# alu_mul_sequencer

File: config.mk
export PLATFORM = sky130hd
export DESIGN_NAME = alu_mul_sequencer
export DESIGN_NICKNAME = d
export VERILOG_FILES = /design/src/rtl/alu_pkg.sv /design/src/rtl/alu_mul_sequencer.sv
export SDC_FILE = /design/constraint.sdc
export NUM_CORES = 1
export LEC_CHECK = 0
export CAP_MARGIN = 10
export CORE_AREA = 2 2 156 158
export DETAILED_ROUTE_END_ITERATION = 12
export DIE_AREA = 0 0 158 160
export PLACE_DENSITY = 0.9
export SLEW_MARGIN = 20
export SYNTH_ARGS = -nofsm -noshare
export SYNTH_HDL_FRONTEND = slang
export SYNTH_SLANG_ARGS = --single-unit
File: constraint.sdc
create_clock -name clock -period 5.4 [get_ports clock]
set_input_delay 0.54 -clock clock [delete_from_list [all_inputs] [get_ports clock]]
set_output_delay 0.54 -clock clock [all_outputs]
set_load 0.05 [all_outputs]
File: src/rtl/alu_pkg.sv
// Shared ALU definitions: function-select encodings, status bit positions
// and the multiply sequencer state encoding.
package alu_pkg;

  // ALU function select: [4:2] op, [1] A-invert, [0] B-invert/carry-in
  localparam logic [4:0] FS_AND = 5'b00000;
  localparam logic [4:0] FS_OR  = 5'b00100;
  localparam logic [4:0] FS_ADD = 5'b01000;
  localparam logic [4:0] FS_SUB = 5'b01001;
  localparam logic [4:0] FS_XOR = 5'b01100;
  localparam logic [4:0] FS_SHL = 5'b10000;
  localparam logic [4:0] FS_SHR = 5'b10100;

  // Bit positions inside the {V,C,Z,N} status vector
  localparam int ST_V = 3;
  localparam int ST_C = 2;
  localparam int ST_Z = 1;
  localparam int ST_N = 0;

  typedef enum logic [2:0] {
    S_IDLE     = 3'd0,
    S_STEP_ADD = 3'd1,
    S_STEP_SHL = 3'd2,
    S_STEP_SHR = 3'd3,
    S_DONE     = 3'd4
  } mul_state_e;

endpackage

File: src/rtl/alu_mul_sequencer.sv
// Shift-and-add unsigned multiplier that borrows the execute-stage ALU for
// every add and shift. Each multiplier bit costs three cycles (ADD, SHL, SHR).
// Optional build macro MUL_EARLY_EXIT_EN: finish as soon as the shifted
// multiplier becomes zero instead of always running N iterations.
module alu_mul_sequencer
  import alu_pkg::*;
#(
  parameter int N  = 64,
  parameter int CW = $clog2(N) + 1
) (
  input  logic         clock,
  input  logic         reset,
  input  logic         start,
  input  logic [N-1:0] a_in,
  input  logic [N-1:0] b_in,
  output logic         busy,
  output logic         done,
  output logic [N-1:0] product,
  output logic         ovf,
  output logic [N-1:0] alu_a,
  output logic [N-1:0] alu_b,
  output logic [4:0]   alu_fs,
  input  logic [N-1:0] alu_f,
  input  logic [3:0]   alu_status
);

  mul_state_e    state_q, state_d;
  logic [N-1:0]  mcand_q, mcand_d;
  logic [N-1:0]  mplr_q, mplr_d;
  logic [N-1:0]  product_q, product_d;
  logic          ovf_q, ovf_d;
  logic [CW-1:0] count_q, count_d;

  // Only C (and Z in the early-exit build) matter here; V and N are ignored.
  logic          unused_status_s;
  assign unused_status_s = &{1'b0, alu_status};

  // State and datapath registers with synchronous reset
  always_ff @(posedge clock) begin
    if (reset) begin
      state_q   <= S_IDLE;
      mcand_q   <= '0;
      mplr_q    <= '0;
      product_q <= '0;
      ovf_q     <= 1'b0;
      count_q   <= '0;
    end else begin
      state_q   <= state_d;
      mcand_q   <= mcand_d;
      mplr_q    <= mplr_d;
      product_q <= product_d;
      ovf_q     <= ovf_d;
      count_q   <= count_d;
    end
  end

  // Next-state logic and ALU operand/function drive for the current step
  always_comb begin
    state_d   = state_q;
    mcand_d   = mcand_q;
    mplr_d    = mplr_q;
    product_d = product_q;
    ovf_d     = ovf_q;
    count_d   = count_q;
    alu_a     = '0;
    alu_b     = '0;
    alu_fs    = FS_AND;

    case (state_q)
      S_IDLE: begin
        if (start) begin
          mcand_d   = a_in;
          mplr_d    = b_in;
          product_d = '0;
          ovf_d     = 1'b0;
          count_d   = '0;
          state_d   = S_STEP_ADD;
        end else begin
          state_d   = S_IDLE;
        end
      end

      S_STEP_ADD: begin
        // Accumulate the shifted multiplicand when the current bit is set;
        // a carry out means the true product no longer fits in N bits.
        if (mplr_q[0]) begin
          alu_a     = product_q;
          alu_b     = mcand_q;
          alu_fs    = FS_ADD;
          product_d = alu_f;
          ovf_d     = ovf_q | alu_status[ST_C];
        end else begin
          product_d = product_q;
        end
        state_d = S_STEP_SHL;
      end

      S_STEP_SHL: begin
        // A set bit falling off the multiplicand matters only if some
        // later multiplier bit would still have added it in.
        alu_a   = mcand_q;
        alu_b   = N'(1);
        alu_fs  = FS_SHL;
        mcand_d = alu_f;
        ovf_d   = ovf_q | (mcand_q[N-1] & (mplr_q[N-1:1] != '0));
        state_d = S_STEP_SHR;
      end

      S_STEP_SHR: begin
        alu_a   = mplr_q;
        alu_b   = N'(1);
        alu_fs  = FS_SHR;
        mplr_d  = alu_f;
        count_d = count_q + CW'(1);
`ifdef MUL_EARLY_EXIT_EN
        if (alu_status[ST_Z] || (count_q == CW'(N - 1))) begin
          state_d = S_DONE;
        end else begin
          state_d = S_STEP_ADD;
        end
`else
        if (count_q == CW'(N - 1)) begin
          state_d = S_DONE;
        end else begin
          state_d = S_STEP_ADD;
        end
`endif
      end

      S_DONE: begin
        state_d = S_IDLE;
      end

      default: begin
        state_d = S_IDLE;
      end
    endcase
  end

  assign busy    = (state_q != S_IDLE);
  assign done    = (state_q == S_DONE);
  assign product = product_q;
  assign ovf     = ovf_q;

endmodule

# muxreg_arbiter

File: config.mk
export PLATFORM = sky130hd
export DESIGN_NAME = muxreg_arbiter
export DESIGN_NICKNAME = d
export VERILOG_FILES = /design/src/rtl/muxreg_arbiter.sv
export SDC_FILE = /design/constraint.sdc
export NUM_CORES = 1
export LEC_CHECK = 0
export ABC_AREA = 1
export CORE_ASPECT_RATIO = 0.7
export CORE_MARGIN = 2
export CORE_UTILIZATION = 45
export DETAILED_ROUTE_END_ITERATION = 8
export DONT_BUFFER_PORTS = 1
export SETUP_SLACK_MARGIN = 0.02
export SYNTH_ARGS = -nofsm -noshare
export SYNTH_HDL_FRONTEND = slang
export SYNTH_SLANG_ARGS = --single-unit
File: constraint.sdc
create_clock -name CLK -period 4.8 [get_ports CLK]
set_clock_uncertainty 0.2 [all_clocks]
set_input_delay 0.96 -clock CLK [delete_from_list [all_inputs] [get_ports CLK]]
set_output_delay 0.96 -clock CLK [all_outputs]
set_load 0.1 [all_outputs]
File: src/rtl/muxreg_arbiter.sv
`default_nettype none
// +--------------------------------------------------------------------------+
// | Module  : muxreg_arbiter                                                 |
// | Brief   : Round-robin load/sel sequencer for the shared 8:1 16-bit mux   |
// |           register, with valid/ack occupancy tracking and timeout.       |
// | Option  : `define MUXARB_PRIO0_EN gives requester 0 absolute priority.   |
// | Revision: 1.0 - initial release                                          |
// +--------------------------------------------------------------------------+
module muxreg_arbiter #(
  parameter int TIMEOUT = 16,
  parameter int TO_W    = 8
) (
  input  logic       CLK,
  input  logic       RST,
  input  logic [7:0] req,
  input  logic       q_ack,
  output logic       load,
  output logic [2:0] sel,
  output logic [7:0] gnt,
  output logic       q_valid,
  output logic [2:0] q_src,
  output logic       timeout_err
);

  localparam bit              c_TO_EN   = (TIMEOUT > 0);
  localparam logic [TO_W-1:0] c_TO_LAST = (TIMEOUT > 0) ? TO_W'(TIMEOUT - 1) : '0;

  logic [2:0]      r_ptr;
  logic            r_q_valid;
  logic [2:0]      r_q_src;
  logic [TO_W-1:0] r_wait_cnt;
  logic            r_timeout_err;

  logic [7:0] w_req_rr;
  logic [7:0] w_rot;
  logic [2:0] w_off;
  logic [2:0] w_rr_win;
  logic [2:0] w_win;
  logic       w_free;
  logic       w_load;

`ifdef MUXARB_PRIO0_EN
  // Requester 0 bypasses the rotation; 1..7 share the round-robin ring.
  assign w_req_rr = {req[7:1], 1'b0};
  assign w_win    = req[0] ? 3'd0 : w_rr_win;
`else
  assign w_req_rr = req;
  assign w_win    = w_rr_win;
`endif

  always_comb begin
    w_rot = '0;
    for (int i = 0; i < 8; i++) begin
      w_rot[i] = w_req_rr[r_ptr + 3'(i)];
    end
  end

  // Descending scan so the lowest offset from ptr wins.
  always_comb begin
    w_off = '0;
    for (int i = 7; i >= 0; i--) begin
      if (w_rot[i]) begin
        w_off = 3'(i);
      end
    end
  end

  assign w_rr_win = r_ptr + w_off;
  assign w_free   = !r_q_valid || q_ack;
  assign w_load   = !RST && w_free && (|req);

  assign load        = w_load;
  assign sel         = w_load ? w_win : 3'd0;
  assign gnt         = {7'd0, w_load} << sel;
  assign q_valid     = r_q_valid;
  assign q_src       = r_q_src;
  assign timeout_err = r_timeout_err;

  always_ff @(posedge CLK or posedge RST) begin
    if (RST) begin
      r_ptr         <= 3'd0;
      r_q_valid     <= 1'b0;
      r_q_src       <= 3'd0;
      r_wait_cnt    <= '0;
      r_timeout_err <= 1'b0;
    end else begin
      r_timeout_err <= 1'b0;
      if (w_load) begin
        r_q_valid  <= 1'b1;
        r_q_src    <= sel;
        r_ptr      <= sel + 3'd1;
        r_wait_cnt <= '0;
      end else if (r_q_valid && q_ack) begin
        r_q_valid  <= 1'b0;
        r_wait_cnt <= '0;
      end else if (c_TO_EN && r_q_valid && (r_wait_cnt == c_TO_LAST)) begin
        // Consumer stalled too long: drop q so the register can be reused.
        r_q_valid     <= 1'b0;
        r_timeout_err <= 1'b1;
        r_wait_cnt    <= '0;
      end else if (r_q_valid) begin
        r_wait_cnt <= r_wait_cnt + TO_W'(1);
      end
    end
  end

endmodule
`default_nettype wire

**alu_mul_sequencer: routing congestion**

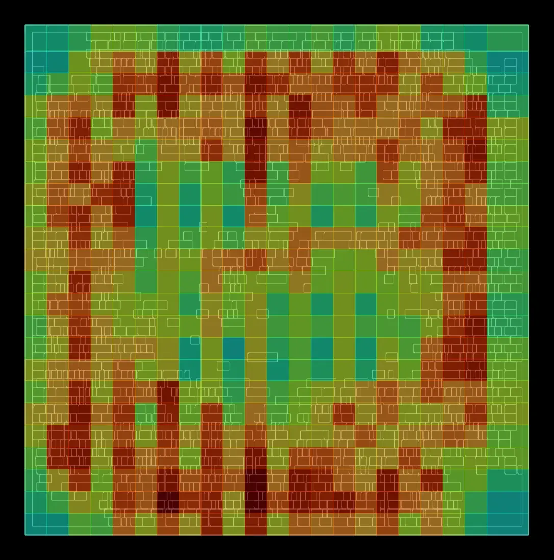
met2 demand-to-capacity share in global routing: 0.502
met1 global-route usage: 0.371

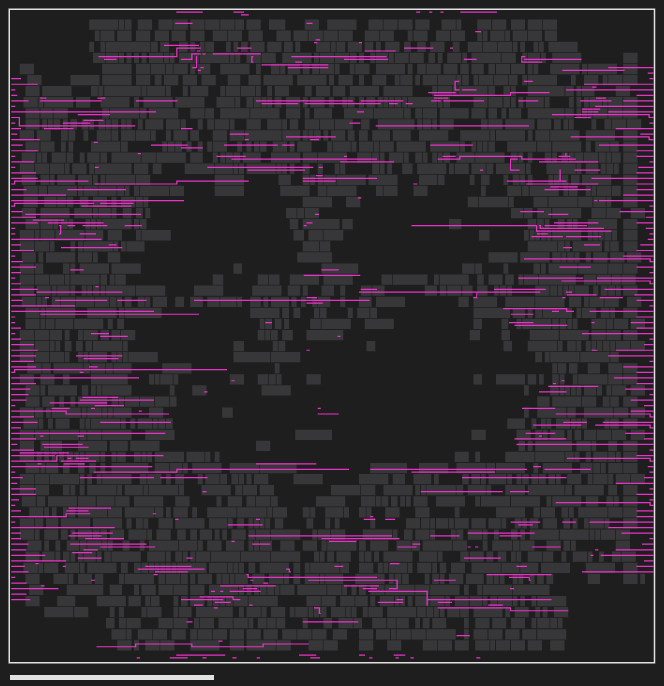
**Above:** alu_mul_sequencer (signal wires on met3).
Scale bar: 50 um.
wire length on this layer	3900 um
share of all routed wire	9.8%
longest straight run	52.0 um
main direction	horizontal
nets with wire on the layer	331

==> run summary, alu_mul_sequencer <==
Implementation numbers.

- Per the gpl log, the routability congestion estimate is 0.890.
- The worst hold path endpoint is product[44].
- The area fraction in xor and xnor cells is 0.000847.
- The share of the core area taken by cells at floorplan is 0.434.
- In this run the tool buffered the top-level ports with 393 buffer cells.
- The count of library flops with an enable pin is 0.
- The worst-case reg-to-reg setup slack stands at 1570 ps.
- At the end of the flow the core is filled with cells to 0.627.
- Per the detail_route log, met2 wirelength is 18700 um.
- The yosys cell count is 1365.
- The die is 158 um wide.
- The all-layer global routing usage is 0.302.
- The first global-routing pass estimated 61200 um of wire.
- The transition time recorded at the tightest slew-check pin is 1000 ps.
- The detail-routed via count per cell is 5.77.
- The first-pass iteration count of the detailed router is 8.
- For this design, the sink count on the clock tree is 203.
- The number of maximum-capacitance constraint violations is 0.
- The class occupying the most area after layout is reported as combinational gates.
- The top cell family by delay on the critical path is buffers and inverters.
- The adder-cell share of the synthesized area is 0.00121.
- The sequential cells in the finished layout cover a total of 4070 um2.
- Per the final report, the share of cell area in clock cells is 0.0473.
- The flow ran to the end, and the final reports show no timing, DRC or antenna violations.
- The post-CTS hold buffer count recorded in the log is 0.
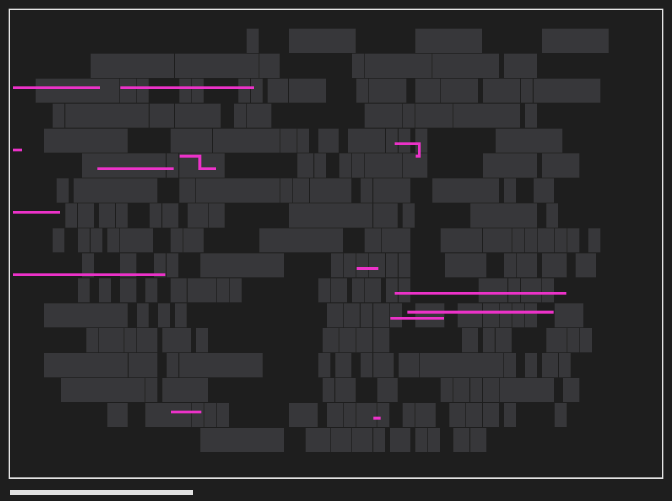
**Above:** muxreg_arbiter (signal wires on met3).
Scale bar: 20 um.
share of all routed wire	3.4%
main direction	horizontal
DRT Wirelength: 3210 um
vias after detailed routing: 1369

==> run summary, muxreg_arbiter <==
Implementation numbers.

- The run finished with clean final reports.
- The sum of buffers and inverters on the critical path is 2.
- The DRC violation count after routing is 0.
- The final-report max-slew violation count is 0.
- The count of buffers inserted at the top-level ports is 0.
- The register with the most flip-flops in the layout has 8 of them.
- The cell area after placement is 1700 um2.
- Wire segments on met2 add up to 1600 um in the final route.
- The horizontal die dimension reported for this design is 71.1 um.
- The layout stage reports a final design area of 1790 um2.
- The global routing usage on met1 is 0.239.
- The area overhead of the layout relative to synthesis is 26.1%.
- The first global-routing pass estimated 5620 um of wire.
- Of all the cell area in the finished design, the clock network holds 0.0308.
- Looking at the clock tree report, the root buffer type is clkbuf_8.
- For this run, the script counts the antenna cells in the layout as 0.
- The synthesized design spends more area on one cell type than any other, namely dfrtp_1.
- Once the clock tree was built, the setup fixing pass inserted 0 buffers.
- The final number of setup-violating endpoints is 0.
- The area fraction in mux cells is 0.00706.
- Registers represent a cell area share of 0.224.
- The pre-CTS setup slack is 363 ps.
- The cell group occupying the most layout area is combinational gates.
- The number of cells reported by Yosys stat comes to 207.
- The initial antenna violation count is 0.
- In this run the cell area of the synthesized design comes to 1420 um2.
- Summing all multi-input logic gate instances after layout gives 1000 um2.
- The per-cell routed wire length is 12.3 um.
- The adder-cell share of the synthesized area is 0.0583.

==> gallery <==
Routed clock nets over the placement.
image #1
Scale bar: 50 um.
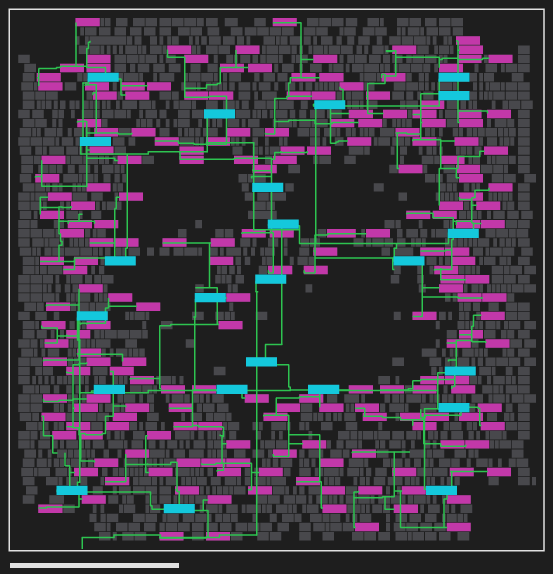
image #2
Scale bar: 20 um.
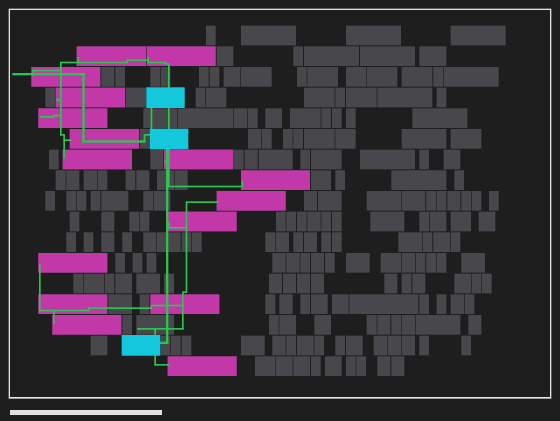
The one with the largest die is image #1.
alu_mul_sequencer -> image #1
muxreg_arbiter -> image #2


# bus_master_if_flat

`config.mk`:
```
export PLATFORM = sky130hd
export DESIGN_NAME = bus_master_if_flat
export DESIGN_NICKNAME = d
export VERILOG_FILES = /design/src/rtl/bus_master_if_if.sv /design/src/rtl/bus_master_if.sv /design/src/flat_wrapper.sv
export SDC_FILE = /design/constraint.sdc
export NUM_CORES = 1
export LEC_CHECK = 0
export ABC_CLOCK_PERIOD_IN_PS = 5300
export CORE_MARGIN = 2
export CORE_UTILIZATION = 45
export CTS_BUF_LIST = sky130_fd_sc_hd__clkbuf_4 sky130_fd_sc_hd__clkbuf_8
export CTS_CLUSTER_SIZE = 25
export DETAILED_ROUTE_END_ITERATION = 16
export PLACE_DENSITY = 0.87
export SKIP_CTS_REPAIR_TIMING = 1
export SYNTH_ARGS = -nofsm -noshare
export SYNTH_HDL_FRONTEND = slang
export SYNTH_SLANG_ARGS = --single-unit
```
`constraint.sdc`:
```
create_clock -name clk -period 5.3 [get_ports clk]
set_input_delay 1.06 -clock clk [delete_from_list [all_inputs] [get_ports clk]]
set_output_delay 1.06 -clock clk [all_outputs]
set_load 0.005 [all_outputs]
```
`src/rtl/bus_master_if_if.sv`:
```
// Shared-bus master port bundle: arbitration handshake, address/data
// phase and slave ready/read-data return.
interface bus_master_if_if #(
  parameter int ADDR_W = 30,
  parameter int DATA_W = 32
);
  logic              bus_req_;
  logic              bus_grnt_;
  logic [ADDR_W-1:0] bus_addr;
  logic              bus_as_;
  logic              bus_rw;
  logic [DATA_W-1:0] bus_wr_data;
  logic [DATA_W-1:0] bus_rd_data;
  logic              bus_rdy_;

  modport master (
    output bus_req_, bus_addr, bus_as_, bus_rw, bus_wr_data,
    input  bus_grnt_, bus_rd_data, bus_rdy_
  );

  modport slave (
    input  bus_req_, bus_addr, bus_as_, bus_rw, bus_wr_data,
    output bus_grnt_, bus_rd_data, bus_rdy_
  );
endinterface

```
`src/rtl/bus_master_if.sv`:
```
// Pipeline-to-bus master adapter: turns a single-cycle load/store request into
// the req_/grnt_/as_/rdy_ bus protocol, with a read-data hold buffer and watchdog.
//
// state  | meaning
// IDLE   | no transaction; accepts cpu_req when not flushed
// REQ    | bus_req_ asserted, waiting for grant (unbounded)
// ACCESS | address strobe asserted, waiting for rdy_ or watchdog expiry
// WAIT   | transfer finished but pipeline stalled; rd_buf held on cpu_rd_data
module bus_master_if #(
  parameter int ADDR_W  = 30,
  parameter int DATA_W  = 32,
  parameter int TIMEOUT = 255,
  parameter int CNT_W   = 16
) (
  input  logic              clk,
  input  logic              rst,
  input  logic              cpu_req,
  input  logic              cpu_rw,
  input  logic [ADDR_W-1:0] cpu_addr,
  input  logic [DATA_W-1:0] cpu_wr_data,
  input  logic              stall,
  input  logic              flush,
  output logic [DATA_W-1:0] cpu_rd_data,
  output logic              busy,
  output logic              err,
  bus_master_if_if.master   bus
);

  typedef enum logic [1:0] {IDLE, REQ, ACCESS, WAIT} state_t;

  localparam bit              TMO_EN   = (TIMEOUT != 0);
  localparam logic [CNT_W-1:0] TMO_LAST = CNT_W'((TIMEOUT == 0) ? 0 : TIMEOUT - 1);

  state_t            state, state_nxt;
  logic              req_r, as_r, rw_r;
  logic [ADDR_W-1:0] addr_r;
  logic [DATA_W-1:0] wr_data_r;
  logic [DATA_W-1:0] rd_buf;
  logic [CNT_W-1:0]  counter;
  logic              accept, rdy_hit, tmo_hit;

  assign accept  = (state == IDLE) && cpu_req && !flush;
  assign rdy_hit = (state == ACCESS) && !bus.bus_rdy_;
  // ready in the same cycle as expiry is a successful transfer, not a timeout
  assign tmo_hit = TMO_EN && (state == ACCESS) && bus.bus_rdy_ && (counter == TMO_LAST);

  assign bus.bus_req_    = req_r;
  assign bus.bus_as_     = as_r;
  assign bus.bus_rw      = rw_r;
  assign bus.bus_addr    = addr_r;
  assign bus.bus_wr_data = wr_data_r;

  always_ff @(posedge clk or posedge rst) begin
    if (rst) state <= IDLE;
    else     state <= state_nxt;
  end

  always_comb begin
    state_nxt   = state;
    busy        = 1'b0;
    cpu_rd_data = rd_buf;
    case (state)
      IDLE: begin
        busy = accept;
        if (accept) state_nxt = REQ;
      end
      REQ: begin
        busy = 1'b1;
        if (!bus.bus_grnt_) state_nxt = ACCESS;
      end
      ACCESS: begin
        if (rdy_hit) begin
          cpu_rd_data = bus.bus_rd_data;
          state_nxt   = stall ? WAIT : IDLE;
        end else if (tmo_hit) begin
          cpu_rd_data = '0;
          state_nxt   = stall ? WAIT : IDLE;
        end else begin
          busy = 1'b1;
        end
      end
      WAIT: begin
        if (!stall) state_nxt = IDLE;
      end
      default: state_nxt = IDLE;
    endcase
  end

  always_ff @(posedge clk or posedge rst) begin
    if (rst) begin
      req_r     <= 1'b1;
      as_r      <= 1'b1;
      rw_r      <= 1'b1;
      addr_r    <= '0;
      wr_data_r <= '0;
      rd_buf    <= '0;
      err       <= 1'b0;
      counter   <= '0;
    end else begin
      err <= 1'b0;
      case (state)
        IDLE: begin
          if (accept) begin
            addr_r    <= cpu_addr;
            rw_r      <= cpu_rw;
            wr_data_r <= cpu_wr_data;
            req_r     <= 1'b0;
          end
        end
        REQ: begin
          if (!bus.bus_grnt_) begin
            as_r    <= 1'b0;
            counter <= '0;
          end
        end
        ACCESS: begin
          counter <= counter + 1'b1;
          if (rdy_hit) begin
            req_r <= 1'b1;
            as_r  <= 1'b1;
            if (rw_r) rd_buf <= bus.bus_rd_data;
          end else if (tmo_hit) begin
            err    <= 1'b1;
            req_r  <= 1'b1;
            as_r   <= 1'b1;
            rd_buf <= '0;
          end
        end
        default: ;
      endcase
    end
  end

endmodule

```
`src/flat_wrapper.sv`:
```
// flat-port wrapper written by rule: the top's interface ports become plain ports
module bus_master_if_flat 
#(
  parameter int ADDR_W  = 30,
  parameter int DATA_W  = 32,
  parameter int TIMEOUT = 255,
  parameter int CNT_W   = 16
)
  (clk, rst, cpu_req, cpu_rw, cpu_addr, cpu_wr_data, stall, flush, cpu_rd_data, busy, err, bus_bus_req_, bus_bus_addr, bus_bus_as_, bus_bus_rw, bus_bus_wr_data, bus_bus_grnt_, bus_bus_rd_data, bus_bus_rdy_);
  bus_master_if_if #(.ADDR_W(ADDR_W), .DATA_W(DATA_W)) bus_i ();
  input  logic clk;
  input  logic rst;
  input  logic cpu_req;
  input  logic cpu_rw;
  input  logic [ADDR_W-1:0] cpu_addr;
  input  logic [DATA_W-1:0] cpu_wr_data;
  input  logic stall;
  input  logic flush;
  output logic [DATA_W-1:0] cpu_rd_data;
  output logic busy;
  output logic err;
  output wire logic [$bits(bus_i.bus_req_)-1:0] bus_bus_req_;
  output wire logic [$bits(bus_i.bus_addr)-1:0] bus_bus_addr;
  output wire logic [$bits(bus_i.bus_as_)-1:0] bus_bus_as_;
  output wire logic [$bits(bus_i.bus_rw)-1:0] bus_bus_rw;
  output wire logic [$bits(bus_i.bus_wr_data)-1:0] bus_bus_wr_data;
  input wire logic [$bits(bus_i.bus_grnt_)-1:0] bus_bus_grnt_;
  input wire logic [$bits(bus_i.bus_rd_data)-1:0] bus_bus_rd_data;
  input wire logic [$bits(bus_i.bus_rdy_)-1:0] bus_bus_rdy_;
  assign bus_bus_req_ = bus_i.bus_req_;
  assign bus_bus_addr = bus_i.bus_addr;
  assign bus_bus_as_ = bus_i.bus_as_;
  assign bus_bus_rw = bus_i.bus_rw;
  assign bus_bus_wr_data = bus_i.bus_wr_data;
  assign bus_i.bus_grnt_ = bus_bus_grnt_;
  assign bus_i.bus_rd_data = bus_bus_rd_data;
  assign bus_i.bus_rdy_ = bus_bus_rdy_;
  bus_master_if #(.ADDR_W(ADDR_W), .DATA_W(DATA_W), .TIMEOUT(TIMEOUT), .CNT_W(CNT_W)) u_core (.clk(clk), .rst(rst), .cpu_req(cpu_req), .cpu_rw(cpu_rw), .cpu_addr(cpu_addr), .cpu_wr_data(cpu_wr_data), .stall(stall), .flush(flush), .cpu_rd_data(cpu_rd_data), .busy(busy), .err(err), .bus(bus_i));
endmodule
```
# sample_frame_streamer

===== config.mk =====
export PLATFORM = sky130hd
export DESIGN_NAME = sample_frame_streamer
export DESIGN_NICKNAME = d
export VERILOG_FILES = /design/src/rtl/sample_frame_streamer.sv
export SDC_FILE = /design/constraint.sdc
export NUM_CORES = 1
export LEC_CHECK = 0
export ABC_AREA = 0
export CORE_AREA = 2 2 115 117
export DETAILED_ROUTE_END_ITERATION = 6
export DIE_AREA = 0 0 117 119
export PLACE_DENSITY = 0.64
export SLEW_MARGIN = 20
export SYNTH_ARGS = -nofsm -noshare
export SYNTH_HDL_FRONTEND = slang
export SYNTH_SLANG_ARGS = --single-unit

===== constraint.sdc =====
create_clock -name clk -period 4.6 [get_ports clk]
set_clock_uncertainty 0.1 [all_clocks]
set_input_delay 0.69 -clock clk [delete_from_list [all_inputs] [get_ports clk]]
set_output_delay 0.69 -clock clk [all_outputs]
set_load 0.1 [all_outputs]

===== src/rtl/sample_frame_streamer.sv =====
// sample_frame_streamer: snapshots the sample history on request and
// streams it to the UART as HEADER, count, data (oldest first), checksum.
module sample_frame_streamer #(
    parameter int         NUM_BYTES = 10,
    parameter logic [7:0] HEADER    = 8'hA5
) (
    input  logic                   clk,
    input  logic                   rst,
    input  logic                   start,
    input  logic [8*NUM_BYTES-1:0] samples_flat,
    output logic [7:0]             tx_data,
    output logic                   tx_valid,
    input  logic                   tx_ready,
    output logic                   busy,
    output logic                   done
);

    localparam int         W     = 8 * NUM_BYTES;
    localparam logic [7:0] CNT_B = 8'(NUM_BYTES);

    typedef enum logic [2:0] {
        IDLE,
        HDR,
        CNT,
        DATA,
        CSUM
    } state_t;

    state_t         state;
    state_t         state_n;
    logic [7:0]     idx;
    logic [7:0]     idx_n;
    logic [7:0]     csum;
    logic [7:0]     csum_n;
    logic [W-1:0]   snap;
    logic [W-1:0]   snap_n;
    logic [7:0]     cur;
    logic           xfer;
    logic [7:0]     tx_data_n;
    logic           tx_valid_n;
    logic           busy_n;
    logic           done_n;

    // The oldest unsent byte always sits at the top of the snapshot,
    // which is shifted left one byte per data transfer.
    assign cur  = snap[W-1 -: 8];
    assign xfer = tx_valid & tx_ready;

    // State register
    always_ff @(posedge clk or posedge rst) begin
        if (rst) state <= IDLE;
        else     state <= state_n;
    end

    // Next-state logic; every non-idle state waits for a transfer
    always_comb begin
        state_n = state;
        unique case (state)
            IDLE:    if (start) state_n = HDR;
            HDR:     if (xfer) state_n = CNT;
            CNT:     if (xfer) state_n = DATA;
            DATA:    if (xfer && idx == 8'd0) state_n = CSUM;
            CSUM:    if (xfer) state_n = IDLE;
            default: state_n = IDLE;
        endcase
    end

    // Next snapshot, index and running checksum
    always_comb begin
        idx_n  = idx;
        csum_n = csum;
        snap_n = snap;
        unique case (state)
            IDLE: if (start) snap_n = samples_flat;
            CNT: begin
                if (xfer) begin
                    csum_n = CNT_B;
                    idx_n  = CNT_B - 8'd1;
                end
            end
            DATA: begin
                if (xfer) begin
                    csum_n = csum + cur;
                    snap_n = snap << 8;
                    if (idx != 8'd0) idx_n = idx - 8'd1;
                end
            end
            default: ;
        endcase
    end

    // Output values for the next cycle, decoded from the next state
    always_comb begin
        tx_valid_n = (state_n != IDLE);
        busy_n     = (state_n != IDLE);
        done_n     = (state == CSUM) && xfer;
        tx_data_n  = 8'h00;
        unique case (state_n)
            HDR:     tx_data_n = HEADER;
            CNT:     tx_data_n = CNT_B;
            DATA:    tx_data_n = snap_n[W-1 -: 8];
            CSUM:    tx_data_n = csum_n;
            default: tx_data_n = 8'h00;
        endcase
    end

    // Datapath registers
    always_ff @(posedge clk or posedge rst) begin
        if (rst) begin
            idx  <= '0;
            csum <= '0;
            snap <= '0;
        end else begin
            idx  <= idx_n;
            csum <= csum_n;
            snap <= snap_n;
        end
    end

    // Registered outputs
    always_ff @(posedge clk or posedge rst) begin
        if (rst) begin
            tx_data  <= 8'h00;
            tx_valid <= 1'b0;
            busy     <= 1'b0;
            done     <= 1'b0;
        end else begin
            tx_data  <= tx_data_n;
            tx_valid <= tx_valid_n;
            busy     <= busy_n;
            done     <= done_n;
        end
    end

endmodule


# reflet_bus_arbiter

`config.mk`:
```
export PLATFORM = sky130hd
export DESIGN_NAME = reflet_bus_arbiter
export DESIGN_NICKNAME = d
export VERILOG_FILES = /design/src/rtl/reflet_bus_arbiter.sv
export SDC_FILE = /design/constraint.sdc
export NUM_CORES = 1
export LEC_CHECK = 0
export ABC_AREA = 0
export CORE_MARGIN = 2
export CORE_UTILIZATION = 30
export CTS_BUF_LIST = sky130_fd_sc_hd__clkbuf_16
export DETAILED_ROUTE_END_ITERATION = 10
export PLACE_DENSITY = 0.71
export SLEW_MARGIN = 20
export SYNTH_ARGS = -nofsm -noshare
export SYNTH_HDL_FRONTEND = slang
export SYNTH_SLANG_ARGS = --single-unit
```
`constraint.sdc`:
```
create_clock -name clk -period 2.25 [get_ports clk]
set_clock_uncertainty 0.15 [all_clocks]
set_input_delay 0.45 -clock clk [delete_from_list [all_inputs] [get_ports clk]]
set_output_delay 0.45 -clock clk [all_outputs]
set_load 0.02 [all_outputs]
```
`src/rtl/reflet_bus_arbiter.sv`:
```
// Two-master round-robin bus arbiter with bounded locking.
// Address phase then response phase; idle memory outputs are zero.
module reflet_bus_arbiter #(
  parameter int wordsize = 16,
  parameter int max_lock = 8
) (
  input  logic                clk,
  input  logic                reset,
  input  logic                m0_req,
  input  logic                m1_req,
  input  logic                m0_lock,
  input  logic                m1_lock,
  input  logic [wordsize-1:0] m0_addr,
  input  logic [wordsize-1:0] m1_addr,
  input  logic [wordsize-1:0] m0_wdata,
  input  logic [wordsize-1:0] m1_wdata,
  input  logic                m0_write_en,
  input  logic                m1_write_en,
  output logic [wordsize-1:0] m0_rdata,
  output logic [wordsize-1:0] m1_rdata,
  output logic                m0_ack,
  output logic                m1_ack,
  output logic [wordsize-1:0] mem_addr,
  output logic [wordsize-1:0] mem_data_out,
  output logic                mem_write_en,
  output logic                mem_enable,
  input  logic [wordsize-1:0] mem_data_in,
  output logic                owner
);

  typedef enum logic [1:0] {
    IDLE,
    ACCESS,
    RESP
  } state_t;

  state_t     state;
  logic       last;
  logic       lock_q;
  logic       wr_q;
  logic [7:0] lock_cnt;

  logic       r0, r1;
  logic       own_req, oth_req;
  logic       hold;
  logic       grant, win, win_oth;
  logic [7:0] cnt_nxt;

  // In RESP the owner's pending req is the one being acked,
  // so it only counts toward a lock hold, never round-robin.
  always_comb begin
    r0 = m0_req;
    r1 = m1_req;
    own_req = owner ? m1_req : m0_req;
    oth_req = owner ? m0_req : m1_req;
    hold = (state == RESP) && lock_q && own_req &&
           (!oth_req || lock_cnt < 8'(max_lock));
    if (state == RESP) begin
      if (owner) r1 = 1'b0;
      else r0 = 1'b0;
    end
    grant = 1'b0;
    win = 1'b0;
    if (state == ACCESS) begin
      grant = 1'b0;
    end else if (hold) begin
      grant = 1'b1;
      win = owner;
    end else if (r0 && r1) begin
      grant = 1'b1;
      win = ~last;
    end else if (r0 || r1) begin
      grant = 1'b1;
      win = r1;
    end
    win_oth = win ? m0_req : m1_req;
    cnt_nxt = (win == last && win_oth) ? lock_cnt + 8'd1 : 8'd0;
  end

  always_ff @(posedge clk or negedge reset) begin
    if (!reset) begin
      state        <= IDLE;
      owner        <= 1'b0;
      last         <= 1'b1;
      lock_cnt     <= 8'd0;
      lock_q       <= 1'b0;
      wr_q         <= 1'b0;
      m0_ack       <= 1'b0;
      m1_ack       <= 1'b0;
      mem_enable   <= 1'b0;
      mem_write_en <= 1'b0;
      mem_addr     <= '0;
      mem_data_out <= '0;
    end else begin
      m0_ack       <= 1'b0;
      m1_ack       <= 1'b0;
      mem_enable   <= 1'b0;
      mem_write_en <= 1'b0;
      mem_addr     <= '0;
      mem_data_out <= '0;
      unique case (state)
        IDLE, RESP: begin
          if (grant) begin
            state        <= ACCESS;
            owner        <= win;
            last         <= win;
            lock_cnt     <= cnt_nxt;
            lock_q       <= win ? m1_lock : m0_lock;
            wr_q         <= win ? m1_write_en : m0_write_en;
            mem_enable   <= 1'b1;
            mem_write_en <= win ? m1_write_en : m0_write_en;
            mem_addr     <= win ? m1_addr : m0_addr;
            mem_data_out <= win ? m1_wdata : m0_wdata;
          end else begin
            state <= IDLE;
          end
        end
        ACCESS: begin
          state <= RESP;
          if (owner) m1_ack <= 1'b1;
          else m0_ack <= 1'b1;
        end
        default: state <= IDLE;
      endcase
    end
  end

  assign m0_rdata = (m0_ack && !wr_q) ? mem_data_in : '0;
  assign m1_rdata = (m1_ack && !wr_q) ? mem_data_in : '0;

endmodule

```
# alu_result_buffer

### src/rtl/alu_result_buffer_pkg.sv
// Shared definitions for the ALU result buffer and neighbouring ALU stages.
package alu_result_buffer_pkg;

    // Default datapath width of a result word.
    localparam int WIDTH_DEFAULT = 32;

    // Width of the occupancy counter (holds 0..2).
    localparam int LEVEL_W = 2;

    // Flag bundle stored alongside each result word.
    typedef struct packed {
        logic zero;
        logic neg;
        logic carry;
        logic ovf;
    } flags_t;

endpackage

### src/rtl/alu_result_buffer_flag_gen.sv
// Combinational zero / negative detection on a result word.
module alu_flag_gen #(
    parameter int WIDTH = 32
) (
    input  logic [WIDTH-1:0] data,
    output logic             zero,
    output logic             neg
);

    assign zero = (data == '0);
    assign neg  = data[WIDTH-1];

endmodule

### src/rtl/alu_result_buffer.sv
// Two-entry skid/result buffer between the ALU result mux and its consumer.
// Flags are computed at push time and stored with each word; outputs are
// driven from registered state only and read zero when the buffer is empty.
module alu_result_buffer
    import alu_result_buffer_pkg::*;
#(
    parameter int WIDTH = WIDTH_DEFAULT,
    parameter int DEPTH = 2
) (
    input  logic               clk,
    input  logic               rst_n,
    input  logic               in_valid,
    output logic               in_ready,
    input  logic [WIDTH-1:0]   in_data,
    input  logic               in_carry,
    input  logic               in_ovf,
    output logic               out_valid,
    input  logic               out_ready,
    output logic [WIDTH-1:0]   out_data,
    output logic               out_zero,
    output logic               out_neg,
    output logic               out_carry,
    output logic               out_ovf,
    output logic [LEVEL_W-1:0] level,
    output logic [7:0]         xfer_count
);

    logic [LEVEL_W-1:0] level_reg;
    logic               wr_ptr_reg;
    logic               rd_ptr_reg;
    logic               alive_reg;
    logic [7:0]         xfer_reg;

    logic [WIDTH-1:0]   entry_data [2];
    flags_t             entry_flags [2];

    logic               in_zero;
    logic               in_neg;
    flags_t             push_flags;
    flags_t             head_flags;
    logic               push;
    logic               pop;

    alu_flag_gen #(.WIDTH(WIDTH)) u_flag_gen (
        .data (in_data),
        .zero (in_zero),
        .neg  (in_neg)
    );

    assign push_flags = '{zero: in_zero, neg: in_neg, carry: in_carry, ovf: in_ovf};

    // alive_reg keeps in_ready low during reset and until the first edge after release.
    assign in_ready  = alive_reg && (level_reg != LEVEL_W'(DEPTH));
    assign out_valid = (level_reg != '0);
    assign push      = in_valid && in_ready;
    assign pop       = out_valid && out_ready;

    // Storage entries: one register pair per slot, written when the write pointer selects it.
    for (genvar gi = 0; gi < 2; gi++) begin : g_entry
        logic [WIDTH-1:0] data_reg;
        flags_t           flags_reg;

        // Capture word and its flags on a push addressed to this slot.
        always_ff @(posedge clk or negedge rst_n) begin
            if (!rst_n) begin
                data_reg  <= '0;
                flags_reg <= '0;
            end else if (push && (wr_ptr_reg == 1'(gi))) begin
                data_reg  <= in_data;
                flags_reg <= push_flags;
            end
        end

        assign entry_data[gi]  = data_reg;
        assign entry_flags[gi] = flags_reg;
    end

    // Pointers, occupancy, transfer counter and post-reset ready enable.
    always_ff @(posedge clk or negedge rst_n) begin
        if (!rst_n) begin
            level_reg  <= '0;
            wr_ptr_reg <= 1'b0;
            rd_ptr_reg <= 1'b0;
            alive_reg  <= 1'b0;
            xfer_reg   <= '0;
        end else begin
            alive_reg <= 1'b1;
            if (push) begin
                wr_ptr_reg <= ~wr_ptr_reg;
            end
            if (pop) begin
                rd_ptr_reg <= ~rd_ptr_reg;
                xfer_reg   <= xfer_reg + 8'd1;
            end
            case ({push, pop})
                2'b10:   level_reg <= level_reg + LEVEL_W'(1);
                2'b01:   level_reg <= level_reg - LEVEL_W'(1);
                default: level_reg <= level_reg;
            endcase
        end
    end

    // Head entry is masked to zero while the buffer is empty.
    always_comb begin
        out_data   = '0;
        head_flags = '0;
        if (out_valid) begin
            out_data   = entry_data[rd_ptr_reg];
            head_flags = entry_flags[rd_ptr_reg];
        end
    end

    assign out_zero   = head_flags.zero;
    assign out_neg    = head_flags.neg;
    assign out_carry  = head_flags.carry;
    assign out_ovf    = head_flags.ovf;
    assign level      = level_reg;
    assign xfer_count = xfer_reg;

endmodule

### config.mk
export PLATFORM = sky130hd
export DESIGN_NAME = alu_result_buffer
export DESIGN_NICKNAME = d
export VERILOG_FILES = /design/src/rtl/alu_result_buffer_pkg.sv /design/src/rtl/alu_result_buffer_flag_gen.sv /design/src/rtl/alu_result_buffer.sv
export SDC_FILE = /design/constraint.sdc
export NUM_CORES = 1
export LEC_CHECK = 0
export CORE_MARGIN = 4
export CORE_UTILIZATION = 35
export CTS_CLUSTER_SIZE = 40
export DETAILED_ROUTE_END_ITERATION = 16
export PLACE_DENSITY = 0.69
export SETUP_SLACK_MARGIN = 0.1
export SLEW_MARGIN = 20
export SYNTH_ARGS = -nofsm -noshare
export SYNTH_HDL_FRONTEND = slang
export SYNTH_SLANG_ARGS = --single-unit
### constraint.sdc
create_clock -name clk -period 1.5 [get_ports clk]
set_input_delay 0.3 -clock clk [delete_from_list [all_inputs] [get_ports clk]]
set_output_delay 0.3 -clock clk [all_outputs]
set_load 0.05 [all_outputs]
# pipe_de_elastic

`src/rtl/pipe_de_elastic.sv`:
```
// Elastic decode-to-execute pipeline register: valid/ready handshake, 2-entry skid buffer, flush.
// Optional PIPE_DE_STALL_CNT_EN adds a saturating 32-bit stall_cnt output.
module pipe_de_elastic #(
    parameter int DATA_W = 32,
    parameter int LANES  = 25,
    parameter int CTRL_W = 10,
    parameter int OP_W   = 5,
    parameter int ADDR_W = 5
) (
    input  logic                    clk,
    input  logic                    rst,
    input  logic                    flush,
    input  logic                    in_valid,
    output logic                    in_ready,
    input  logic [CTRL_W-1:0]       in_ctrl,
    input  logic                    in_wr_reg,
    input  logic                    in_wr_mem,
    input  logic [OP_W-1:0]         in_opcode,
    input  logic [DATA_W-1:0]       in_imm,
    input  logic [DATA_W-1:0]       in_val_a,
    input  logic [DATA_W-1:0]       in_val_b,
    input  logic [ADDR_W-1:0]       in_dir_write,
    input  logic [LANES*DATA_W-1:0] in_lanes,
    output logic                    out_valid,
    input  logic                    out_ready,
    output logic [CTRL_W-1:0]       out_ctrl,
    output logic                    out_wr_reg,
    output logic                    out_wr_mem,
    output logic [OP_W-1:0]         out_opcode,
    output logic [DATA_W-1:0]       out_imm,
    output logic [DATA_W-1:0]       out_val_a,
    output logic [DATA_W-1:0]       out_val_b,
    output logic [ADDR_W-1:0]       out_dir_write,
    output logic [LANES*DATA_W-1:0] out_lanes
`ifdef PIPE_DE_STALL_CNT_EN
    ,
    output logic [31:0]             stall_cnt
`endif
);

    localparam int PW = CTRL_W + 2 + OP_W + 3 * DATA_W + ADDR_W + LANES * DATA_W;

    typedef enum logic [1:0] {
        EMPTY = 2'd0,
        HALF  = 2'd1,
        FULL  = 2'd2
    } state_t;

    state_t          state_reg;
    state_t          state_next;
    logic [PW-1:0]   in_payload;
    logic [PW-1:0]   m_reg;
    logic [PW-1:0]   s_reg;
    logic            load_m_in;
    logic            load_m_s;
    logic            load_s;
    logic            held_wr_reg;
    logic            held_wr_mem;

    assign in_payload = {in_ctrl, in_wr_reg, in_wr_mem, in_opcode, in_imm,
                         in_val_a, in_val_b, in_dir_write, in_lanes};

    // Handshake flags decode straight from the state flops, so in_ready never sees out_ready.
    assign in_ready  = (state_reg != FULL);
    assign out_valid = (state_reg != EMPTY);

    always_ff @(posedge clk) begin
        if (rst) begin
            state_reg <= EMPTY;
        end else begin
            state_reg <= state_next;
        end
    end

    always_comb begin
        state_next = state_reg;
        unique case (state_reg)
            EMPTY: begin
                if (in_valid) begin
                    state_next = HALF;
                end
            end
            HALF: begin
                if (in_valid && !out_ready) begin
                    state_next = FULL;
                end else if (!in_valid && out_ready) begin
                    state_next = EMPTY;
                end
            end
            FULL: begin
                if (out_ready) begin
                    state_next = HALF;
                end
            end
            default: state_next = EMPTY;
        endcase
        if (flush) begin
            state_next = EMPTY;
        end
    end

    // In EMPTY/HALF in_ready is 1, so an accept there is just in_valid.
    always_comb begin
        load_m_in = 1'b0;
        load_m_s  = 1'b0;
        load_s    = 1'b0;
        unique case (state_reg)
            EMPTY:   load_m_in = in_valid;
            HALF: begin
                load_m_in = in_valid && out_ready;
                load_s    = in_valid && !out_ready;
            end
            FULL:    load_m_s = out_ready;
            default: ;
        endcase
    end

    always_ff @(posedge clk) begin
        if (rst) begin
            m_reg <= '0;
            s_reg <= '0;
        end else begin
            if (load_m_in) begin
                m_reg <= in_payload;
            end else if (load_m_s) begin
                m_reg <= s_reg;
            end
            if (load_s) begin
                s_reg <= in_payload;
            end
        end
    end

    assign {out_ctrl, held_wr_reg, held_wr_mem, out_opcode, out_imm,
            out_val_a, out_val_b, out_dir_write, out_lanes} = m_reg;

    // Write enables must never fire on a bubble, including the cycle after a flush.
    assign out_wr_reg = held_wr_reg & out_valid;
    assign out_wr_mem = held_wr_mem & out_valid;

`ifdef PIPE_DE_STALL_CNT_EN
    logic [31:0] stall_cnt_reg;

    always_ff @(posedge clk) begin
        if (rst) begin
            stall_cnt_reg <= '0;
        end else if (out_valid && !out_ready && (stall_cnt_reg != 32'hFFFF_FFFF)) begin
            stall_cnt_reg <= stall_cnt_reg + 32'd1;
        end
    end

    assign stall_cnt = stall_cnt_reg;
`endif

endmodule
```
`config.mk`:
```
export PLATFORM = sky130hd
export DESIGN_NAME = pipe_de_elastic
export DESIGN_NICKNAME = d
export VERILOG_FILES = /design/src/rtl/pipe_de_elastic.sv
export SDC_FILE = /design/constraint.sdc
export NUM_CORES = 2
export LEC_CHECK = 0
export CAP_MARGIN = 20
export CELL_PAD_IN_SITES_DETAIL_PLACEMENT = 1
export CELL_PAD_IN_SITES_GLOBAL_PLACEMENT = 2
export CORE_AREA = 2 2 723 725
export CTS_BUF_LIST = sky130_fd_sc_hd__clkbuf_4
export CTS_CLUSTER_SIZE = 14
export DETAILED_ROUTE_END_ITERATION = 10
export DIE_AREA = 0 0 725 727
export GPL_TIMING_DRIVEN = 0
export PLACE_DENSITY_LB_ADDON = 0.12
export SETUP_SLACK_MARGIN = 0.1
export SYNTH_ARGS = -nofsm -noshare
export SYNTH_HDL_FRONTEND = slang
export SYNTH_SLANG_ARGS = --single-unit
```
`constraint.sdc`:
```
create_clock -name clk -period 2.05 [get_ports clk]
set_input_delay 0.3075 -clock clk [delete_from_list [all_inputs] [get_ports clk]]
set_output_delay 0.3075 -clock clk [all_outputs]
set_load 0.01 [all_outputs]
```
**sample_frame_streamer: routed clock nets over the placement**

Scale bar: 20 um.
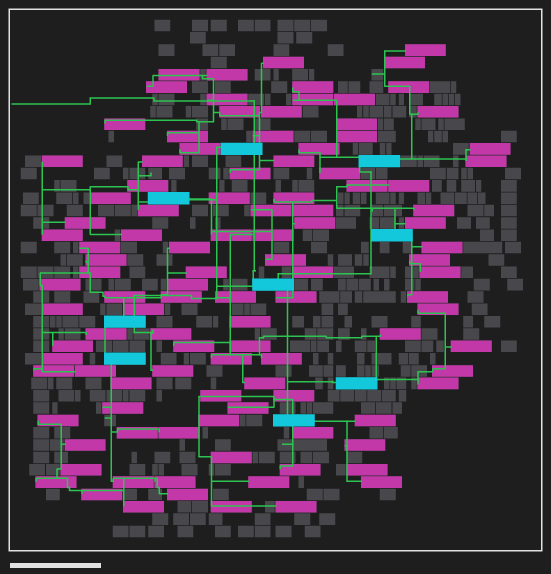
[clock wires] green | length: 1280 um
[clock-net drivers] cyan | count: 9
[flip-flops] magenta | count: 109
flops lie	widely spread
routed clock nets	10

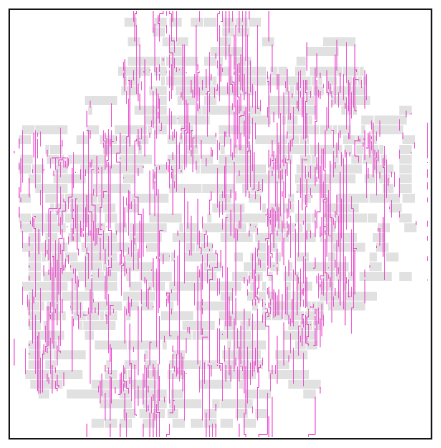
**Above:** sample_frame_streamer (signal wires on met2).
longest straight run	41.8 um
main direction	vertical

==> run summary, sample_frame_streamer <==
Implementation numbers.

- The flow ran to the end, but the final reports show violations.
- The final reports fail on DRC.
- After detailed routing, the total wire length is 12300 um.
- In the final layout, the fill cell count is 1152.
- 95 I/O pins were placed.
- Of the synthesized area, sequential elements account for 0.553.
- The aoi/oai-family share of the synthesized area is 0.228.
- In the layout the commonest cells are 109 x dfrtp_1, 94 x clkdlybuf4s50_1, 72 x inv_1, 65 x a222oi_1, 23 x nor2_1.
- The register with the most flip-flops is snap.
- Multi-input combinational cells in the finished layout were counted as 226.
- The pin closest to its max-slew limit shows a slew of 973 ps.
- The root buffer cell chosen for the clock tree is clkbuf_16.
- In the CTS report, the clock slew at the register clock pins of the worst setup and hold paths is listed as 70 ps.
- The count of cells in the finished layout, fillers not included, comes to 701.
- Measured along the x axis, the die boundary spans 117 um.
- The end point of the critical path is snap[65].
- The element type at the critical path end is a register.
- The routed layout reports a DRC error count of 15.
- The most critical hold endpoint after final layout shows a slack of 391 ps.
- Yosys stat counts 441 cells in the synthesized netlist.
- The initial antenna violation count is 0.
- After detailed routing, the average wire length per cell comes to 17.6 um.
- The worst min-delay path category is register to register.
- The top-area cell type share of the netlist area is 0.553.
- The worst endpoint required time is 4780 ps.
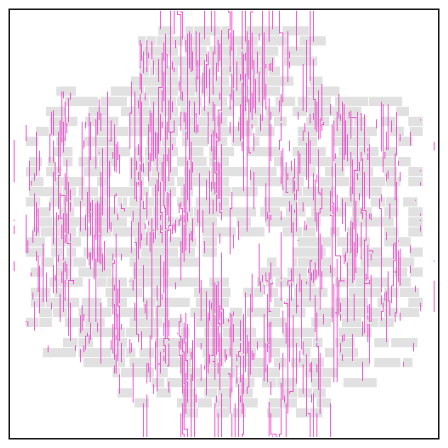
**Above:** alu_result_buffer (signal wires on met2).
nets with wire on the layer	465
longest straight run	42.5 um
DRT Wirelength: 11200 um
met2 demand-to-capacity share in global routing: 0.286
vias after detailed routing: 2943

==> run summary, alu_result_buffer <==
Implementation numbers.

- The sum of buffers and inverters on the critical path is 5.
- The layout report lists the clock-cell share of area as 0.0426.
- The report lists the number of cells resized after CTS as 88.
- The core box area is 11400 um2.
- The top cell type by instance count after synthesis is dfrtp_1.
- The root buffer cell chosen for the clock tree is clkbuf_16.
- Endpoints with negative setup slack in the final report add up to 113.
- The width of the die is 116 um.
- The post-route worst setup slack is -372 ps.
- The flow ran to the end, but the final reports show violations.
- The busiest layer in global routing is met2.
- The share of the Yosys chip area taken by registers is 0.510.
- Counting endpoints that fail hold in the final report gives 5.
- The top cell family by delay on the critical path is buffers and inverters.
- The slowest cell on the critical path is dfrtp_2.
- Per the synthesis report, the AND-OR/OR-AND share of the synthesized area is 0.00923.
- The cell-mix breakdown from Yosys lists the simple-gate area share as 0.0744.
- The detailed placer reported the number of placed instances as 557.
- The share of cells above drive strength 1 is 0.626.
- The most critical hold endpoint after final layout shows a slack of -8.47 ps.
- The checks that failed: hold timing, setup timing.
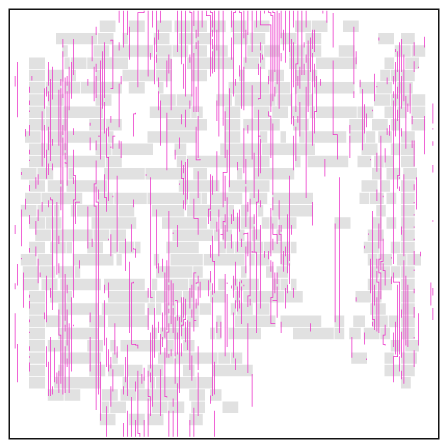
**Above:** reflet_bus_arbiter (signal wires on met2).
share of all routed wire	52%
nets with wire on the layer	425

==> run summary, reflet_bus_arbiter <==
Implementation numbers.

- The number of hold-slack violations in the final timing report is 2.
- After clock tree synthesis, the setup repair step added 3 buffers.
- The net total in the final layout is 498.
- At the pin with the least slew margin, the transition time is 558 ps.
- The total wirelength of the detailed-routed design is 6850 um.
- 0 antenna diodes ended up in the layout.
- At floorplan, the net count of the design was reported as 325.
- The final standard cell area without fillers is 4530 um2.
- The source of the worst register-to-register timing path is owner.
- In the synthesized netlist, the number of instances is 236.
- The non-clock inverters instantiated in the layout total 5.
- In this run the worst hold path is classified as input port to async pin.
- The all-layer global routing usage is 0.152.
- The post-route utilization of the core is recorded as 0.559.
- The per-cell routed wire length is 13.3 um.
- The count of distinct cell types in the synthesized netlist is 31.
- The final-report max-slew violation count is 0.
- The share of synthesized area in the top cell type comes to 0.496.
- For the worst setup path, the data arrival time is 2350 ps.
- Using the TritonRoute via totals, the vias-per-cell ratio works out to 4.52.
- The combinational family with the most area after synthesis is simple AND/OR/NAND/NOR gates.
- The floorplan step defined a core boundary enclosing 8090 um2.
- The count of buffers inserted at the top-level ports is 156.
- Across all setup checks in the final design, the least slack found is -48.5 ps.
- The path type of the worst setup path is register to register.
- The critical path's slowest stage uses the library cell dfrtp_2.
- Detailed routing inserted a total of 2328 vias.
- The adder-cell share of the synthesized area is 0.00507.
- The busiest layer in global routing is met2.
- The run finished, with violations left.
- The root cell of the clock tree is clkbuf_16.
- Across all hold checks on the routed design, the worst slack comes to -0.648 ps.
- Per the layout area report, the combinational gate area comes to 1140 um2.
- By area the synthesized netlist is led by dfrtp_1 50%, mux2i_1 15%, and2_1 8.1%.
- In the final routing, the length of wire on met1 measures 2340 um.
- The area overhead of the layout relative to synthesis is 83.3%.
- In the final timing run, aggregate negative setup slack is -155 ps.
- The final number of setup-violating endpoints is 13.
- In the layout the commonest cells are 121 x clkdlybuf4s50_1, 48 x dfrtp_1, 39 x nor2_1, 36 x mux2i_1, 34 x dlygate4sd2_1.
- The final reports fail on hold timing, setup timing.
- Measured against the total synthesized area, the mux share comes to 0.183.
- The end point of the critical path is lock_cnt[7].
- The count of placed standard cells in the final layout, fillers left out is 515.
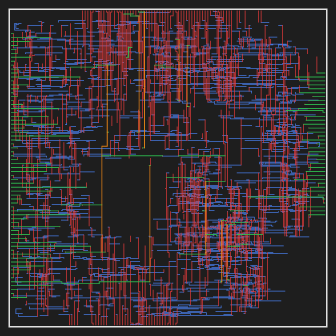
**Above:** bus_master_if_flat (routed metal, one colour a layer).
layer	colour	wire length
M4	orange	301 um
M3	green	935 um
M1	blue	5020 um
M2	red	6210 um

==> run summary, bus_master_if_flat <==
Implementation numbers.

- The flow ran to the end, and the final reports show no timing, DRC or antenna violations.
- The share of cells above drive strength 1 is 0.179.
- The element type at the critical path end is an output port.
- By count the netlist is led by 113 x dfrtp_1, 65 x a22o_1, 63 x mux2_2.
- The smallest clock period supported by the final layout is computed as 4430 ps.
- The count of inserted tapcells is 140.
- The final weighted congestion of routability-driven global placement is 0.798.
- The depth of the worst register-to-register path is 7.
- The share of the core filled with cells in the final layout is 0.691.
- Among all cell types in the netlist, the one instantiated most often is dfrtp_1.
- At the pin with the least slew margin, the transition time is 1130 ps.
- Ranking logic cells in the layout by count gives the top entries 200 x clkdlybuf4s50_1, 113 x dfrtp_1, 65 x a22o_1, 63 x mux2_2, 23 x clkbuf_8.
- The timing report gives the biggest stage delay along the critical path as 690 ps.
- The data arrival time of the critical path is 3370 ps.
- The DRC violation count after routing is 0.
- For the final routed database, the setup TNS stands at 0 ps.
- The max-slew check reports its worst relative slack as 0.247.
- The startpoint type of the worst setup path is a register.
- The first-pass iteration count of the detailed router is 4.
- The top cell family by delay on the critical path is simple AND/OR/NAND/NOR gates.
- The cell group occupying the most layout area is registers.
- The cell sitting at the root of the clock tree is a clkbuf_8.
- The largest area contributor in the synthesized netlist is dfrtp_1.
- The most critical min-delay path falls under register to register.
- Walking the worst path, the cells encountered are inv_1, ha_1, nand4b_1, o41ai_2, nand2_1, a22o_1, clkdlybuf4s50_1.
- Per the detail_route log, met3 wirelength is 934 um.
- The count of placed standard cells including taps is 699.
- Input and output buffers added on the ports amount to 200.
- No sink is reached through more buffers than the 2 on the longest clock path.
- The share of final layout cell area taken by clock buffers and inverters is 0.0498.
- In the setup report, the worst path falls into the class register to output port.
- The share of synthesized registers carrying an async set or reset is 1.00.
- The number of nets with antenna violations after detailed routing is 0.
- Per the synthesis report, the XOR/XNOR share of the synthesized area is 0.00704.
- Per the log, the first TritonRoute iteration ended with a DRC count of 211.
- The detailed router used layers up to and including met4.
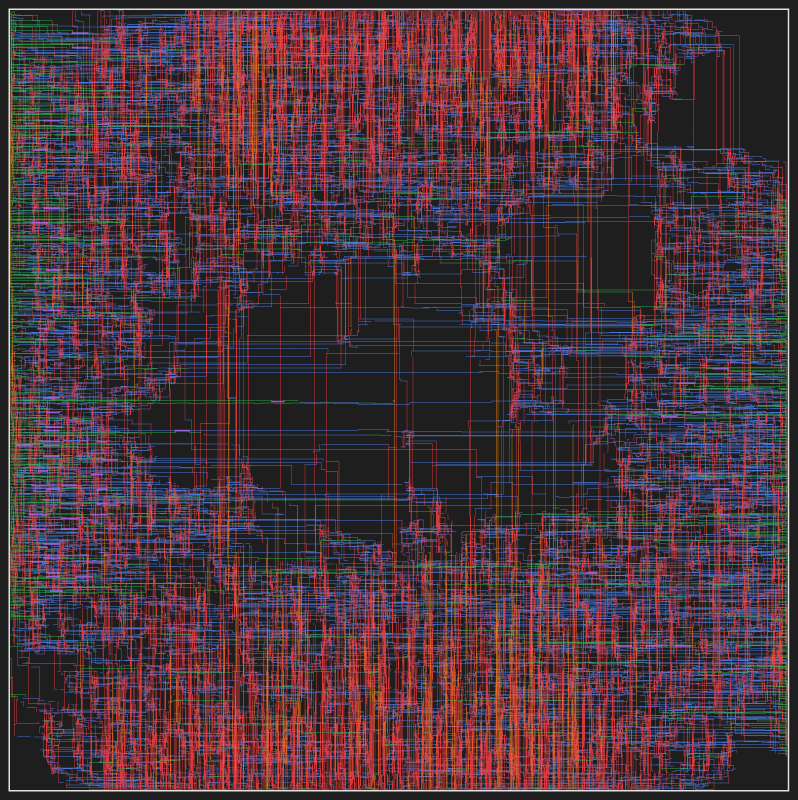
**Above:** pipe_de_elastic (routed metal, one colour a layer).
layer	colour	wire length
M3	green	30.5 mm
M2	red	253 mm
M1	blue	210 mm
M5	purple	742 um
M4	orange	22.4 mm
routed length per instance: 24.8 um
Tot GR Track Use: 0.189
DRT Wirelength: 517000 um
vias after detailed routing: 82488

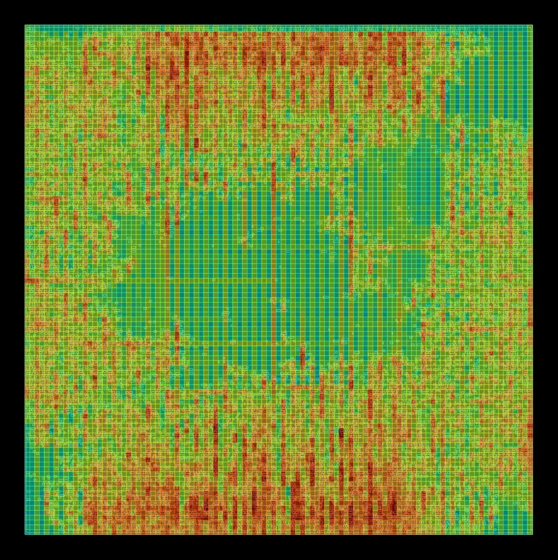
**Above:** pipe_de_elastic (routing congestion).
met2 demand-to-capacity share in global routing: 0.336
layer with the highest usage after global routing: met2

==> run summary, pipe_de_elastic <==
Implementation numbers.

- The tree built by TritonCTS fans out to 1838 sinks.
- The met3 track demand over resource in global routing is 0.0502.
- The root cell of the clock tree is clkbuf_4.
- The pre-CTS setup slack is -2040 ps.
- The yosys synthesis chip area is 76400 um2.
- For the finished layout, the period the worst path requires is 2860 ps.
- The area fraction in xor and xnor cells is 0.
- The share of cells above drive strength 1 is 0.304.
- The H-tree was split into 6 levels.
- The final timing report counts setup violations totalling 2664.
- The cell group occupying the most layout area is buffers.
- The share of the core filled with cells in the final layout is 0.262.
- The width of the die is 725 um.
- The number of buffers inserted during clock tree synthesis is 613.
- The final reports fail on setup timing.
- The clock passes through at most 4 buffers.
- Setup repair after global routing could not meet its margin everywhere.
- The per-instance average area after synthesis is 8.50 um2.
- The slew check shows that the tightest pin keeps a relative margin of 0.244.
- The total of flip-flops plus latches after synthesis is 1838.
- The post-route worst setup slack is -807 ps.
- The number of nets with antenna violations after detailed routing is 0.
- The flow ran to the end, but the final reports show violations.
- STA shows the worst reg2reg path with a cell count of 9.

# round_ctrl

**round_ctrl: routed clock nets over the placement**

Scale bar: 20 um.
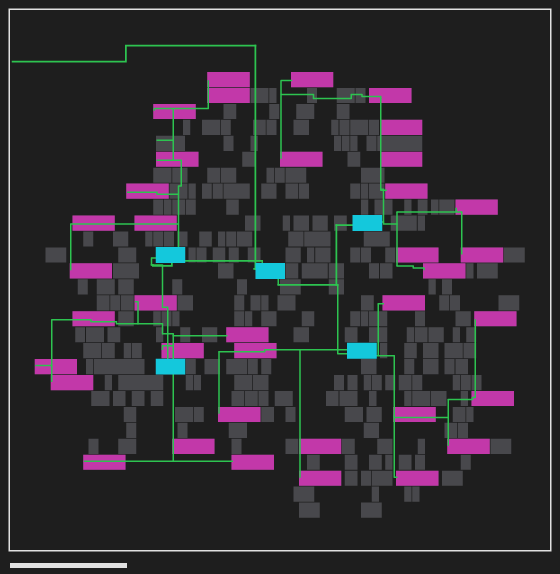

**config.mk**
```make
export PLATFORM = sky130hd
export DESIGN_NAME = round_ctrl
export DESIGN_NICKNAME = d
export VERILOG_FILES = /design/src/rtl/round_ctrl_pkg.sv /design/src/rtl/round_ctrl_lfsr16.sv /design/src/rtl/round_ctrl.sv
export SDC_FILE = /design/constraint.sdc
export NUM_CORES = 1
export LEC_CHECK = 0
export CORE_MARGIN = 4
export CORE_UTILIZATION = 30
export CTS_CLUSTER_SIZE = 40
export DETAILED_ROUTE_END_ITERATION = 8
export GPL_ROUTABILITY_DRIVEN = 0
export HOLD_SLACK_MARGIN = 0.08
export PLACE_DENSITY_LB_ADDON = 0.2
export SETUP_SLACK_MARGIN = 0.2
export SLEW_MARGIN = 20
export SYNTH_ARGS = -nofsm -noshare
export SYNTH_HDL_FRONTEND = slang
export SYNTH_SLANG_ARGS = --single-unit
```
**constraint.sdc**
```tcl
create_clock -name clk -period 2.9 [get_ports clk]
set_input_delay 0.58 -clock clk [delete_from_list [all_inputs] [get_ports clk]]
set_output_delay 0.58 -clock clk [all_outputs]
set_load 0.03 [all_outputs]
```
**src/rtl/round_ctrl_pkg.sv**
```systemverilog
// round_ctrl_pkg: shared definitions for the round sequencer.
// Holds the 3-bit FSM state encodings (so benches and other game blocks can
// decode the sequencer state), the LFSR tap mask, and a width helper.
package round_ctrl_pkg;

  localparam logic [2:0] ST_IDLE   = 3'd0;
  localparam logic [2:0] ST_WAIT   = 3'd1;
  localparam logic [2:0] ST_REACT  = 3'd2;
  localparam logic [2:0] ST_RESULT = 3'd3;
  localparam logic [2:0] ST_COOL   = 3'd4;
  localparam logic [2:0] ST_DONE   = 3'd5;

  // Galois form of x^16 + x^14 + x^13 + x^11 (right-shifting register).
  localparam logic [15:0] LFSR_TAPS = 16'hB400;

  function automatic int unsigned max3(input int unsigned a,
                                       input int unsigned b,
                                       input int unsigned c);
    int unsigned m;
    m = (a > b) ? a : b;
    return (m > c) ? m : c;
  endfunction

endpackage

```
**src/rtl/round_ctrl_lfsr16.sv**
```systemverilog
// lfsr16: free-running 16-bit Galois LFSR, reusable by other game blocks.
// Ports:
//   clk  in  1   system clock
//   rst  in  1   synchronous active-high reset, loads SEED
//   q    out 16  current LFSR state (advances every cycle)
module lfsr16
  import round_ctrl_pkg::*;
#(
  parameter logic [15:0] SEED = 16'hACE1,  // must be non-zero
  parameter logic [15:0] TAPS = LFSR_TAPS
) (
  input  logic        clk,
  input  logic        rst,
  output logic [15:0] q
);

  logic [15:0] q_next;

  // Shift right; the bit falling out of q[0] is XORed into every tap position.
  generate
    for (genvar gi = 0; gi < 15; gi++) begin : g_bit
      assign q_next[gi] = q[gi+1] ^ (TAPS[gi] & q[0]);
    end
  endgenerate
  assign q_next[15] = TAPS[15] & q[0];

  always_ff @(posedge clk) begin
    if (rst) q <= SEED;
    else     q <= q_next;
  end

endmodule

```
**src/rtl/round_ctrl.sv**
```systemverilog
// round_ctrl: round sequencer for the reaction tug-of-war game.
// Waits a pseudo-random delay, lights the LEDs, decides who pressed first
// (right, left, tie, foul or timeout), strobes the result to the scorer for
// one cycle, cools down, and halts once the score reaches either end.
// Ports:
//   clk      in  1  system clock
//   rst      in  1  synchronous active-high reset
//   pbl      in  1  left button, debounced level
//   pbr      in  1  right button, debounced level
//   score    in  7  one-hot scorer position (bit 0 left end, bit 6 right end)
//   leds_on  out 1  round LEDs lit (REACT only)
//   winrnd   out 1  one-cycle round-result strobe
//   right    out 1  with winrnd: right player won
//   tie      out 1  with winrnd: tied round
//   done     out 1  game over, held until rst
module round_ctrl
  import round_ctrl_pkg::*;
#(
  parameter int unsigned  DELAY_MIN     = 50_000_000,
  parameter int unsigned  DELAY_RBITS   = 26,
  parameter int unsigned  REACT_TIMEOUT = 100_000_000,
  parameter int unsigned  COOLDOWN      = 25_000_000,
  parameter logic [15:0]  SEED          = 16'hACE1
) (
  input  logic       clk,
  input  logic       rst,
  input  logic       pbl,
  input  logic       pbr,
  input  logic [6:0] score,
  output logic       leds_on,
  output logic       winrnd,
  output logic       right,
  output logic       tie,
  output logic       done
);

  localparam int unsigned CNT_MAX =
    max3(DELAY_MIN + (2 ** DELAY_RBITS), REACT_TIMEOUT, COOLDOWN);
  localparam int CW = $clog2(CNT_MAX + 1);

  logic [2:0]    state_reg;
  logic [CW-1:0] cnt_reg;
  logic          pbl_q, pbr_q;
  logic          el, er;
  logic [15:0]   lfsr_q;
  logic          unused_bits;

  lfsr16 #(.SEED(SEED)) u_lfsr (
    .clk (clk),
    .rst (rst),
    .q   (lfsr_q)
  );

  // Only rising edges count, so a held button can never score.
  assign el = pbl & ~pbl_q;
  assign er = pbr & ~pbr_q;

  // Only the low LFSR bits and the end positions of score are consumed.
  assign unused_bits = ^{lfsr_q, score[5:1]};

  always_ff @(posedge clk) begin
    if (rst) begin
      state_reg <= ST_IDLE;
      cnt_reg   <= '0;
      pbl_q     <= 1'b0;
      pbr_q     <= 1'b0;
      leds_on   <= 1'b0;
      winrnd    <= 1'b0;
      right     <= 1'b0;
      tie       <= 1'b0;
      done      <= 1'b0;
    end else begin
      pbl_q  <= pbl;
      pbr_q  <= pbr;
      // Result outputs are strobes; they are only set on the transition into RESULT.
      winrnd <= 1'b0;
      right  <= 1'b0;
      tie    <= 1'b0;

      case (state_reg)
        ST_IDLE: begin
          if (score[0] | score[6]) begin
            state_reg <= ST_DONE;
            done      <= 1'b1;
          end else if (!pbl && !pbr) begin
            // A button still held from the previous round blocks the start.
            state_reg <= ST_WAIT;
            cnt_reg   <= CW'(DELAY_MIN) + CW'(lfsr_q[DELAY_RBITS-1:0]);
          end
        end

        ST_WAIT: begin
          if (el | er) begin
            // Early press is a foul: the other player takes the round.
            state_reg <= ST_RESULT;
            winrnd    <= 1'b1;
            tie       <= el & er;
            right     <= el & ~er;
          end else if (cnt_reg == '0) begin
            state_reg <= ST_REACT;
            leds_on   <= 1'b1;
            cnt_reg   <= CW'(REACT_TIMEOUT - 1);
          end else begin
            cnt_reg <= cnt_reg - CW'(1);
          end
        end

        ST_REACT: begin
          // A press in the same cycle as the timeout still wins.
          if (el | er) begin
            state_reg <= ST_RESULT;
            leds_on   <= 1'b0;
            winrnd    <= 1'b1;
            tie       <= el & er;
            right     <= er & ~el;
          end else if (cnt_reg == '0) begin
            state_reg <= ST_RESULT;
            leds_on   <= 1'b0;
            winrnd    <= 1'b1;
            tie       <= 1'b1;
          end else begin
            cnt_reg <= cnt_reg - CW'(1);
          end
        end

        ST_RESULT: begin
          state_reg <= ST_COOL;
          cnt_reg   <= CW'(COOLDOWN - 1);
        end

        ST_COOL: begin
          if (cnt_reg == '0) state_reg <= ST_IDLE;
          else               cnt_reg   <= cnt_reg - CW'(1);
        end

        ST_DONE: begin
          done <= 1'b1;
        end

        default: begin
          state_reg <= ST_IDLE;
        end
      endcase
    end
  end

endmodule
```
# systolic_pe_mp

===== config.mk =====
export PLATFORM = sky130hd
export DESIGN_NAME = systolic_pe_mp
export DESIGN_NICKNAME = d
export VERILOG_FILES = /design/src/rtl/systolic_pkg.sv /design/src/rtl/pe_mult_mp.sv /design/src/rtl/systolic_pe_mp.sv
export SDC_FILE = /design/constraint.sdc
export NUM_CORES = 1
export LEC_CHECK = 0
export CAP_MARGIN = 5
export CORE_AREA = 2 2 100 102
export DETAILED_ROUTE_END_ITERATION = 10
export DIE_AREA = 0 0 102 104
export PLACE_DENSITY = 0.78
export SLEW_MARGIN = 15
export SYNTH_ARGS = -nofsm -noshare
export SYNTH_HDL_FRONTEND = slang
export SYNTH_SLANG_ARGS = --single-unit

===== constraint.sdc =====
create_clock -name clk -period 13.6 [get_ports clk]
set_input_delay 2.72 -clock clk [delete_from_list [all_inputs] [get_ports clk]]
set_output_delay 2.72 -clock clk [all_outputs]
set_load 0.05 [all_outputs]

===== src/rtl/systolic_pkg.sv =====
// Shared types and helpers for the multiprecision systolic PE: weight modes,
// weight buffer states and the product width rule.
package systolic_pkg;

  typedef enum logic [1:0] {
    W1 = 2'd0,
    W2 = 2'd1,
    W4 = 2'd2,
    W8 = 2'd3
  } wmode_t;

  typedef enum logic [1:0] {
    WS_EMPTY         = 2'd0,
    WS_SHADOW        = 2'd1,
    WS_ACTIVE        = 2'd2,
    WS_ACTIVE_SHADOW = 2'd3
  } wstate_t;

  localparam int WEIGHT_W = 8;

  function automatic int wbits(wmode_t m);
    case (m)
      W1:      return 1;
      W2:      return 2;
      W4:      return 4;
      default: return 8;
    endcase
  endfunction

  // Intermediate product width: activation plus a full 8-bit weight.
  function automatic int prod_w(int bit_size);
    return bit_size + WEIGHT_W;
  endfunction

endpackage


===== src/rtl/pe_mult_mp.sv =====
// Combinational mode-selected multiply: activation times a 1/2/4/8-bit weight,
// rescaled so the weight acts as a signed fraction; result is BitSize+1 bits.
module pe_mult_mp
  import systolic_pkg::*;
#(
  parameter int BitSize = 8
) (
  input  logic signed [BitSize-1:0] in_data,
  input  logic        [7:0]         i_prod,
  input  wmode_t                    mode,
  output logic signed [BitSize:0]   out_data
);

  localparam int PROD_W = prod_w(BitSize);

  logic signed [PROD_W-1:0] a_ext;
  logic signed [PROD_W-1:0] w_ext;
  logic signed [PROD_W-1:0] full;
  logic signed [PROD_W-1:0] shifted;

  always_comb begin
    a_ext = {{WEIGHT_W{in_data[BitSize-1]}}, in_data};
    w_ext = '0;
    // A 1-bit weight encodes +1 / -1, so it multiplies by +-1 with no rescale.
    case (mode)
      W1:      w_ext = i_prod[0] ? PROD_W'(1) : '1;
      W2:      w_ext = {{(PROD_W-2){i_prod[1]}}, i_prod[1:0]};
      W4:      w_ext = {{(PROD_W-4){i_prod[3]}}, i_prod[3:0]};
      default: w_ext = {{(PROD_W-8){i_prod[7]}}, i_prod};
    endcase
    full     = a_ext * w_ext;
    shifted  = full >>> (wbits(mode) - 1);
    out_data = (BitSize+1)'(shifted);
  end

endmodule


===== src/rtl/systolic_pe_mp.sv =====
// Multiprecision systolic MAC PE with double-buffered weights. Activations go
// right, partial sums go down. Define SYSTOLIC_PE_SAT_EN for a saturating sum.
module systolic_pe_mp
  import systolic_pkg::*;
#(
  parameter int BitSize     = 8,
  parameter int M_W_BitSize = 8,
  parameter int CHAIN_ID    = 0
) (
  input  logic                   clk,
  input  logic                   res,
  input  logic                   in_valid,
  input  logic [BitSize-1:0]     in_a,
  input  logic [BitSize-1:0]     in_partial_sum,
  input  logic [M_W_BitSize-1:0] in_b,
  input  logic                   in_b_valid,
  input  logic                   en_l_b,
  input  logic                   in_commit,
  input  logic [1:0]             in_mode,
  output logic [BitSize-1:0]     out_a,
  output logic [BitSize-1:0]     out_partial_sum,
  output logic                   out_valid,
  output logic [M_W_BitSize-1:0] out_b,
  output logic                   out_b_valid,
  output logic                   out_commit,
  output logic                   w_active
);

  if (M_W_BitSize < 8) begin : g_bad_width
    $error("systolic_pe_mp[%0d]: M_W_BitSize must be >= 8", CHAIN_ID);
  end

  // Handshake: in_valid qualifies in_a/in_partial_sum for exactly one cycle and
  // out_valid mirrors it one cycle later; there is no ready, the PE never stalls.
  wstate_t                w_state, w_state_nxt;
  logic [WEIGHT_W-1:0]    shadow_w, active_w;
  wmode_t                 active_mode;
  logic                   shadow_vld, active_vld, load;
  logic                   act_n, shd_n;
  logic signed [BitSize:0] prod, eff_prod, psum_ext, sum_full;
  logic [BitSize-1:0]     sum_out;

  assign load       = in_b_valid & en_l_b;
  assign shadow_vld = (w_state == WS_SHADOW) || (w_state == WS_ACTIVE_SHADOW);
  assign active_vld = (w_state == WS_ACTIVE) || (w_state == WS_ACTIVE_SHADOW);
  assign w_active   = active_vld;

  // A commit consumes the shadow; a same-cycle load refills it after the copy.
  always_comb begin
    w_state_nxt = w_state;
    act_n       = active_vld;
    shd_n       = shadow_vld | load;
    if (in_commit) begin
      act_n = shadow_vld;
      shd_n = load;
    end
    case ({act_n, shd_n})
      2'b00:   w_state_nxt = WS_EMPTY;
      2'b01:   w_state_nxt = WS_SHADOW;
      2'b10:   w_state_nxt = WS_ACTIVE;
      default: w_state_nxt = WS_ACTIVE_SHADOW;
    endcase
  end

  pe_mult_mp #(.BitSize(BitSize)) u_mult (
    .in_data  (in_a),
    .i_prod   (active_w),
    .mode     (active_mode),
    .out_data (prod)
  );

  always_comb begin
    eff_prod = active_vld ? prod : '0;
    psum_ext = {in_partial_sum[BitSize-1], in_partial_sum};
    sum_full = psum_ext + eff_prod;
`ifdef SYSTOLIC_PE_SAT_EN
    if (sum_full[BitSize] != sum_full[BitSize-1])
      sum_out = sum_full[BitSize] ? {1'b1, {(BitSize-1){1'b0}}}
                                  : {1'b0, {(BitSize-1){1'b1}}};
    else
      sum_out = sum_full[BitSize-1:0];
`else
    sum_out = BitSize'(sum_full);
`endif
  end

  always_ff @(posedge clk) begin
    if (res) begin
      w_state         <= WS_EMPTY;
      shadow_w        <= '0;
      active_w        <= '0;
      active_mode     <= W8;
      out_a           <= '0;
      out_partial_sum <= '0;
      out_valid       <= 1'b0;
      out_b           <= '0;
      out_b_valid     <= 1'b0;
      out_commit      <= 1'b0;
    end else begin
      w_state     <= w_state_nxt;
      out_b       <= in_b;
      out_b_valid <= in_b_valid;
      out_commit  <= in_commit;
      out_valid   <= in_valid;
      if (load) shadow_w <= in_b[WEIGHT_W-1:0];
      if (in_commit) begin
        active_w    <= shadow_w;
        active_mode <= wmode_t'(in_mode);
      end
      if (in_valid) begin
        out_a           <= in_a;
        out_partial_sum <= sum_out;
      end
    end
  end

  assert property (@(posedge clk) disable iff (res) in_commit |-> !$isunknown(in_mode))
    else $error("systolic_pe_mp[%0d]: commit with unknown mode", CHAIN_ID);

endmodule


**round_ctrl: signal wires on met3**

Scale bar: 20 um.
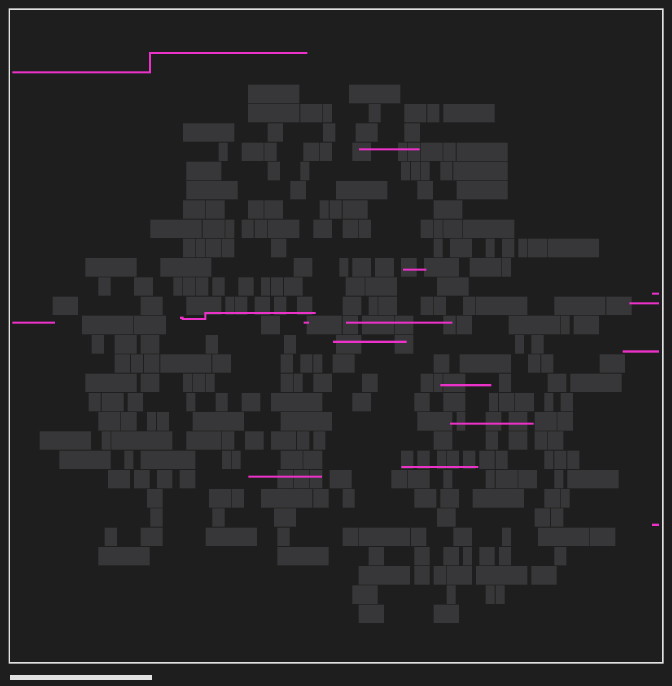
longest straight run	22.1 um
main direction	horizontal
nets with wire on the layer	13

About 'routed clock nets over the placement' of round_ctrl:
[flip-flops] magenta | count: 37
[clock wires] green | length: 574 um
[clock-net drivers] cyan | count: 5
routed clock nets	6
flops lie	widely spread
worst clock skew on the final layout: 9.39 ps
proportion of power drawn by the clock network: 0.108
clock insertion delay at the later pin of the skew report: 290 ps
power dissipated in the clock network: 369 uW

==> run summary, round_ctrl <==
Implementation numbers.

- The worst hold path endpoint is done.
- Routing resource usage on met3 recorded by global route was 0.0271.
- The clock sink count is 37.
- The multi-input gate share of total cell area is 0.518.
- Post-CTS timing repair inserted 0 buffers for setup.
- The overall chip area is 8480 um2.
- The maximum clock insertion buffer count is 2.
- The area fraction of the largest cell type after synthesis is 0.349.
- The clock tree from TritonCTS is yes.
- For this design, the CTS-stage hold fixing added 0 buffers.
- The most frequently used flop master after synthesis is dfxtp_1.
- The row count is 30.
- In this run the cell area of the synthesized design comes to 2120 um2.
- In the final report, the number of pins over their slew limit comes to 0.
- The capture point of the worst register-to-register path is recorded as cnt_reg[13].
- The dominant power group in this design is combinational logic.
- The post-route worst setup slack is 442 ps.
- The run finished with clean final reports.
- The clock buffers instantiated in the layout total 7.
- Looking at the worst setup and hold paths, the clock pins of their registers show a slew of 80 ps.
- For the worst flop-to-flop path, the logic depth is 6.
- In the layout the commonest cells are 37 x dfxtp_1, 26 x nor2_1, 24 x o21ai_0, 21 x a21oi_1, 18 x buf_4.
- The finished cells cover 2490 um2.
- Counting plain and timing-repair buffers in the layout gives 28.
- The count of distinct cell types in the synthesized netlist is 47.
- The startpoint of the most critical hold path is done.
- The detail route stage leaves a number of antenna-violating nets equal to 0.
- On met2, the global router reports a usage of 0.212.
- The most critical setup path has its startpoint at cnt_reg[21].
- The pre-CTS setup slack is 170 ps.
- In the per-layer summary, the met1 wirelength comes to 2770 um.
- The share of total power in combinational logic is 0.634.
- The worst setup path is launched from a register.
- The via count of the first global-routing pass is 1795.
- The area fraction in mux cells is 0.
- The worst setup path is captured at a register.
- The final number of setup-violating endpoints is 0.
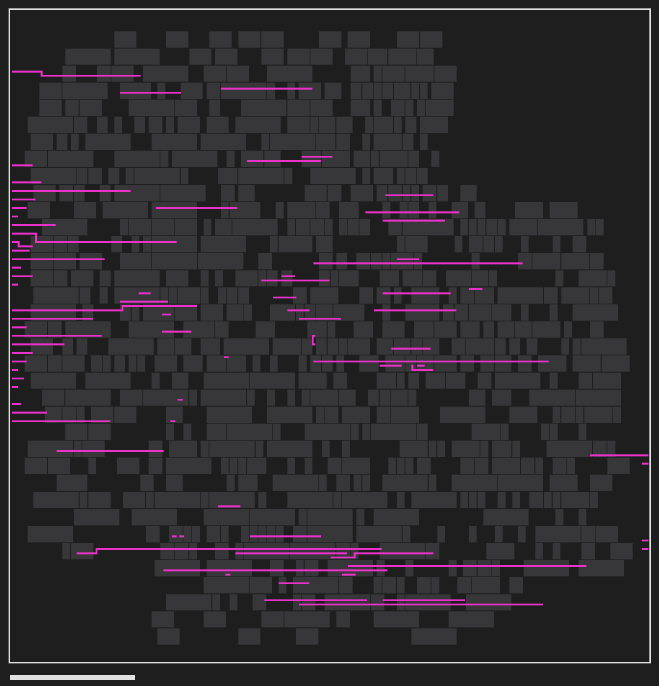
**Above:** systolic_pe_mp (signal wires on met3).
Scale bar: 20 um.
main direction	horizontal
nets with wire on the layer	65
share of all routed wire	6.2%
wire length on this layer	722 um
longest straight run	45.3 um
GR Layer Usage met3: 0.0477
vias after detailed routing: 4087
DRT Wirelength: 11700 um

==> run summary, systolic_pe_mp <==
Implementation numbers.

- The data arrival time of the critical path is 9860 ps.
- The combinational power is 355 uW.
- The stage logs contain a warning count of 26.
- The basic-gate share of the synthesized area counting and, or, nand and nor cells is 0.202.
- OpenSTA lists the critical path endpoint as out_partial_sum[7].
- The count of placed standard cells including taps is 767.
- Per the timing report, the achievable frequency comes out to 104 MHz.
- Entering global routing, the biggest net connects 26 pins.
- After detailed routing, no signal wire sits above met4.
- The total of flip-flops plus latches after synthesis is 47.
- The number of DRC markers in iteration 0 is 211.
- The H-tree depth is 2.
- Total power for the finished layout comes to 594 uW.
- The portion of total power attributed to the clock network is 0.149.
- In the global route stage, overall resource usage came out at 0.240.
- The yosys synthesis chip area is 5120 um2.
- Detailed placement ended at an HPWL of 9510 um.
- The gate-level netlist out of Yosys references 63 unique cell types.
- The flow ran to the end, and the final reports show no timing, DRC or antenna violations.
- TritonCTS created 5 clock buffers.
- The worst min-delay path category is register to register.
- The layout clock buffer count is 6.
- The combinational family with the most area after synthesis is adder cells.
- The worst hold margin is 459 ps.
- The clock slew seen by the registers of the worst setup and hold paths is 80 ps.
- The count of buffers inserted at the top-level ports is 59.

# fifo_wr_arbiter_flat

**fifo_wr_arbiter_flat: routed metal, one colour a layer**

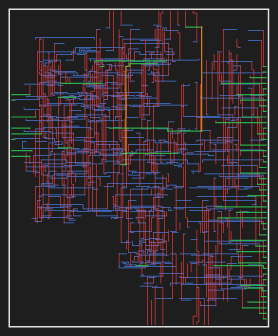

`config.mk`:
```
export PLATFORM = sky130hd
export DESIGN_NAME = fifo_wr_arbiter_flat
export DESIGN_NICKNAME = d
export VERILOG_FILES = /design/src/rtl/fifo_wr_arbiter_pkg.sv /design/src/rtl/fifo_wr_arbiter_if.sv /design/src/rtl/fifo_wr_arbiter_rr_pick.sv /design/src/rtl/fifo_wr_arbiter.sv /design/src/flat_wrapper.sv
export SDC_FILE = /design/constraint.sdc
export NUM_CORES = 1
export LEC_CHECK = 0
export CAP_MARGIN = 20
export CORE_ASPECT_RATIO = 1.25
export CORE_MARGIN = 3
export CORE_UTILIZATION = 37
export DETAILED_ROUTE_END_ITERATION = 8
export PLACE_DENSITY = 0.83
export SLEW_MARGIN = 15
export SYNTH_ARGS = -nofsm -noshare
export SYNTH_HDL_FRONTEND = slang
export SYNTH_HIERARCHICAL = 1
export SYNTH_SLANG_ARGS = --single-unit
```
`constraint.sdc`:
```
create_clock -name wr_clk -period 1.95 [get_ports wr_clk]
set_clock_uncertainty 0.1 [all_clocks]
set_input_delay 0.4875 -clock wr_clk [delete_from_list [all_inputs] [get_ports wr_clk]]
set_output_delay 0.4875 -clock wr_clk [all_outputs]
set_load 0.02 [all_outputs]
```
`src/rtl/fifo_wr_arbiter_pkg.sv`:
```
// fifo_arb_pkg: shared types and helpers for the FIFO write-port arbiter.
//
// Contents:
//   arb_state_e  - arbiter FSM states (idle/arbitrate, grant/transfer)
//   STALL_CNT_W  - width of the saturating full-stall counter
//   next_index() - round-robin successor of an index, wrapping at num_req-1
package fifo_arb_pkg;

    typedef enum logic {
        ARB_IDLE,
        ARB_GRANT
    } arb_state_e;

    localparam int STALL_CNT_W = 16;

    function automatic int next_index(input int idx, input int num_req);
        return (idx >= num_req - 1) ? 0 : idx + 1;
    endfunction

endpackage

```
`src/rtl/fifo_wr_arbiter_if.sv`:
```
// fifo_wr_arbiter_if: bundles the producer valid/ready handshake and the
// FIFO write-side signals shared by the arbiter and its environment.
//
// Signals:
//   req_valid [NUM_REQ]            per-producer word available
//   req_data  [NUM_REQ*DATA_WIDTH] producer i at [i*DATA_WIDTH +: DATA_WIDTH]
//   req_ready [NUM_REQ]            one-hot or zero accept
//   fifo_full                      FIFO full flag
//   wr_en                          FIFO write enable
//   data_in   [DATA_WIDTH]         FIFO write data
// Modports:
//   master - producers + FIFO side (drives requests and the full flag)
//   slave  - the arbiter (drives ready, write enable and write data)
interface fifo_wr_arbiter_if #(
    parameter int NUM_REQ    = 4,
    parameter int DATA_WIDTH = 8
);

    logic [NUM_REQ-1:0]            req_valid;
    logic [NUM_REQ*DATA_WIDTH-1:0] req_data;
    logic [NUM_REQ-1:0]            req_ready;
    logic                          fifo_full;
    logic                          wr_en;
    logic [DATA_WIDTH-1:0]         data_in;

    modport master (
        output req_valid, req_data, fifo_full,
        input  req_ready, wr_en, data_in
    );

    modport slave (
        input  req_valid, req_data, fifo_full,
        output req_ready, wr_en, data_in
    );

endinterface

```
`src/rtl/fifo_wr_arbiter_rr_pick.sv`:
```
// rr_pick: combinational round-robin selector.
//
// Ports:
//   req     in  [NUM_REQ]          request vector
//   last_id in  [clog2(NUM_REQ)]   most recent winner (lowest priority)
//   found   out                    at least one request is asserted
//   pick_id out [clog2(NUM_REQ)]   first asserted index above last_id, wrapping
module rr_pick
    import fifo_arb_pkg::*;
#(
    parameter int NUM_REQ = 4
) (
    input  logic [NUM_REQ-1:0]         req,
    input  logic [$clog2(NUM_REQ)-1:0] last_id,
    output logic                       found,
    output logic [$clog2(NUM_REQ)-1:0] pick_id
);

    localparam int ID_W = $clog2(NUM_REQ);

    // Walk the candidates starting just above last_id; the inner loop keeps
    // every bit select constant so the search unrolls into plain muxing.
    always_comb begin
        int idx;
        found   = 1'b0;
        pick_id = '0;
        idx     = next_index(int'(last_id), NUM_REQ);
        for (int k = 0; k < NUM_REQ; k++) begin
            for (int i = 0; i < NUM_REQ; i++) begin
                if (i == idx && req[i] && !found) begin
                    found   = 1'b1;
                    pick_id = ID_W'(i);
                end
            end
            idx = next_index(idx, NUM_REQ);
        end
    end

endmodule

```
`src/rtl/fifo_wr_arbiter.sv`:
```
// fifo_wr_arbiter: round-robin arbiter sharing the async FIFO write port
// among NUM_REQ producers, entirely in the wr_clk domain.
//
// Ports:
//   wr_clk    in   write-domain clock, rising edge
//   wr_rst    in   synchronous active-high reset
//   bus       slave modport of fifo_wr_arbiter_if (handshakes + FIFO write side)
//   grant_id  out  index of the current owner
//   busy      out  high while in the GRANT state
//   stall_cnt out  saturating count of GRANT cycles with fifo_full high
//
// Build option: define FIFO_ARB_BURST_EN to let a grant carry up to MAX_BURST
// beats; otherwise every grant ends after a single transferred beat.
module fifo_wr_arbiter
    import fifo_arb_pkg::*;
#(
    parameter int NUM_REQ    = 4,
    parameter int DATA_WIDTH = 8,
    parameter int MAX_BURST  = 4
) (
    input  logic                       wr_clk,
    input  logic                       wr_rst,
    fifo_wr_arbiter_if.slave           bus,
    output logic [$clog2(NUM_REQ)-1:0] grant_id,
    output logic                       busy,
    output logic [STALL_CNT_W-1:0]     stall_cnt
);

    localparam int ID_W   = $clog2(NUM_REQ);
    localparam int BEAT_W = $clog2(MAX_BURST + 1);
`ifdef FIFO_ARB_BURST_EN
    localparam int BURST_LIMIT = MAX_BURST;
`else
    localparam int BURST_LIMIT = 1;
`endif

    arb_state_e            state;
    arb_state_e            next_state;
    logic [ID_W-1:0]       last_id;
    logic [BEAT_W-1:0]     beat_cnt;
    logic                  found;
    logic [ID_W-1:0]       pick_id;
    logic                  owner_valid;
    logic [DATA_WIDTH-1:0] data_sel;
    logic                  last_beat;

    rr_pick #(
        .NUM_REQ (NUM_REQ)
    ) u_rr_pick (
        .req     (bus.req_valid),
        .last_id (last_id),
        .found   (found),
        .pick_id (pick_id)
    );

    // Owner's valid bit and data slice. Outside GRANT the mux still follows
    // grant_id so data_in never floats to X.
    always_comb begin
        owner_valid = 1'b0;
        data_sel    = bus.req_data[DATA_WIDTH-1:0];
        for (int i = 0; i < NUM_REQ; i++) begin
            if (grant_id == ID_W'(i)) begin
                owner_valid = bus.req_valid[i];
                data_sel    = bus.req_data[i*DATA_WIDTH +: DATA_WIDTH];
            end
        end
    end

    // fifo_full and wr_rst gate the handshake combinationally, so no write
    // can leave in a full cycle or in the reset cycle of an interrupted burst.
    always_comb begin
        bus.req_ready = '0;
        bus.wr_en     = 1'b0;
        bus.data_in   = data_sel;
        if (state == ARB_GRANT && !wr_rst && !bus.fifo_full) begin
            for (int i = 0; i < NUM_REQ; i++) begin
                bus.req_ready[i] = (grant_id == ID_W'(i));
            end
            bus.wr_en = owner_valid;
        end
    end

    assign last_beat = (beat_cnt == BEAT_W'(BURST_LIMIT - 1));
    assign busy      = (state == ARB_GRANT);

    // A grant ends when its final beat moves or the owner withdraws; a full
    // FIFO alone never ends it.
    always_comb begin
        next_state = state;
        case (state)
            ARB_IDLE:  if (found) next_state = ARB_GRANT;
            ARB_GRANT: if (!owner_valid || (bus.wr_en && last_beat)) next_state = ARB_IDLE;
            default:   next_state = ARB_IDLE;
        endcase
    end

    // last_id starts at NUM_REQ-1 so requester 0 wins the first arbitration.
    always_ff @(posedge wr_clk) begin
        if (wr_rst) begin
            state     <= ARB_IDLE;
            grant_id  <= '0;
            last_id   <= ID_W'(NUM_REQ - 1);
            beat_cnt  <= '0;
            stall_cnt <= '0;
        end else begin
            state <= next_state;
            if (state == ARB_IDLE && found) begin
                grant_id <= pick_id;
                last_id  <= pick_id;
                beat_cnt <= '0;
            end
            if (state == ARB_GRANT && bus.wr_en) begin
                beat_cnt <= beat_cnt + BEAT_W'(1);
            end
            if (state == ARB_GRANT && bus.fifo_full && stall_cnt != '1) begin
                stall_cnt <= stall_cnt + STALL_CNT_W'(1);
            end
        end
    end

endmodule

```
`src/flat_wrapper.sv`:
```
// flat-port wrapper written by rule: the top's interface ports become plain ports
module fifo_wr_arbiter_flat import fifo_arb_pkg::*;
#(
    parameter int NUM_REQ    = 4,
    parameter int DATA_WIDTH = 8,
    parameter int MAX_BURST  = 4
)
  (wr_clk, wr_rst, grant_id, busy, stall_cnt, bus_req_valid, bus_req_data, bus_fifo_full, bus_req_ready, bus_wr_en, bus_data_in);
  fifo_wr_arbiter_if #(.NUM_REQ(NUM_REQ), .DATA_WIDTH(DATA_WIDTH)) bus_i ();
  input  logic wr_clk;
  input  logic wr_rst;
  output logic [$clog2(NUM_REQ)-1:0] grant_id;
  output logic busy;
  output logic [STALL_CNT_W-1:0] stall_cnt;
  input wire logic [$bits(bus_i.req_valid)-1:0] bus_req_valid;
  input wire logic [$bits(bus_i.req_data)-1:0] bus_req_data;
  input wire logic [$bits(bus_i.fifo_full)-1:0] bus_fifo_full;
  output wire logic [$bits(bus_i.req_ready)-1:0] bus_req_ready;
  output wire logic [$bits(bus_i.wr_en)-1:0] bus_wr_en;
  output wire logic [$bits(bus_i.data_in)-1:0] bus_data_in;
  assign bus_i.req_valid = bus_req_valid;
  assign bus_i.req_data = bus_req_data;
  assign bus_i.fifo_full = bus_fifo_full;
  assign bus_req_ready = bus_i.req_ready;
  assign bus_wr_en = bus_i.wr_en;
  assign bus_data_in = bus_i.data_in;
  fifo_wr_arbiter #(.NUM_REQ(NUM_REQ), .DATA_WIDTH(DATA_WIDTH), .MAX_BURST(MAX_BURST)) u_core (.wr_clk(wr_clk), .wr_rst(wr_rst), .bus(bus_i), .grant_id(grant_id), .busy(busy), .stall_cnt(stall_cnt));
endmodule
```
# div_monitor

### src/rtl/div_pkg.sv
// div_pkg: shared types and constants for the divider monitor family.
//   state_t          measurement FSM states
//   SAT              all-ones value of a default-width counter
//   DEF_*            default parameter values for div_monitor / sync_edge
package div_pkg;

  typedef enum logic [1:0] {
    ST_IDLE    = 2'd0,
    ST_MEASURE = 2'd1,
    ST_TIMEOUT = 2'd2
  } state_t;

  localparam int DEF_SYNC_STAGES = 2;
  localparam int DEF_CNT_W       = 32;
  localparam int DEF_TIMEOUT     = 1024;

  localparam logic [DEF_CNT_W-1:0] SAT = {DEF_CNT_W{1'b1}};

endpackage

### src/rtl/sync_edge.sv
// sync_edge: multi-flop synchroniser for an asynchronous / glitchy level,
// followed by a one-cycle-delayed copy used for edge detection.
//   clk    system clock (posedge)
//   reset  synchronous, active-high
//   level  raw input level (e.g. a divider tap)
//   s      synchronised level (last synchroniser flop)
//   rise   s & ~prev, combinational
//   fall   ~s & prev, combinational
module sync_edge
  import div_pkg::*;
#(
  parameter int SYNC_STAGES = DEF_SYNC_STAGES
) (
  input  logic clk,
  input  logic reset,
  input  logic level,
  output logic s,
  output logic rise,
  output logic fall
);

  logic [SYNC_STAGES-1:0] sync_q;
  logic                   prev;

  always_ff @(posedge clk) begin
    if (reset) begin
      sync_q <= '0;
      prev   <= 1'b0;
    end else begin
      sync_q <= {sync_q[SYNC_STAGES-2:0], level};
      prev   <= sync_q[SYNC_STAGES-1];
    end
  end

  assign s    = sync_q[SYNC_STAGES-1];
  assign rise = s & ~prev;
  assign fall = ~s & prev;

endmodule

### src/rtl/div_monitor.sv
// div_monitor: watches the divided clock from the upstream divider.
// Emits a tick per rising edge, measures period and high width in clk
// cycles, counts ticks and flags a stalled divider via a watchdog.
//   clk           system clock (posedge)
//   reset         synchronous, active-high
//   div_in        divided-clock level (may glitch, changes on both edges)
//   clear         zeroes tick_count, period, high_width (FSM untouched)
//   tick          one-cycle strobe per rising edge of div_in
//   period        last rising-to-rising interval, clk cycles (saturating)
//   high_width    last rising-to-falling interval, clk cycles (saturating)
//   period_valid  one-cycle strobe when period is updated
//   tick_count    ticks since reset/clear, wraps
//   stalled       high while no rising edge for TIMEOUT cycles
// CNT_W is limited to at most 32 bits (width of div_pkg::SAT).
module div_monitor
  import div_pkg::*;
#(
  parameter int SYNC_STAGES = DEF_SYNC_STAGES,
  parameter int CNT_W       = DEF_CNT_W,
  parameter int TIMEOUT     = DEF_TIMEOUT
) (
  input  logic             clk,
  input  logic             reset,
  input  logic             div_in,
  input  logic             clear,
  output logic             tick,
  output logic [CNT_W-1:0] period,
  output logic [CNT_W-1:0] high_width,
  output logic             period_valid,
  output logic [CNT_W-1:0] tick_count,
  output logic             stalled
);

  localparam logic [CNT_W-1:0] CNT_MAX = CNT_W'(SAT);

  // Compare at >= 32 bits so a TIMEOUT beyond the counter range simply
  // never fires instead of aliasing onto a truncated value.
  localparam int            TW      = (CNT_W > 32) ? CNT_W : 32;
  localparam logic [TW-1:0] TO_LAST = TW'(TIMEOUT - 1);

  function automatic logic [CNT_W-1:0] sat_inc(input logic [CNT_W-1:0] v);
    return (v == CNT_MAX) ? v : v + 1'b1;
  endfunction

  logic             s;
  logic             rise;
  logic             fall;
  logic             timeout_hit;
  state_t           state;
  logic [CNT_W-1:0] cyc_cnt;
  logic [CNT_W-1:0] hi_cnt;

  sync_edge #(.SYNC_STAGES(SYNC_STAGES)) u_sync (
    .clk   (clk),
    .reset (reset),
    .level (div_in),
    .s     (s),
    .rise  (rise),
    .fall  (fall)
  );

  assign timeout_hit = (TW'(cyc_cnt) == TO_LAST);

  always_ff @(posedge clk) begin
    if (reset) begin
      state        <= ST_IDLE;
      cyc_cnt      <= '0;
      hi_cnt       <= '0;
      tick         <= 1'b0;
      period_valid <= 1'b0;
      stalled      <= 1'b0;
      period       <= '0;
      high_width   <= '0;
      tick_count   <= '0;
    end else begin
      tick         <= rise;
      period_valid <= 1'b0;
      cyc_cnt      <= rise ? '0 : sat_inc(cyc_cnt);

      if (rise)   hi_cnt <= '0;
      else if (s) hi_cnt <= sat_inc(hi_cnt);

      // A rise always beats the timeout condition in the same cycle.
      case (state)
        ST_IDLE: begin
          if (rise) begin
            state <= ST_MEASURE;
          end else if (timeout_hit) begin
            state   <= ST_TIMEOUT;
            stalled <= 1'b1;
          end
        end
        ST_MEASURE: begin
          if (rise) begin
            if (!clear) begin
              period       <= sat_inc(cyc_cnt);
              period_valid <= 1'b1;
            end
          end else if (timeout_hit) begin
            state   <= ST_TIMEOUT;
            stalled <= 1'b1;
          end
          if (fall) high_width <= sat_inc(hi_cnt);
        end
        ST_TIMEOUT: begin
          // Interval since the last edge is unbounded: re-arm only.
          if (rise) begin
            state   <= ST_MEASURE;
            stalled <= 1'b0;
          end
        end
        default: begin
          state   <= ST_IDLE;
          stalled <= 1'b0;
        end
      endcase

      // clear overrides any measurement loaded above; a coincident rise
      // still counts as the first tick after the clear.
      if (clear) begin
        period     <= '0;
        high_width <= '0;
        tick_count <= rise ? CNT_W'(1) : '0;
      end else if (rise) begin
        tick_count <= tick_count + 1'b1;
      end
    end
  end

endmodule

### config.mk
export PLATFORM = sky130hd
export DESIGN_NAME = div_monitor
export DESIGN_NICKNAME = d
export VERILOG_FILES = /design/src/rtl/div_pkg.sv /design/src/rtl/sync_edge.sv /design/src/rtl/div_monitor.sv
export SDC_FILE = /design/constraint.sdc
export NUM_CORES = 1
export LEC_CHECK = 0
export CORE_ASPECT_RATIO = 1.1
export CORE_UTILIZATION = 50
export DETAILED_ROUTE_END_ITERATION = 12
export PLACE_DENSITY = 0.74
export SYNTH_ARGS = -nofsm -noshare
export SYNTH_HDL_FRONTEND = slang
export SYNTH_SLANG_ARGS = --single-unit
### constraint.sdc
create_clock -name clk -period 5.5 [get_ports clk]
set_input_delay 0.55 -clock clk [delete_from_list [all_inputs] [get_ports clk]]
set_output_delay 0.55 -clock clk [all_outputs]
set_load 0.1 [all_outputs]
**fifo_wr_arbiter_flat: routing congestion**

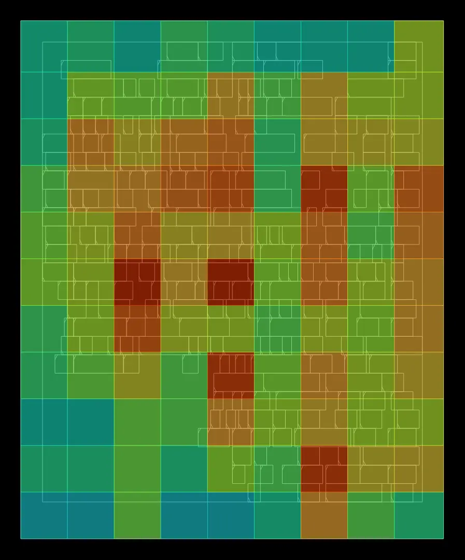
layer with the highest usage after global routing: met2
GR Layer Usage met3: 0.0310
Tot GR Track Use: 0.192
routed length per instance: 14.7 um
met1 global-route usage: 0.217

## Picture notes: 'routed metal, one colour a layer' of fifo_wr_arbiter_flat
layer	colour	wire length
M4	orange	49.0 um
M1	blue	1890 um
M3	green	308 um
M2	red	2380 um

==> run summary, fifo_wr_arbiter_flat <==
Implementation numbers.

- The power report lists cell-internal power as 847 uW.
- The number of buffers inserted to repair setup after CTS is 1.
- The final total negative setup slack is -623 ps.
- The total number of yosys warnings is 6.
- The post-route worst setup slack is -105 ps.
- The number of nets produced by synthesis is 213.
- After layout, the design draws a total of 1170 uW.
- The worst min-delay path category is register to register.
- The worst-case IR drop observed on VDD is 289 uV.
- The measured slew at the worst slew-check pin is 259 ps.
- The count of placed standard cells in the final layout, fillers left out is 315.
- The via count of the first global-routing pass is 1629.
- Per the post-synthesis report, the number of cells in the design is 171.
- In this run, CTS created clock tree buffers numbering 3.
- The yosys synthesis chip area is 1480 um2.
- The leakage component of the power was reported as 0.00112 uW.
- The routed design could run at a clock period as short as 2060 ps.
- The net switching power in the latest report is 328 uW.
- The aoi/oai-family share of the synthesized area is 0.174.
- The fraction of power spent switching nets is 0.279.
- By area, combinational gates come first.
- The number of inserted diodes is 0.
- The source of the worst register-to-register timing path is u_core/stall_cnt[1].
- The final standard cell area without fillers is 2400 um2.
- Along the worst hold path, the cell count comes to 1.
- Buffers placed on the I/O ports in this run total 70.
- The largest registers in the layout are u_core/stall_cnt: 16 flops, u_core/beat_cnt: 3 flops.
- The layout summary lists the proportion of cells stronger than drive strength 1 as 0.253.
- The combinational power is 370 uW.
- Per the run summary, max-cap violations total 0.
- The number of hold-slack violations in the final timing report is 0.
- The run finished, with violations left.
- The worst hold path endpoint is u_core/beat_cnt[2].
- The final number of setup-violating endpoints is 9.
- The checks that failed: setup timing.
- The end point of the critical path is bus_data_in[2].
- The first-pass iteration count of the detailed router is 6.
- The first global-routing pass estimated 7560 um of wire.
- The total of plain and repair buffers excluding clock buffers is 95.
- After layout, the inverter instance count without clock inverters stands at 7.
- The worst-case headroom to the max-slew limit is 0.826.
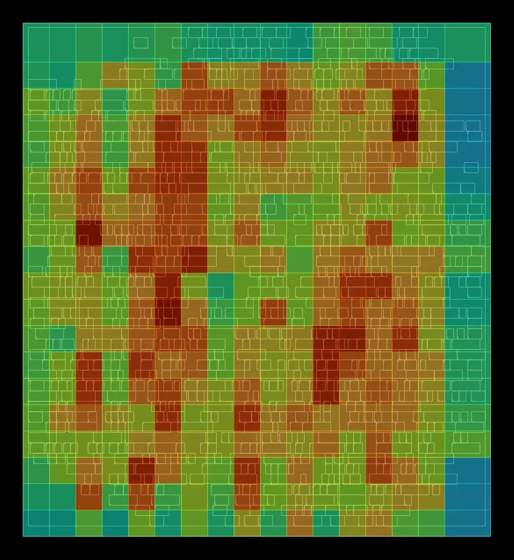
**Above:** div_monitor (routing congestion).
GR Layer Usage met3: 0.0540
Tot GR Track Use: 0.251
met2 demand-to-capacity share in global routing: 0.440
share of the core filled with cells in the final layout: 0.615

==> run summary, div_monitor <==
Implementation numbers.

- The area fraction in xor and xnor cells is 0.0484.
- With fillers left out, the area of the finished cells amounts to 9600 um2.
- Dividing total power by cell area gives a power density of 260 nW/um2.
- In this run, the synthesized area fraction spent on and/or/nand/nor cells is recorded as 0.275.
- The flop-to-flop setup slack is 2800 ps.
- The worst min-delay path category is register to register.
- Looking at the setup timing report, the critical path kind is register to register.
- The met2 wire length is 10100 um.
- The first-pass GRT wire length is 32800 um.
- The count of distinct cell types in the synthesized netlist is 48.
- Yosys reports that the most numerous cell types are 168 x dfxtp_1, 113 x o21ai_0, 87 x a21oi_1.
- Looking at area per cell type in the netlist, the leader is dfxtp_1.
- The net total in the final layout is 1053.
- The inverter tally of the final layout excluding the clock network is 17.
- The number of logic gates is 733.
- The combinational family with the most area after synthesis is simple AND/OR/NAND/NOR gates.
- The flow ran to the end, and the final reports show no timing, DRC or antenna violations.
- Counting tap cells, the placed design contains a total of 1227 instances.
- Setup repair after global routing left no endpoint under its margin.
- Buffers inserted to repair hold after CTS numbered 0.
- TritonCTS built the clock tree.
- Of the available clock period, the critical path in the final layout requires 0.491.
- Of the post-synthesis cell area, the dominant cell type holds 0.422.
- In the routed design, unresolved DRC markers number 0.
- For this run, the script counts the antenna cells in the layout as 0.
- For this run, global-route usage on met1 was measured as 0.295.
- Routed signal wires occupy layers up through met4.

# timer_display_driver

### config.mk
export PLATFORM = sky130hd
export DESIGN_NAME = timer_display_driver
export DESIGN_NICKNAME = d
export VERILOG_FILES = /design/src/rtl/timer_disp_pkg.sv /design/src/rtl/timer_display_driver_hex.sv /design/src/rtl/timer_display_driver.sv
export SDC_FILE = /design/constraint.sdc
export NUM_CORES = 1
export LEC_CHECK = 0
export CAP_MARGIN = 30
export CORE_MARGIN = 8
export CORE_UTILIZATION = 35
export CTS_CLUSTER_DIAMETER = 30
export DETAILED_ROUTE_END_ITERATION = 16
export PLACE_DENSITY = 0.62
export SYNTH_ARGS = -nofsm -noshare
export SYNTH_HDL_FRONTEND = slang
export SYNTH_SLANG_ARGS = --single-unit
### constraint.sdc
create_clock -name clk -period 7.3 [get_ports clk]
set_clock_uncertainty 0.2 [all_clocks]
set_input_delay 1.825 -clock clk [delete_from_list [all_inputs] [get_ports clk]]
set_output_delay 1.825 -clock clk [all_outputs]
set_load 0.02 [all_outputs]
### src/rtl/timer_disp_pkg.sv
// Shared types and constants for the two-digit seven-segment scan driver.
package timer_disp_pkg;

    typedef enum logic [1:0] {
        SHOW0 = 2'd0,
        GAP0  = 2'd1,
        SHOW1 = 2'd2,
        GAP1  = 2'd3
    } disp_state_e;

    localparam logic [6:0] SEG_OFF = 7'b000_0000;

    // Active-high {g,f,e,d,c,b,a} patterns; element 15 is listed first.
    localparam logic [15:0][6:0] SEG_TABLE = {
        7'b1110001, // F
        7'b1111001, // E
        7'b1011110, // d
        7'b0111001, // C
        7'b1111100, // b
        7'b1110111, // A
        7'b1101111, // 9
        7'b1111111, // 8
        7'b0000111, // 7
        7'b1111101, // 6
        7'b1101101, // 5
        7'b1100110, // 4
        7'b1001111, // 3
        7'b1011011, // 2
        7'b0000110, // 1
        7'b0111111  // 0
    };

endpackage

### src/rtl/timer_display_driver_hex.sv
// Combinational hex nibble to active-high seven-segment pattern.
module hex_to_7seg
    import timer_disp_pkg::*;
(
    input  logic [3:0] nibble,
    output logic [6:0] pattern
);

    assign pattern = SEG_TABLE[nibble];

endmodule

### src/rtl/timer_display_driver.sv
// Two-digit multiplexed seven-segment driver with dead time, frame-boundary
// value commit and optional leading-zero blanking.
module timer_display_driver
    import timer_disp_pkg::*;
#(
    parameter int CLK_HZ      = 12000000,
    parameter int SLOT_HZ     = 1000,
    parameter int DEAD_CYCLES = 64,
    parameter bit ACTIVE_LOW  = 1'b1
) (
    input  logic       clk,
    input  logic       rst,
    input  logic       value_valid,
    input  logic [7:0] value,
    input  logic       blank_lz,
    output logic [6:0] seg,
    output logic [1:0] dig,
    output logic       frame_start
);

    localparam int DIV = CLK_HZ / SLOT_HZ;
    localparam int CW  = $clog2(DIV);
    localparam logic [CW-1:0] SHOW_LAST = CW'(DIV - DEAD_CYCLES - 1);
    localparam logic [CW-1:0] GAP_LAST  = CW'(DEAD_CYCLES - 1);

    if (DEAD_CYCLES < 1 || DEAD_CYCLES >= DIV) begin : g_bad_dead
        $error("timer_display_driver: DEAD_CYCLES must satisfy 1 <= DEAD_CYCLES < DIV");
    end

    disp_state_e   state_q, state_d;
    logic [CW-1:0] cnt_q, cnt_d;
    logic [7:0]    display_q, display_d;
    logic [7:0]    pending_q;
    logic          pend_flag_q;
    logic          slot_last, commit;
    logic [3:0]    nibble;
    logic [6:0]    pattern, seg_hi;
    logic [1:0]    dig_hi;

    assign slot_last = (state_q == SHOW0 || state_q == SHOW1) ? (cnt_q == SHOW_LAST)
                                                              : (cnt_q == GAP_LAST);
    assign commit    = (state_q == GAP1) && slot_last;

    // NOTE: every variable driven in always_comb gets a default first so no latch is inferred.
    always_comb begin : next_state_comb
        state_d = state_q;
        cnt_d   = cnt_q + CW'(1);
        if (slot_last) begin
            cnt_d = '0;
            case (state_q)
                SHOW0:   state_d = GAP0;
                GAP0:    state_d = SHOW1;
                SHOW1:   state_d = GAP1;
                default: state_d = SHOW0;
            endcase
        end
    end

    // A strobe on the commit edge bypasses the pending register.
    always_comb begin : commit_comb
        display_d = display_q;
        if (commit) begin
            if (value_valid)      display_d = value;
            else if (pend_flag_q) display_d = pending_q;
        end
    end

    // Outputs decode the next state so they switch on the same edge as the FSM.
    assign nibble = (state_d == SHOW1) ? display_d[7:4] : display_d[3:0];

    hex_to_7seg u_hex (
        .nibble  (nibble),
        .pattern (pattern)
    );

    always_comb begin : output_comb
        dig_hi = 2'b00;
        seg_hi = SEG_OFF;
        case (state_d)
            SHOW0: begin
                dig_hi = 2'b01;
                seg_hi = pattern;
            end
            SHOW1: begin
                if (!(blank_lz && display_d[7:4] == 4'h0)) begin
                    dig_hi = 2'b10;
                    seg_hi = pattern;
                end
            end
            default: ;
        endcase
    end

    // NOTE: sequential state uses non-blocking assignments; reset is synchronous and active-high.
    always_ff @(posedge clk) begin
        if (rst) begin
            state_q     <= GAP1;
            cnt_q       <= '0;
            display_q   <= 8'h00;
            pending_q   <= 8'h00;
            pend_flag_q <= 1'b0;
            seg         <= ACTIVE_LOW ? ~SEG_OFF : SEG_OFF;
            dig         <= ACTIVE_LOW ? 2'b11 : 2'b00;
            frame_start <= 1'b0;
        end else begin
            state_q     <= state_d;
            cnt_q       <= cnt_d;
            display_q   <= display_d;
            if (value_valid) pending_q <= value;
            pend_flag_q <= commit ? 1'b0 : (pend_flag_q | value_valid);
            seg         <= ACTIVE_LOW ? ~seg_hi : seg_hi;
            dig         <= ACTIVE_LOW ? ~dig_hi : dig_hi;
            frame_start <= commit;
        end
    end

endmodule

==> run summary <==
Implementation numbers.

- The path type of the worst setup path is input port to register.
- The portion of the clock cycle consumed by the worst path in the final layout is 0.682.
- Per the GRT log, the top usage layer is met2.
- The pre-antenna-repair detailed-routing pass consisted of 4 iterations.
- The inverter tally of the final layout excluding the clock network is 6.
- After detailed routing, the average wire length per cell comes to 14.2 um.
- The aoi/oai-family share of the synthesized area is 0.0951.
- The portion of the layout cell area used by non-clock buffers is 0.0769.
- The final total negative setup slack is 0 ps.
- The number of nets produced by synthesis is 283.
- For this floorplan the total number of well-tap instances is 80.
- The flop-to-flop setup slack is 3400 ps.
- Relative to the synthesized area, the layout overhead comes to 16.1%.
- The count of buffers inserted at the top-level ports is 21.
- The count of warning messages emitted by the tools is 33.
- The post-route utilization of the core is recorded as 0.412.
- Counting instances in the post-synthesis netlist gives the leading cell types as 43 x dfxtp_1, 37 x nor2_1, 17 x nand4_1.
- Counting flops per register, the top entry is cnt_q.
- The H-tree depth is 2.
- The logic depth of the worst setup path including buffers is 10.
- The die covers 9610 um2.
- The heaviest power group is registers.
- Per the gpl log, the routability congestion estimate is 0.897.
- The initial cell density of the core is 0.355.
- After synthesis the cells add up to 2360 um2.
- The layout summary lists the proportion of cells stronger than drive strength 1 as 0.0939.
- The register with the most flip-flops in the layout has 14 of them.
- The detailed router used layers up to and including met4.
- Ranked by total cell area, the synthesized netlist is headed by dfxtp_1 37%, mux2i_1 6.4%, nor2_1 5.9%.
- Per the synth log, the flip-flop and latch total comes to 43.
- The yosys cell count is 261.
- The DRC violation total left in the routed layout is recorded as 0.
- The I/O pin total is 22.
- In this run, synthesis inferred 0 flip-flops with an integrated enable.
- A synthesized cell averages 9.03 um2.
- The first-pass GRT wire length is 8780 um.
- The run finished with clean final reports.
- The global route stage reports its total congestion overflow as 0.
- The data arrival time of the critical path is 4950 ps.
- The number of hold-repair buffers added at the cts stage is 0.
- The largest area contributor in the synthesized netlist is dfxtp_1.
- The number of buffers inserted during clock tree synthesis is 5.
- Per the OpenROAD power report, leakage power amounts to 0.000989 uW.
- The switching portion of total power comes to 0.204.
- The clock slew seen by the registers of the worst setup and hold paths is 90 ps.
- Among all cell classes, the greatest summed area belongs to combinational gates.
- The met3 track demand over resource in global routing is 0.0299.
- The number of DRC markers in iteration 0 is 59.
- The top cell type by instance count after synthesis is dfxtp_1.
- According to the dpl log, the detail-placed design has an HPWL of 3680 um.
- In the layout the tool counted multi-input logic cells amounting to 199.
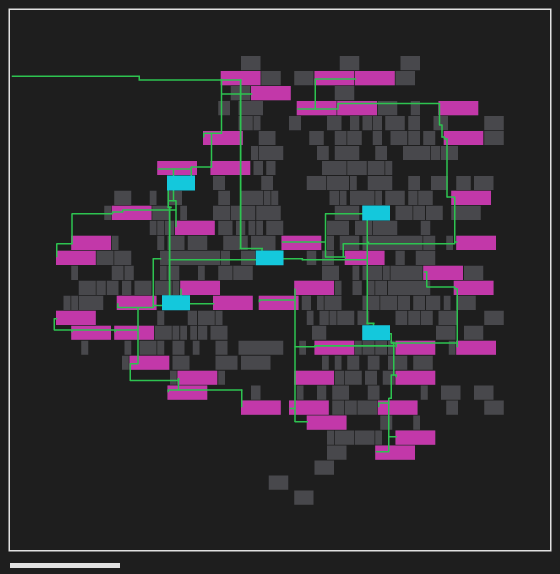
**Above:** timer_display_driver (routed clock nets over the placement).
Scale bar: 20 um.
[clock wires] green | length: 577 um
[clock-net drivers] cyan | count: 5
[flip-flops] magenta | count: 43
routed clock nets	6
power dissipated in the clock network: 222 uW
clock insertion delay at the later pin of the skew report: 300 ps
proportion of power drawn by the clock network: 0.459

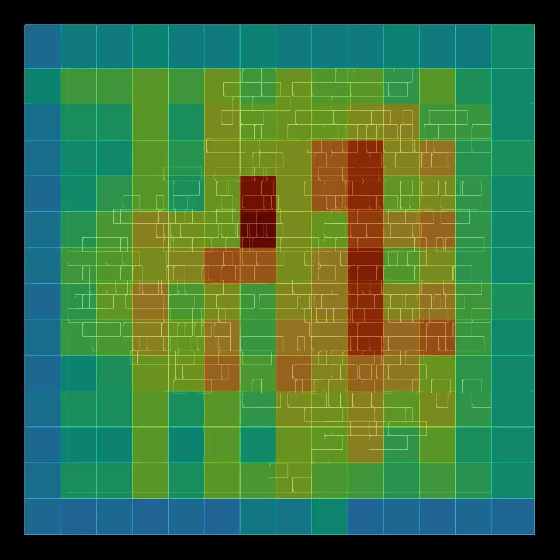
**Above:** timer_display_driver (routing congestion).
met2 demand-to-capacity share in global routing: 0.178
Tot GR Track Use: 0.110



==> screenshots <==
Signal wires on met2.
picture 1
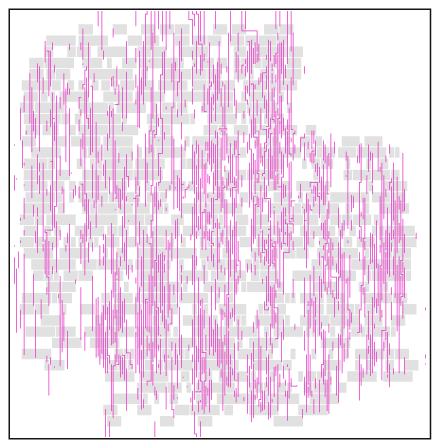
picture 2
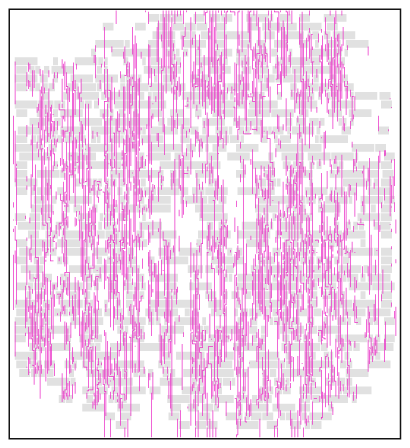
picture 3
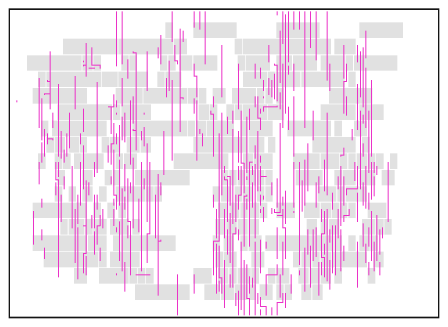
picture 4
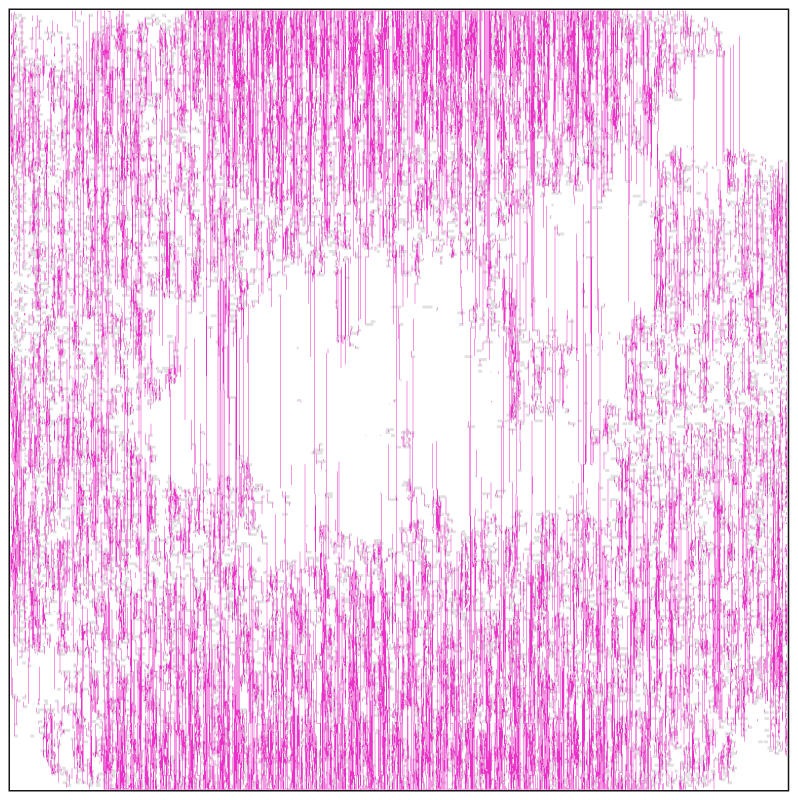
picture 5
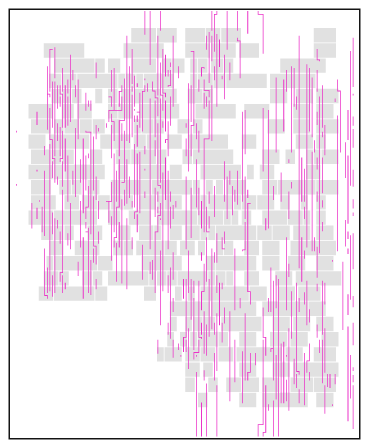
picture 6
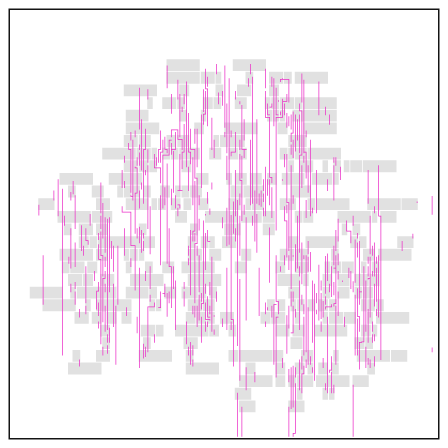
For pipe_de_elastic, see picture 4.
For fifo_wr_arbiter_flat, see picture 5.
For systolic_pe_mp, see picture 1.
For round_ctrl, see picture 6.
For muxreg_arbiter, see picture 3.
For div_monitor, see picture 2.


==> gallery <==
Signal wires on met3.
panel A
Scale bar: 20 um.
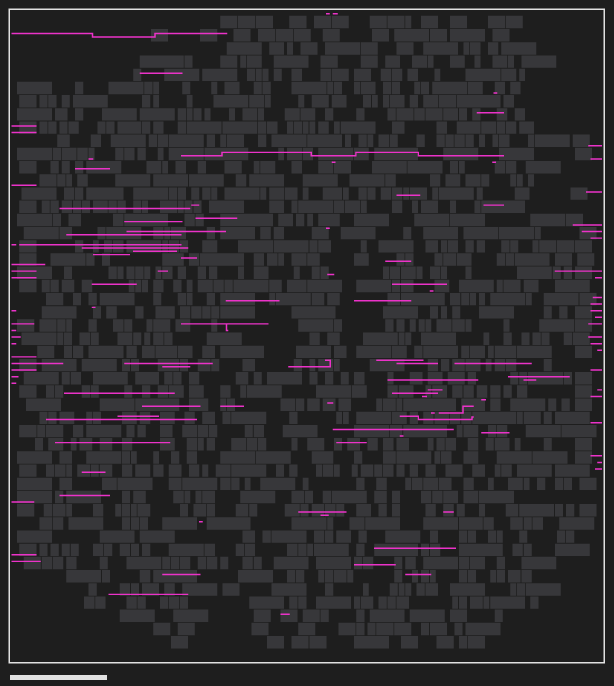
panel B
Scale bar: 200 um.
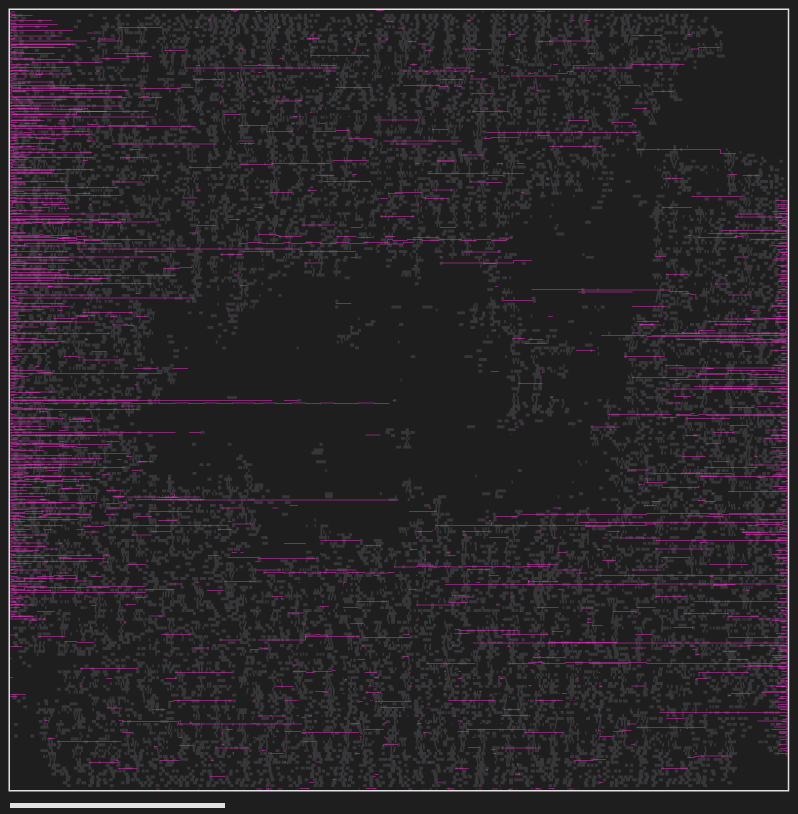
panel C
Scale bar: 20 um.
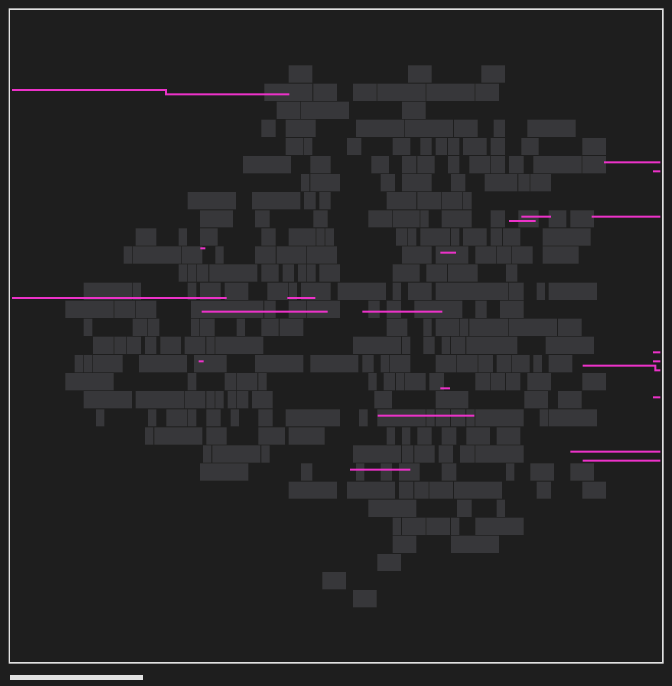
panel D
Scale bar: 20 um.
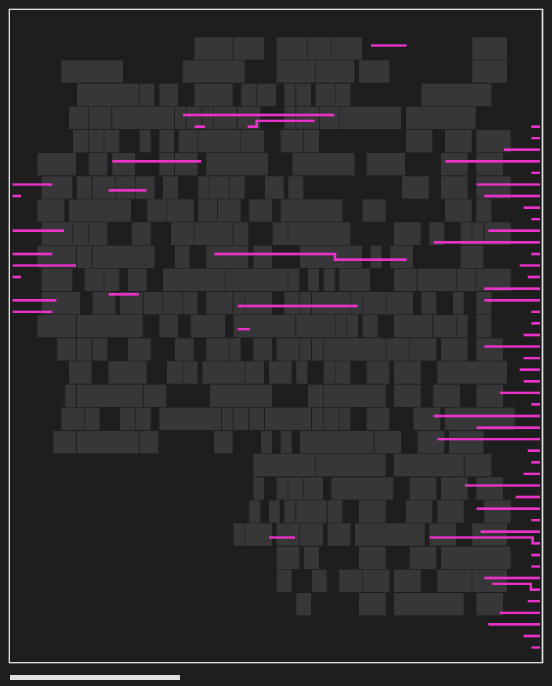
panel E
Scale bar: 20 um.
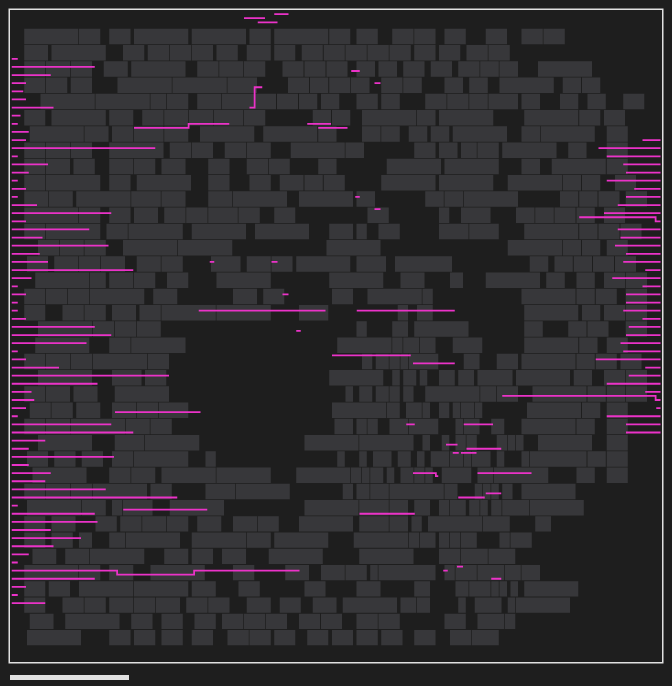
panel F
Scale bar: 20 um.
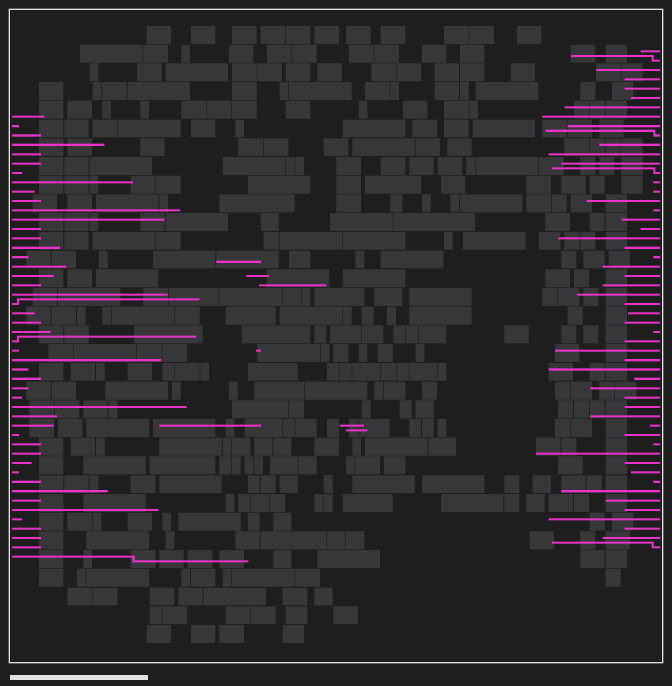
pipe_de_elastic: panel B
fifo_wr_arbiter_flat: panel D
div_monitor: panel A
bus_master_if_flat: panel E
timer_display_driver: panel C
reflet_bus_arbiter: panel F

Key to panel C:
nets with wire on the layer	16
wire length on this layer	201 um

Power is estimated from default activity; no workload was simulated.
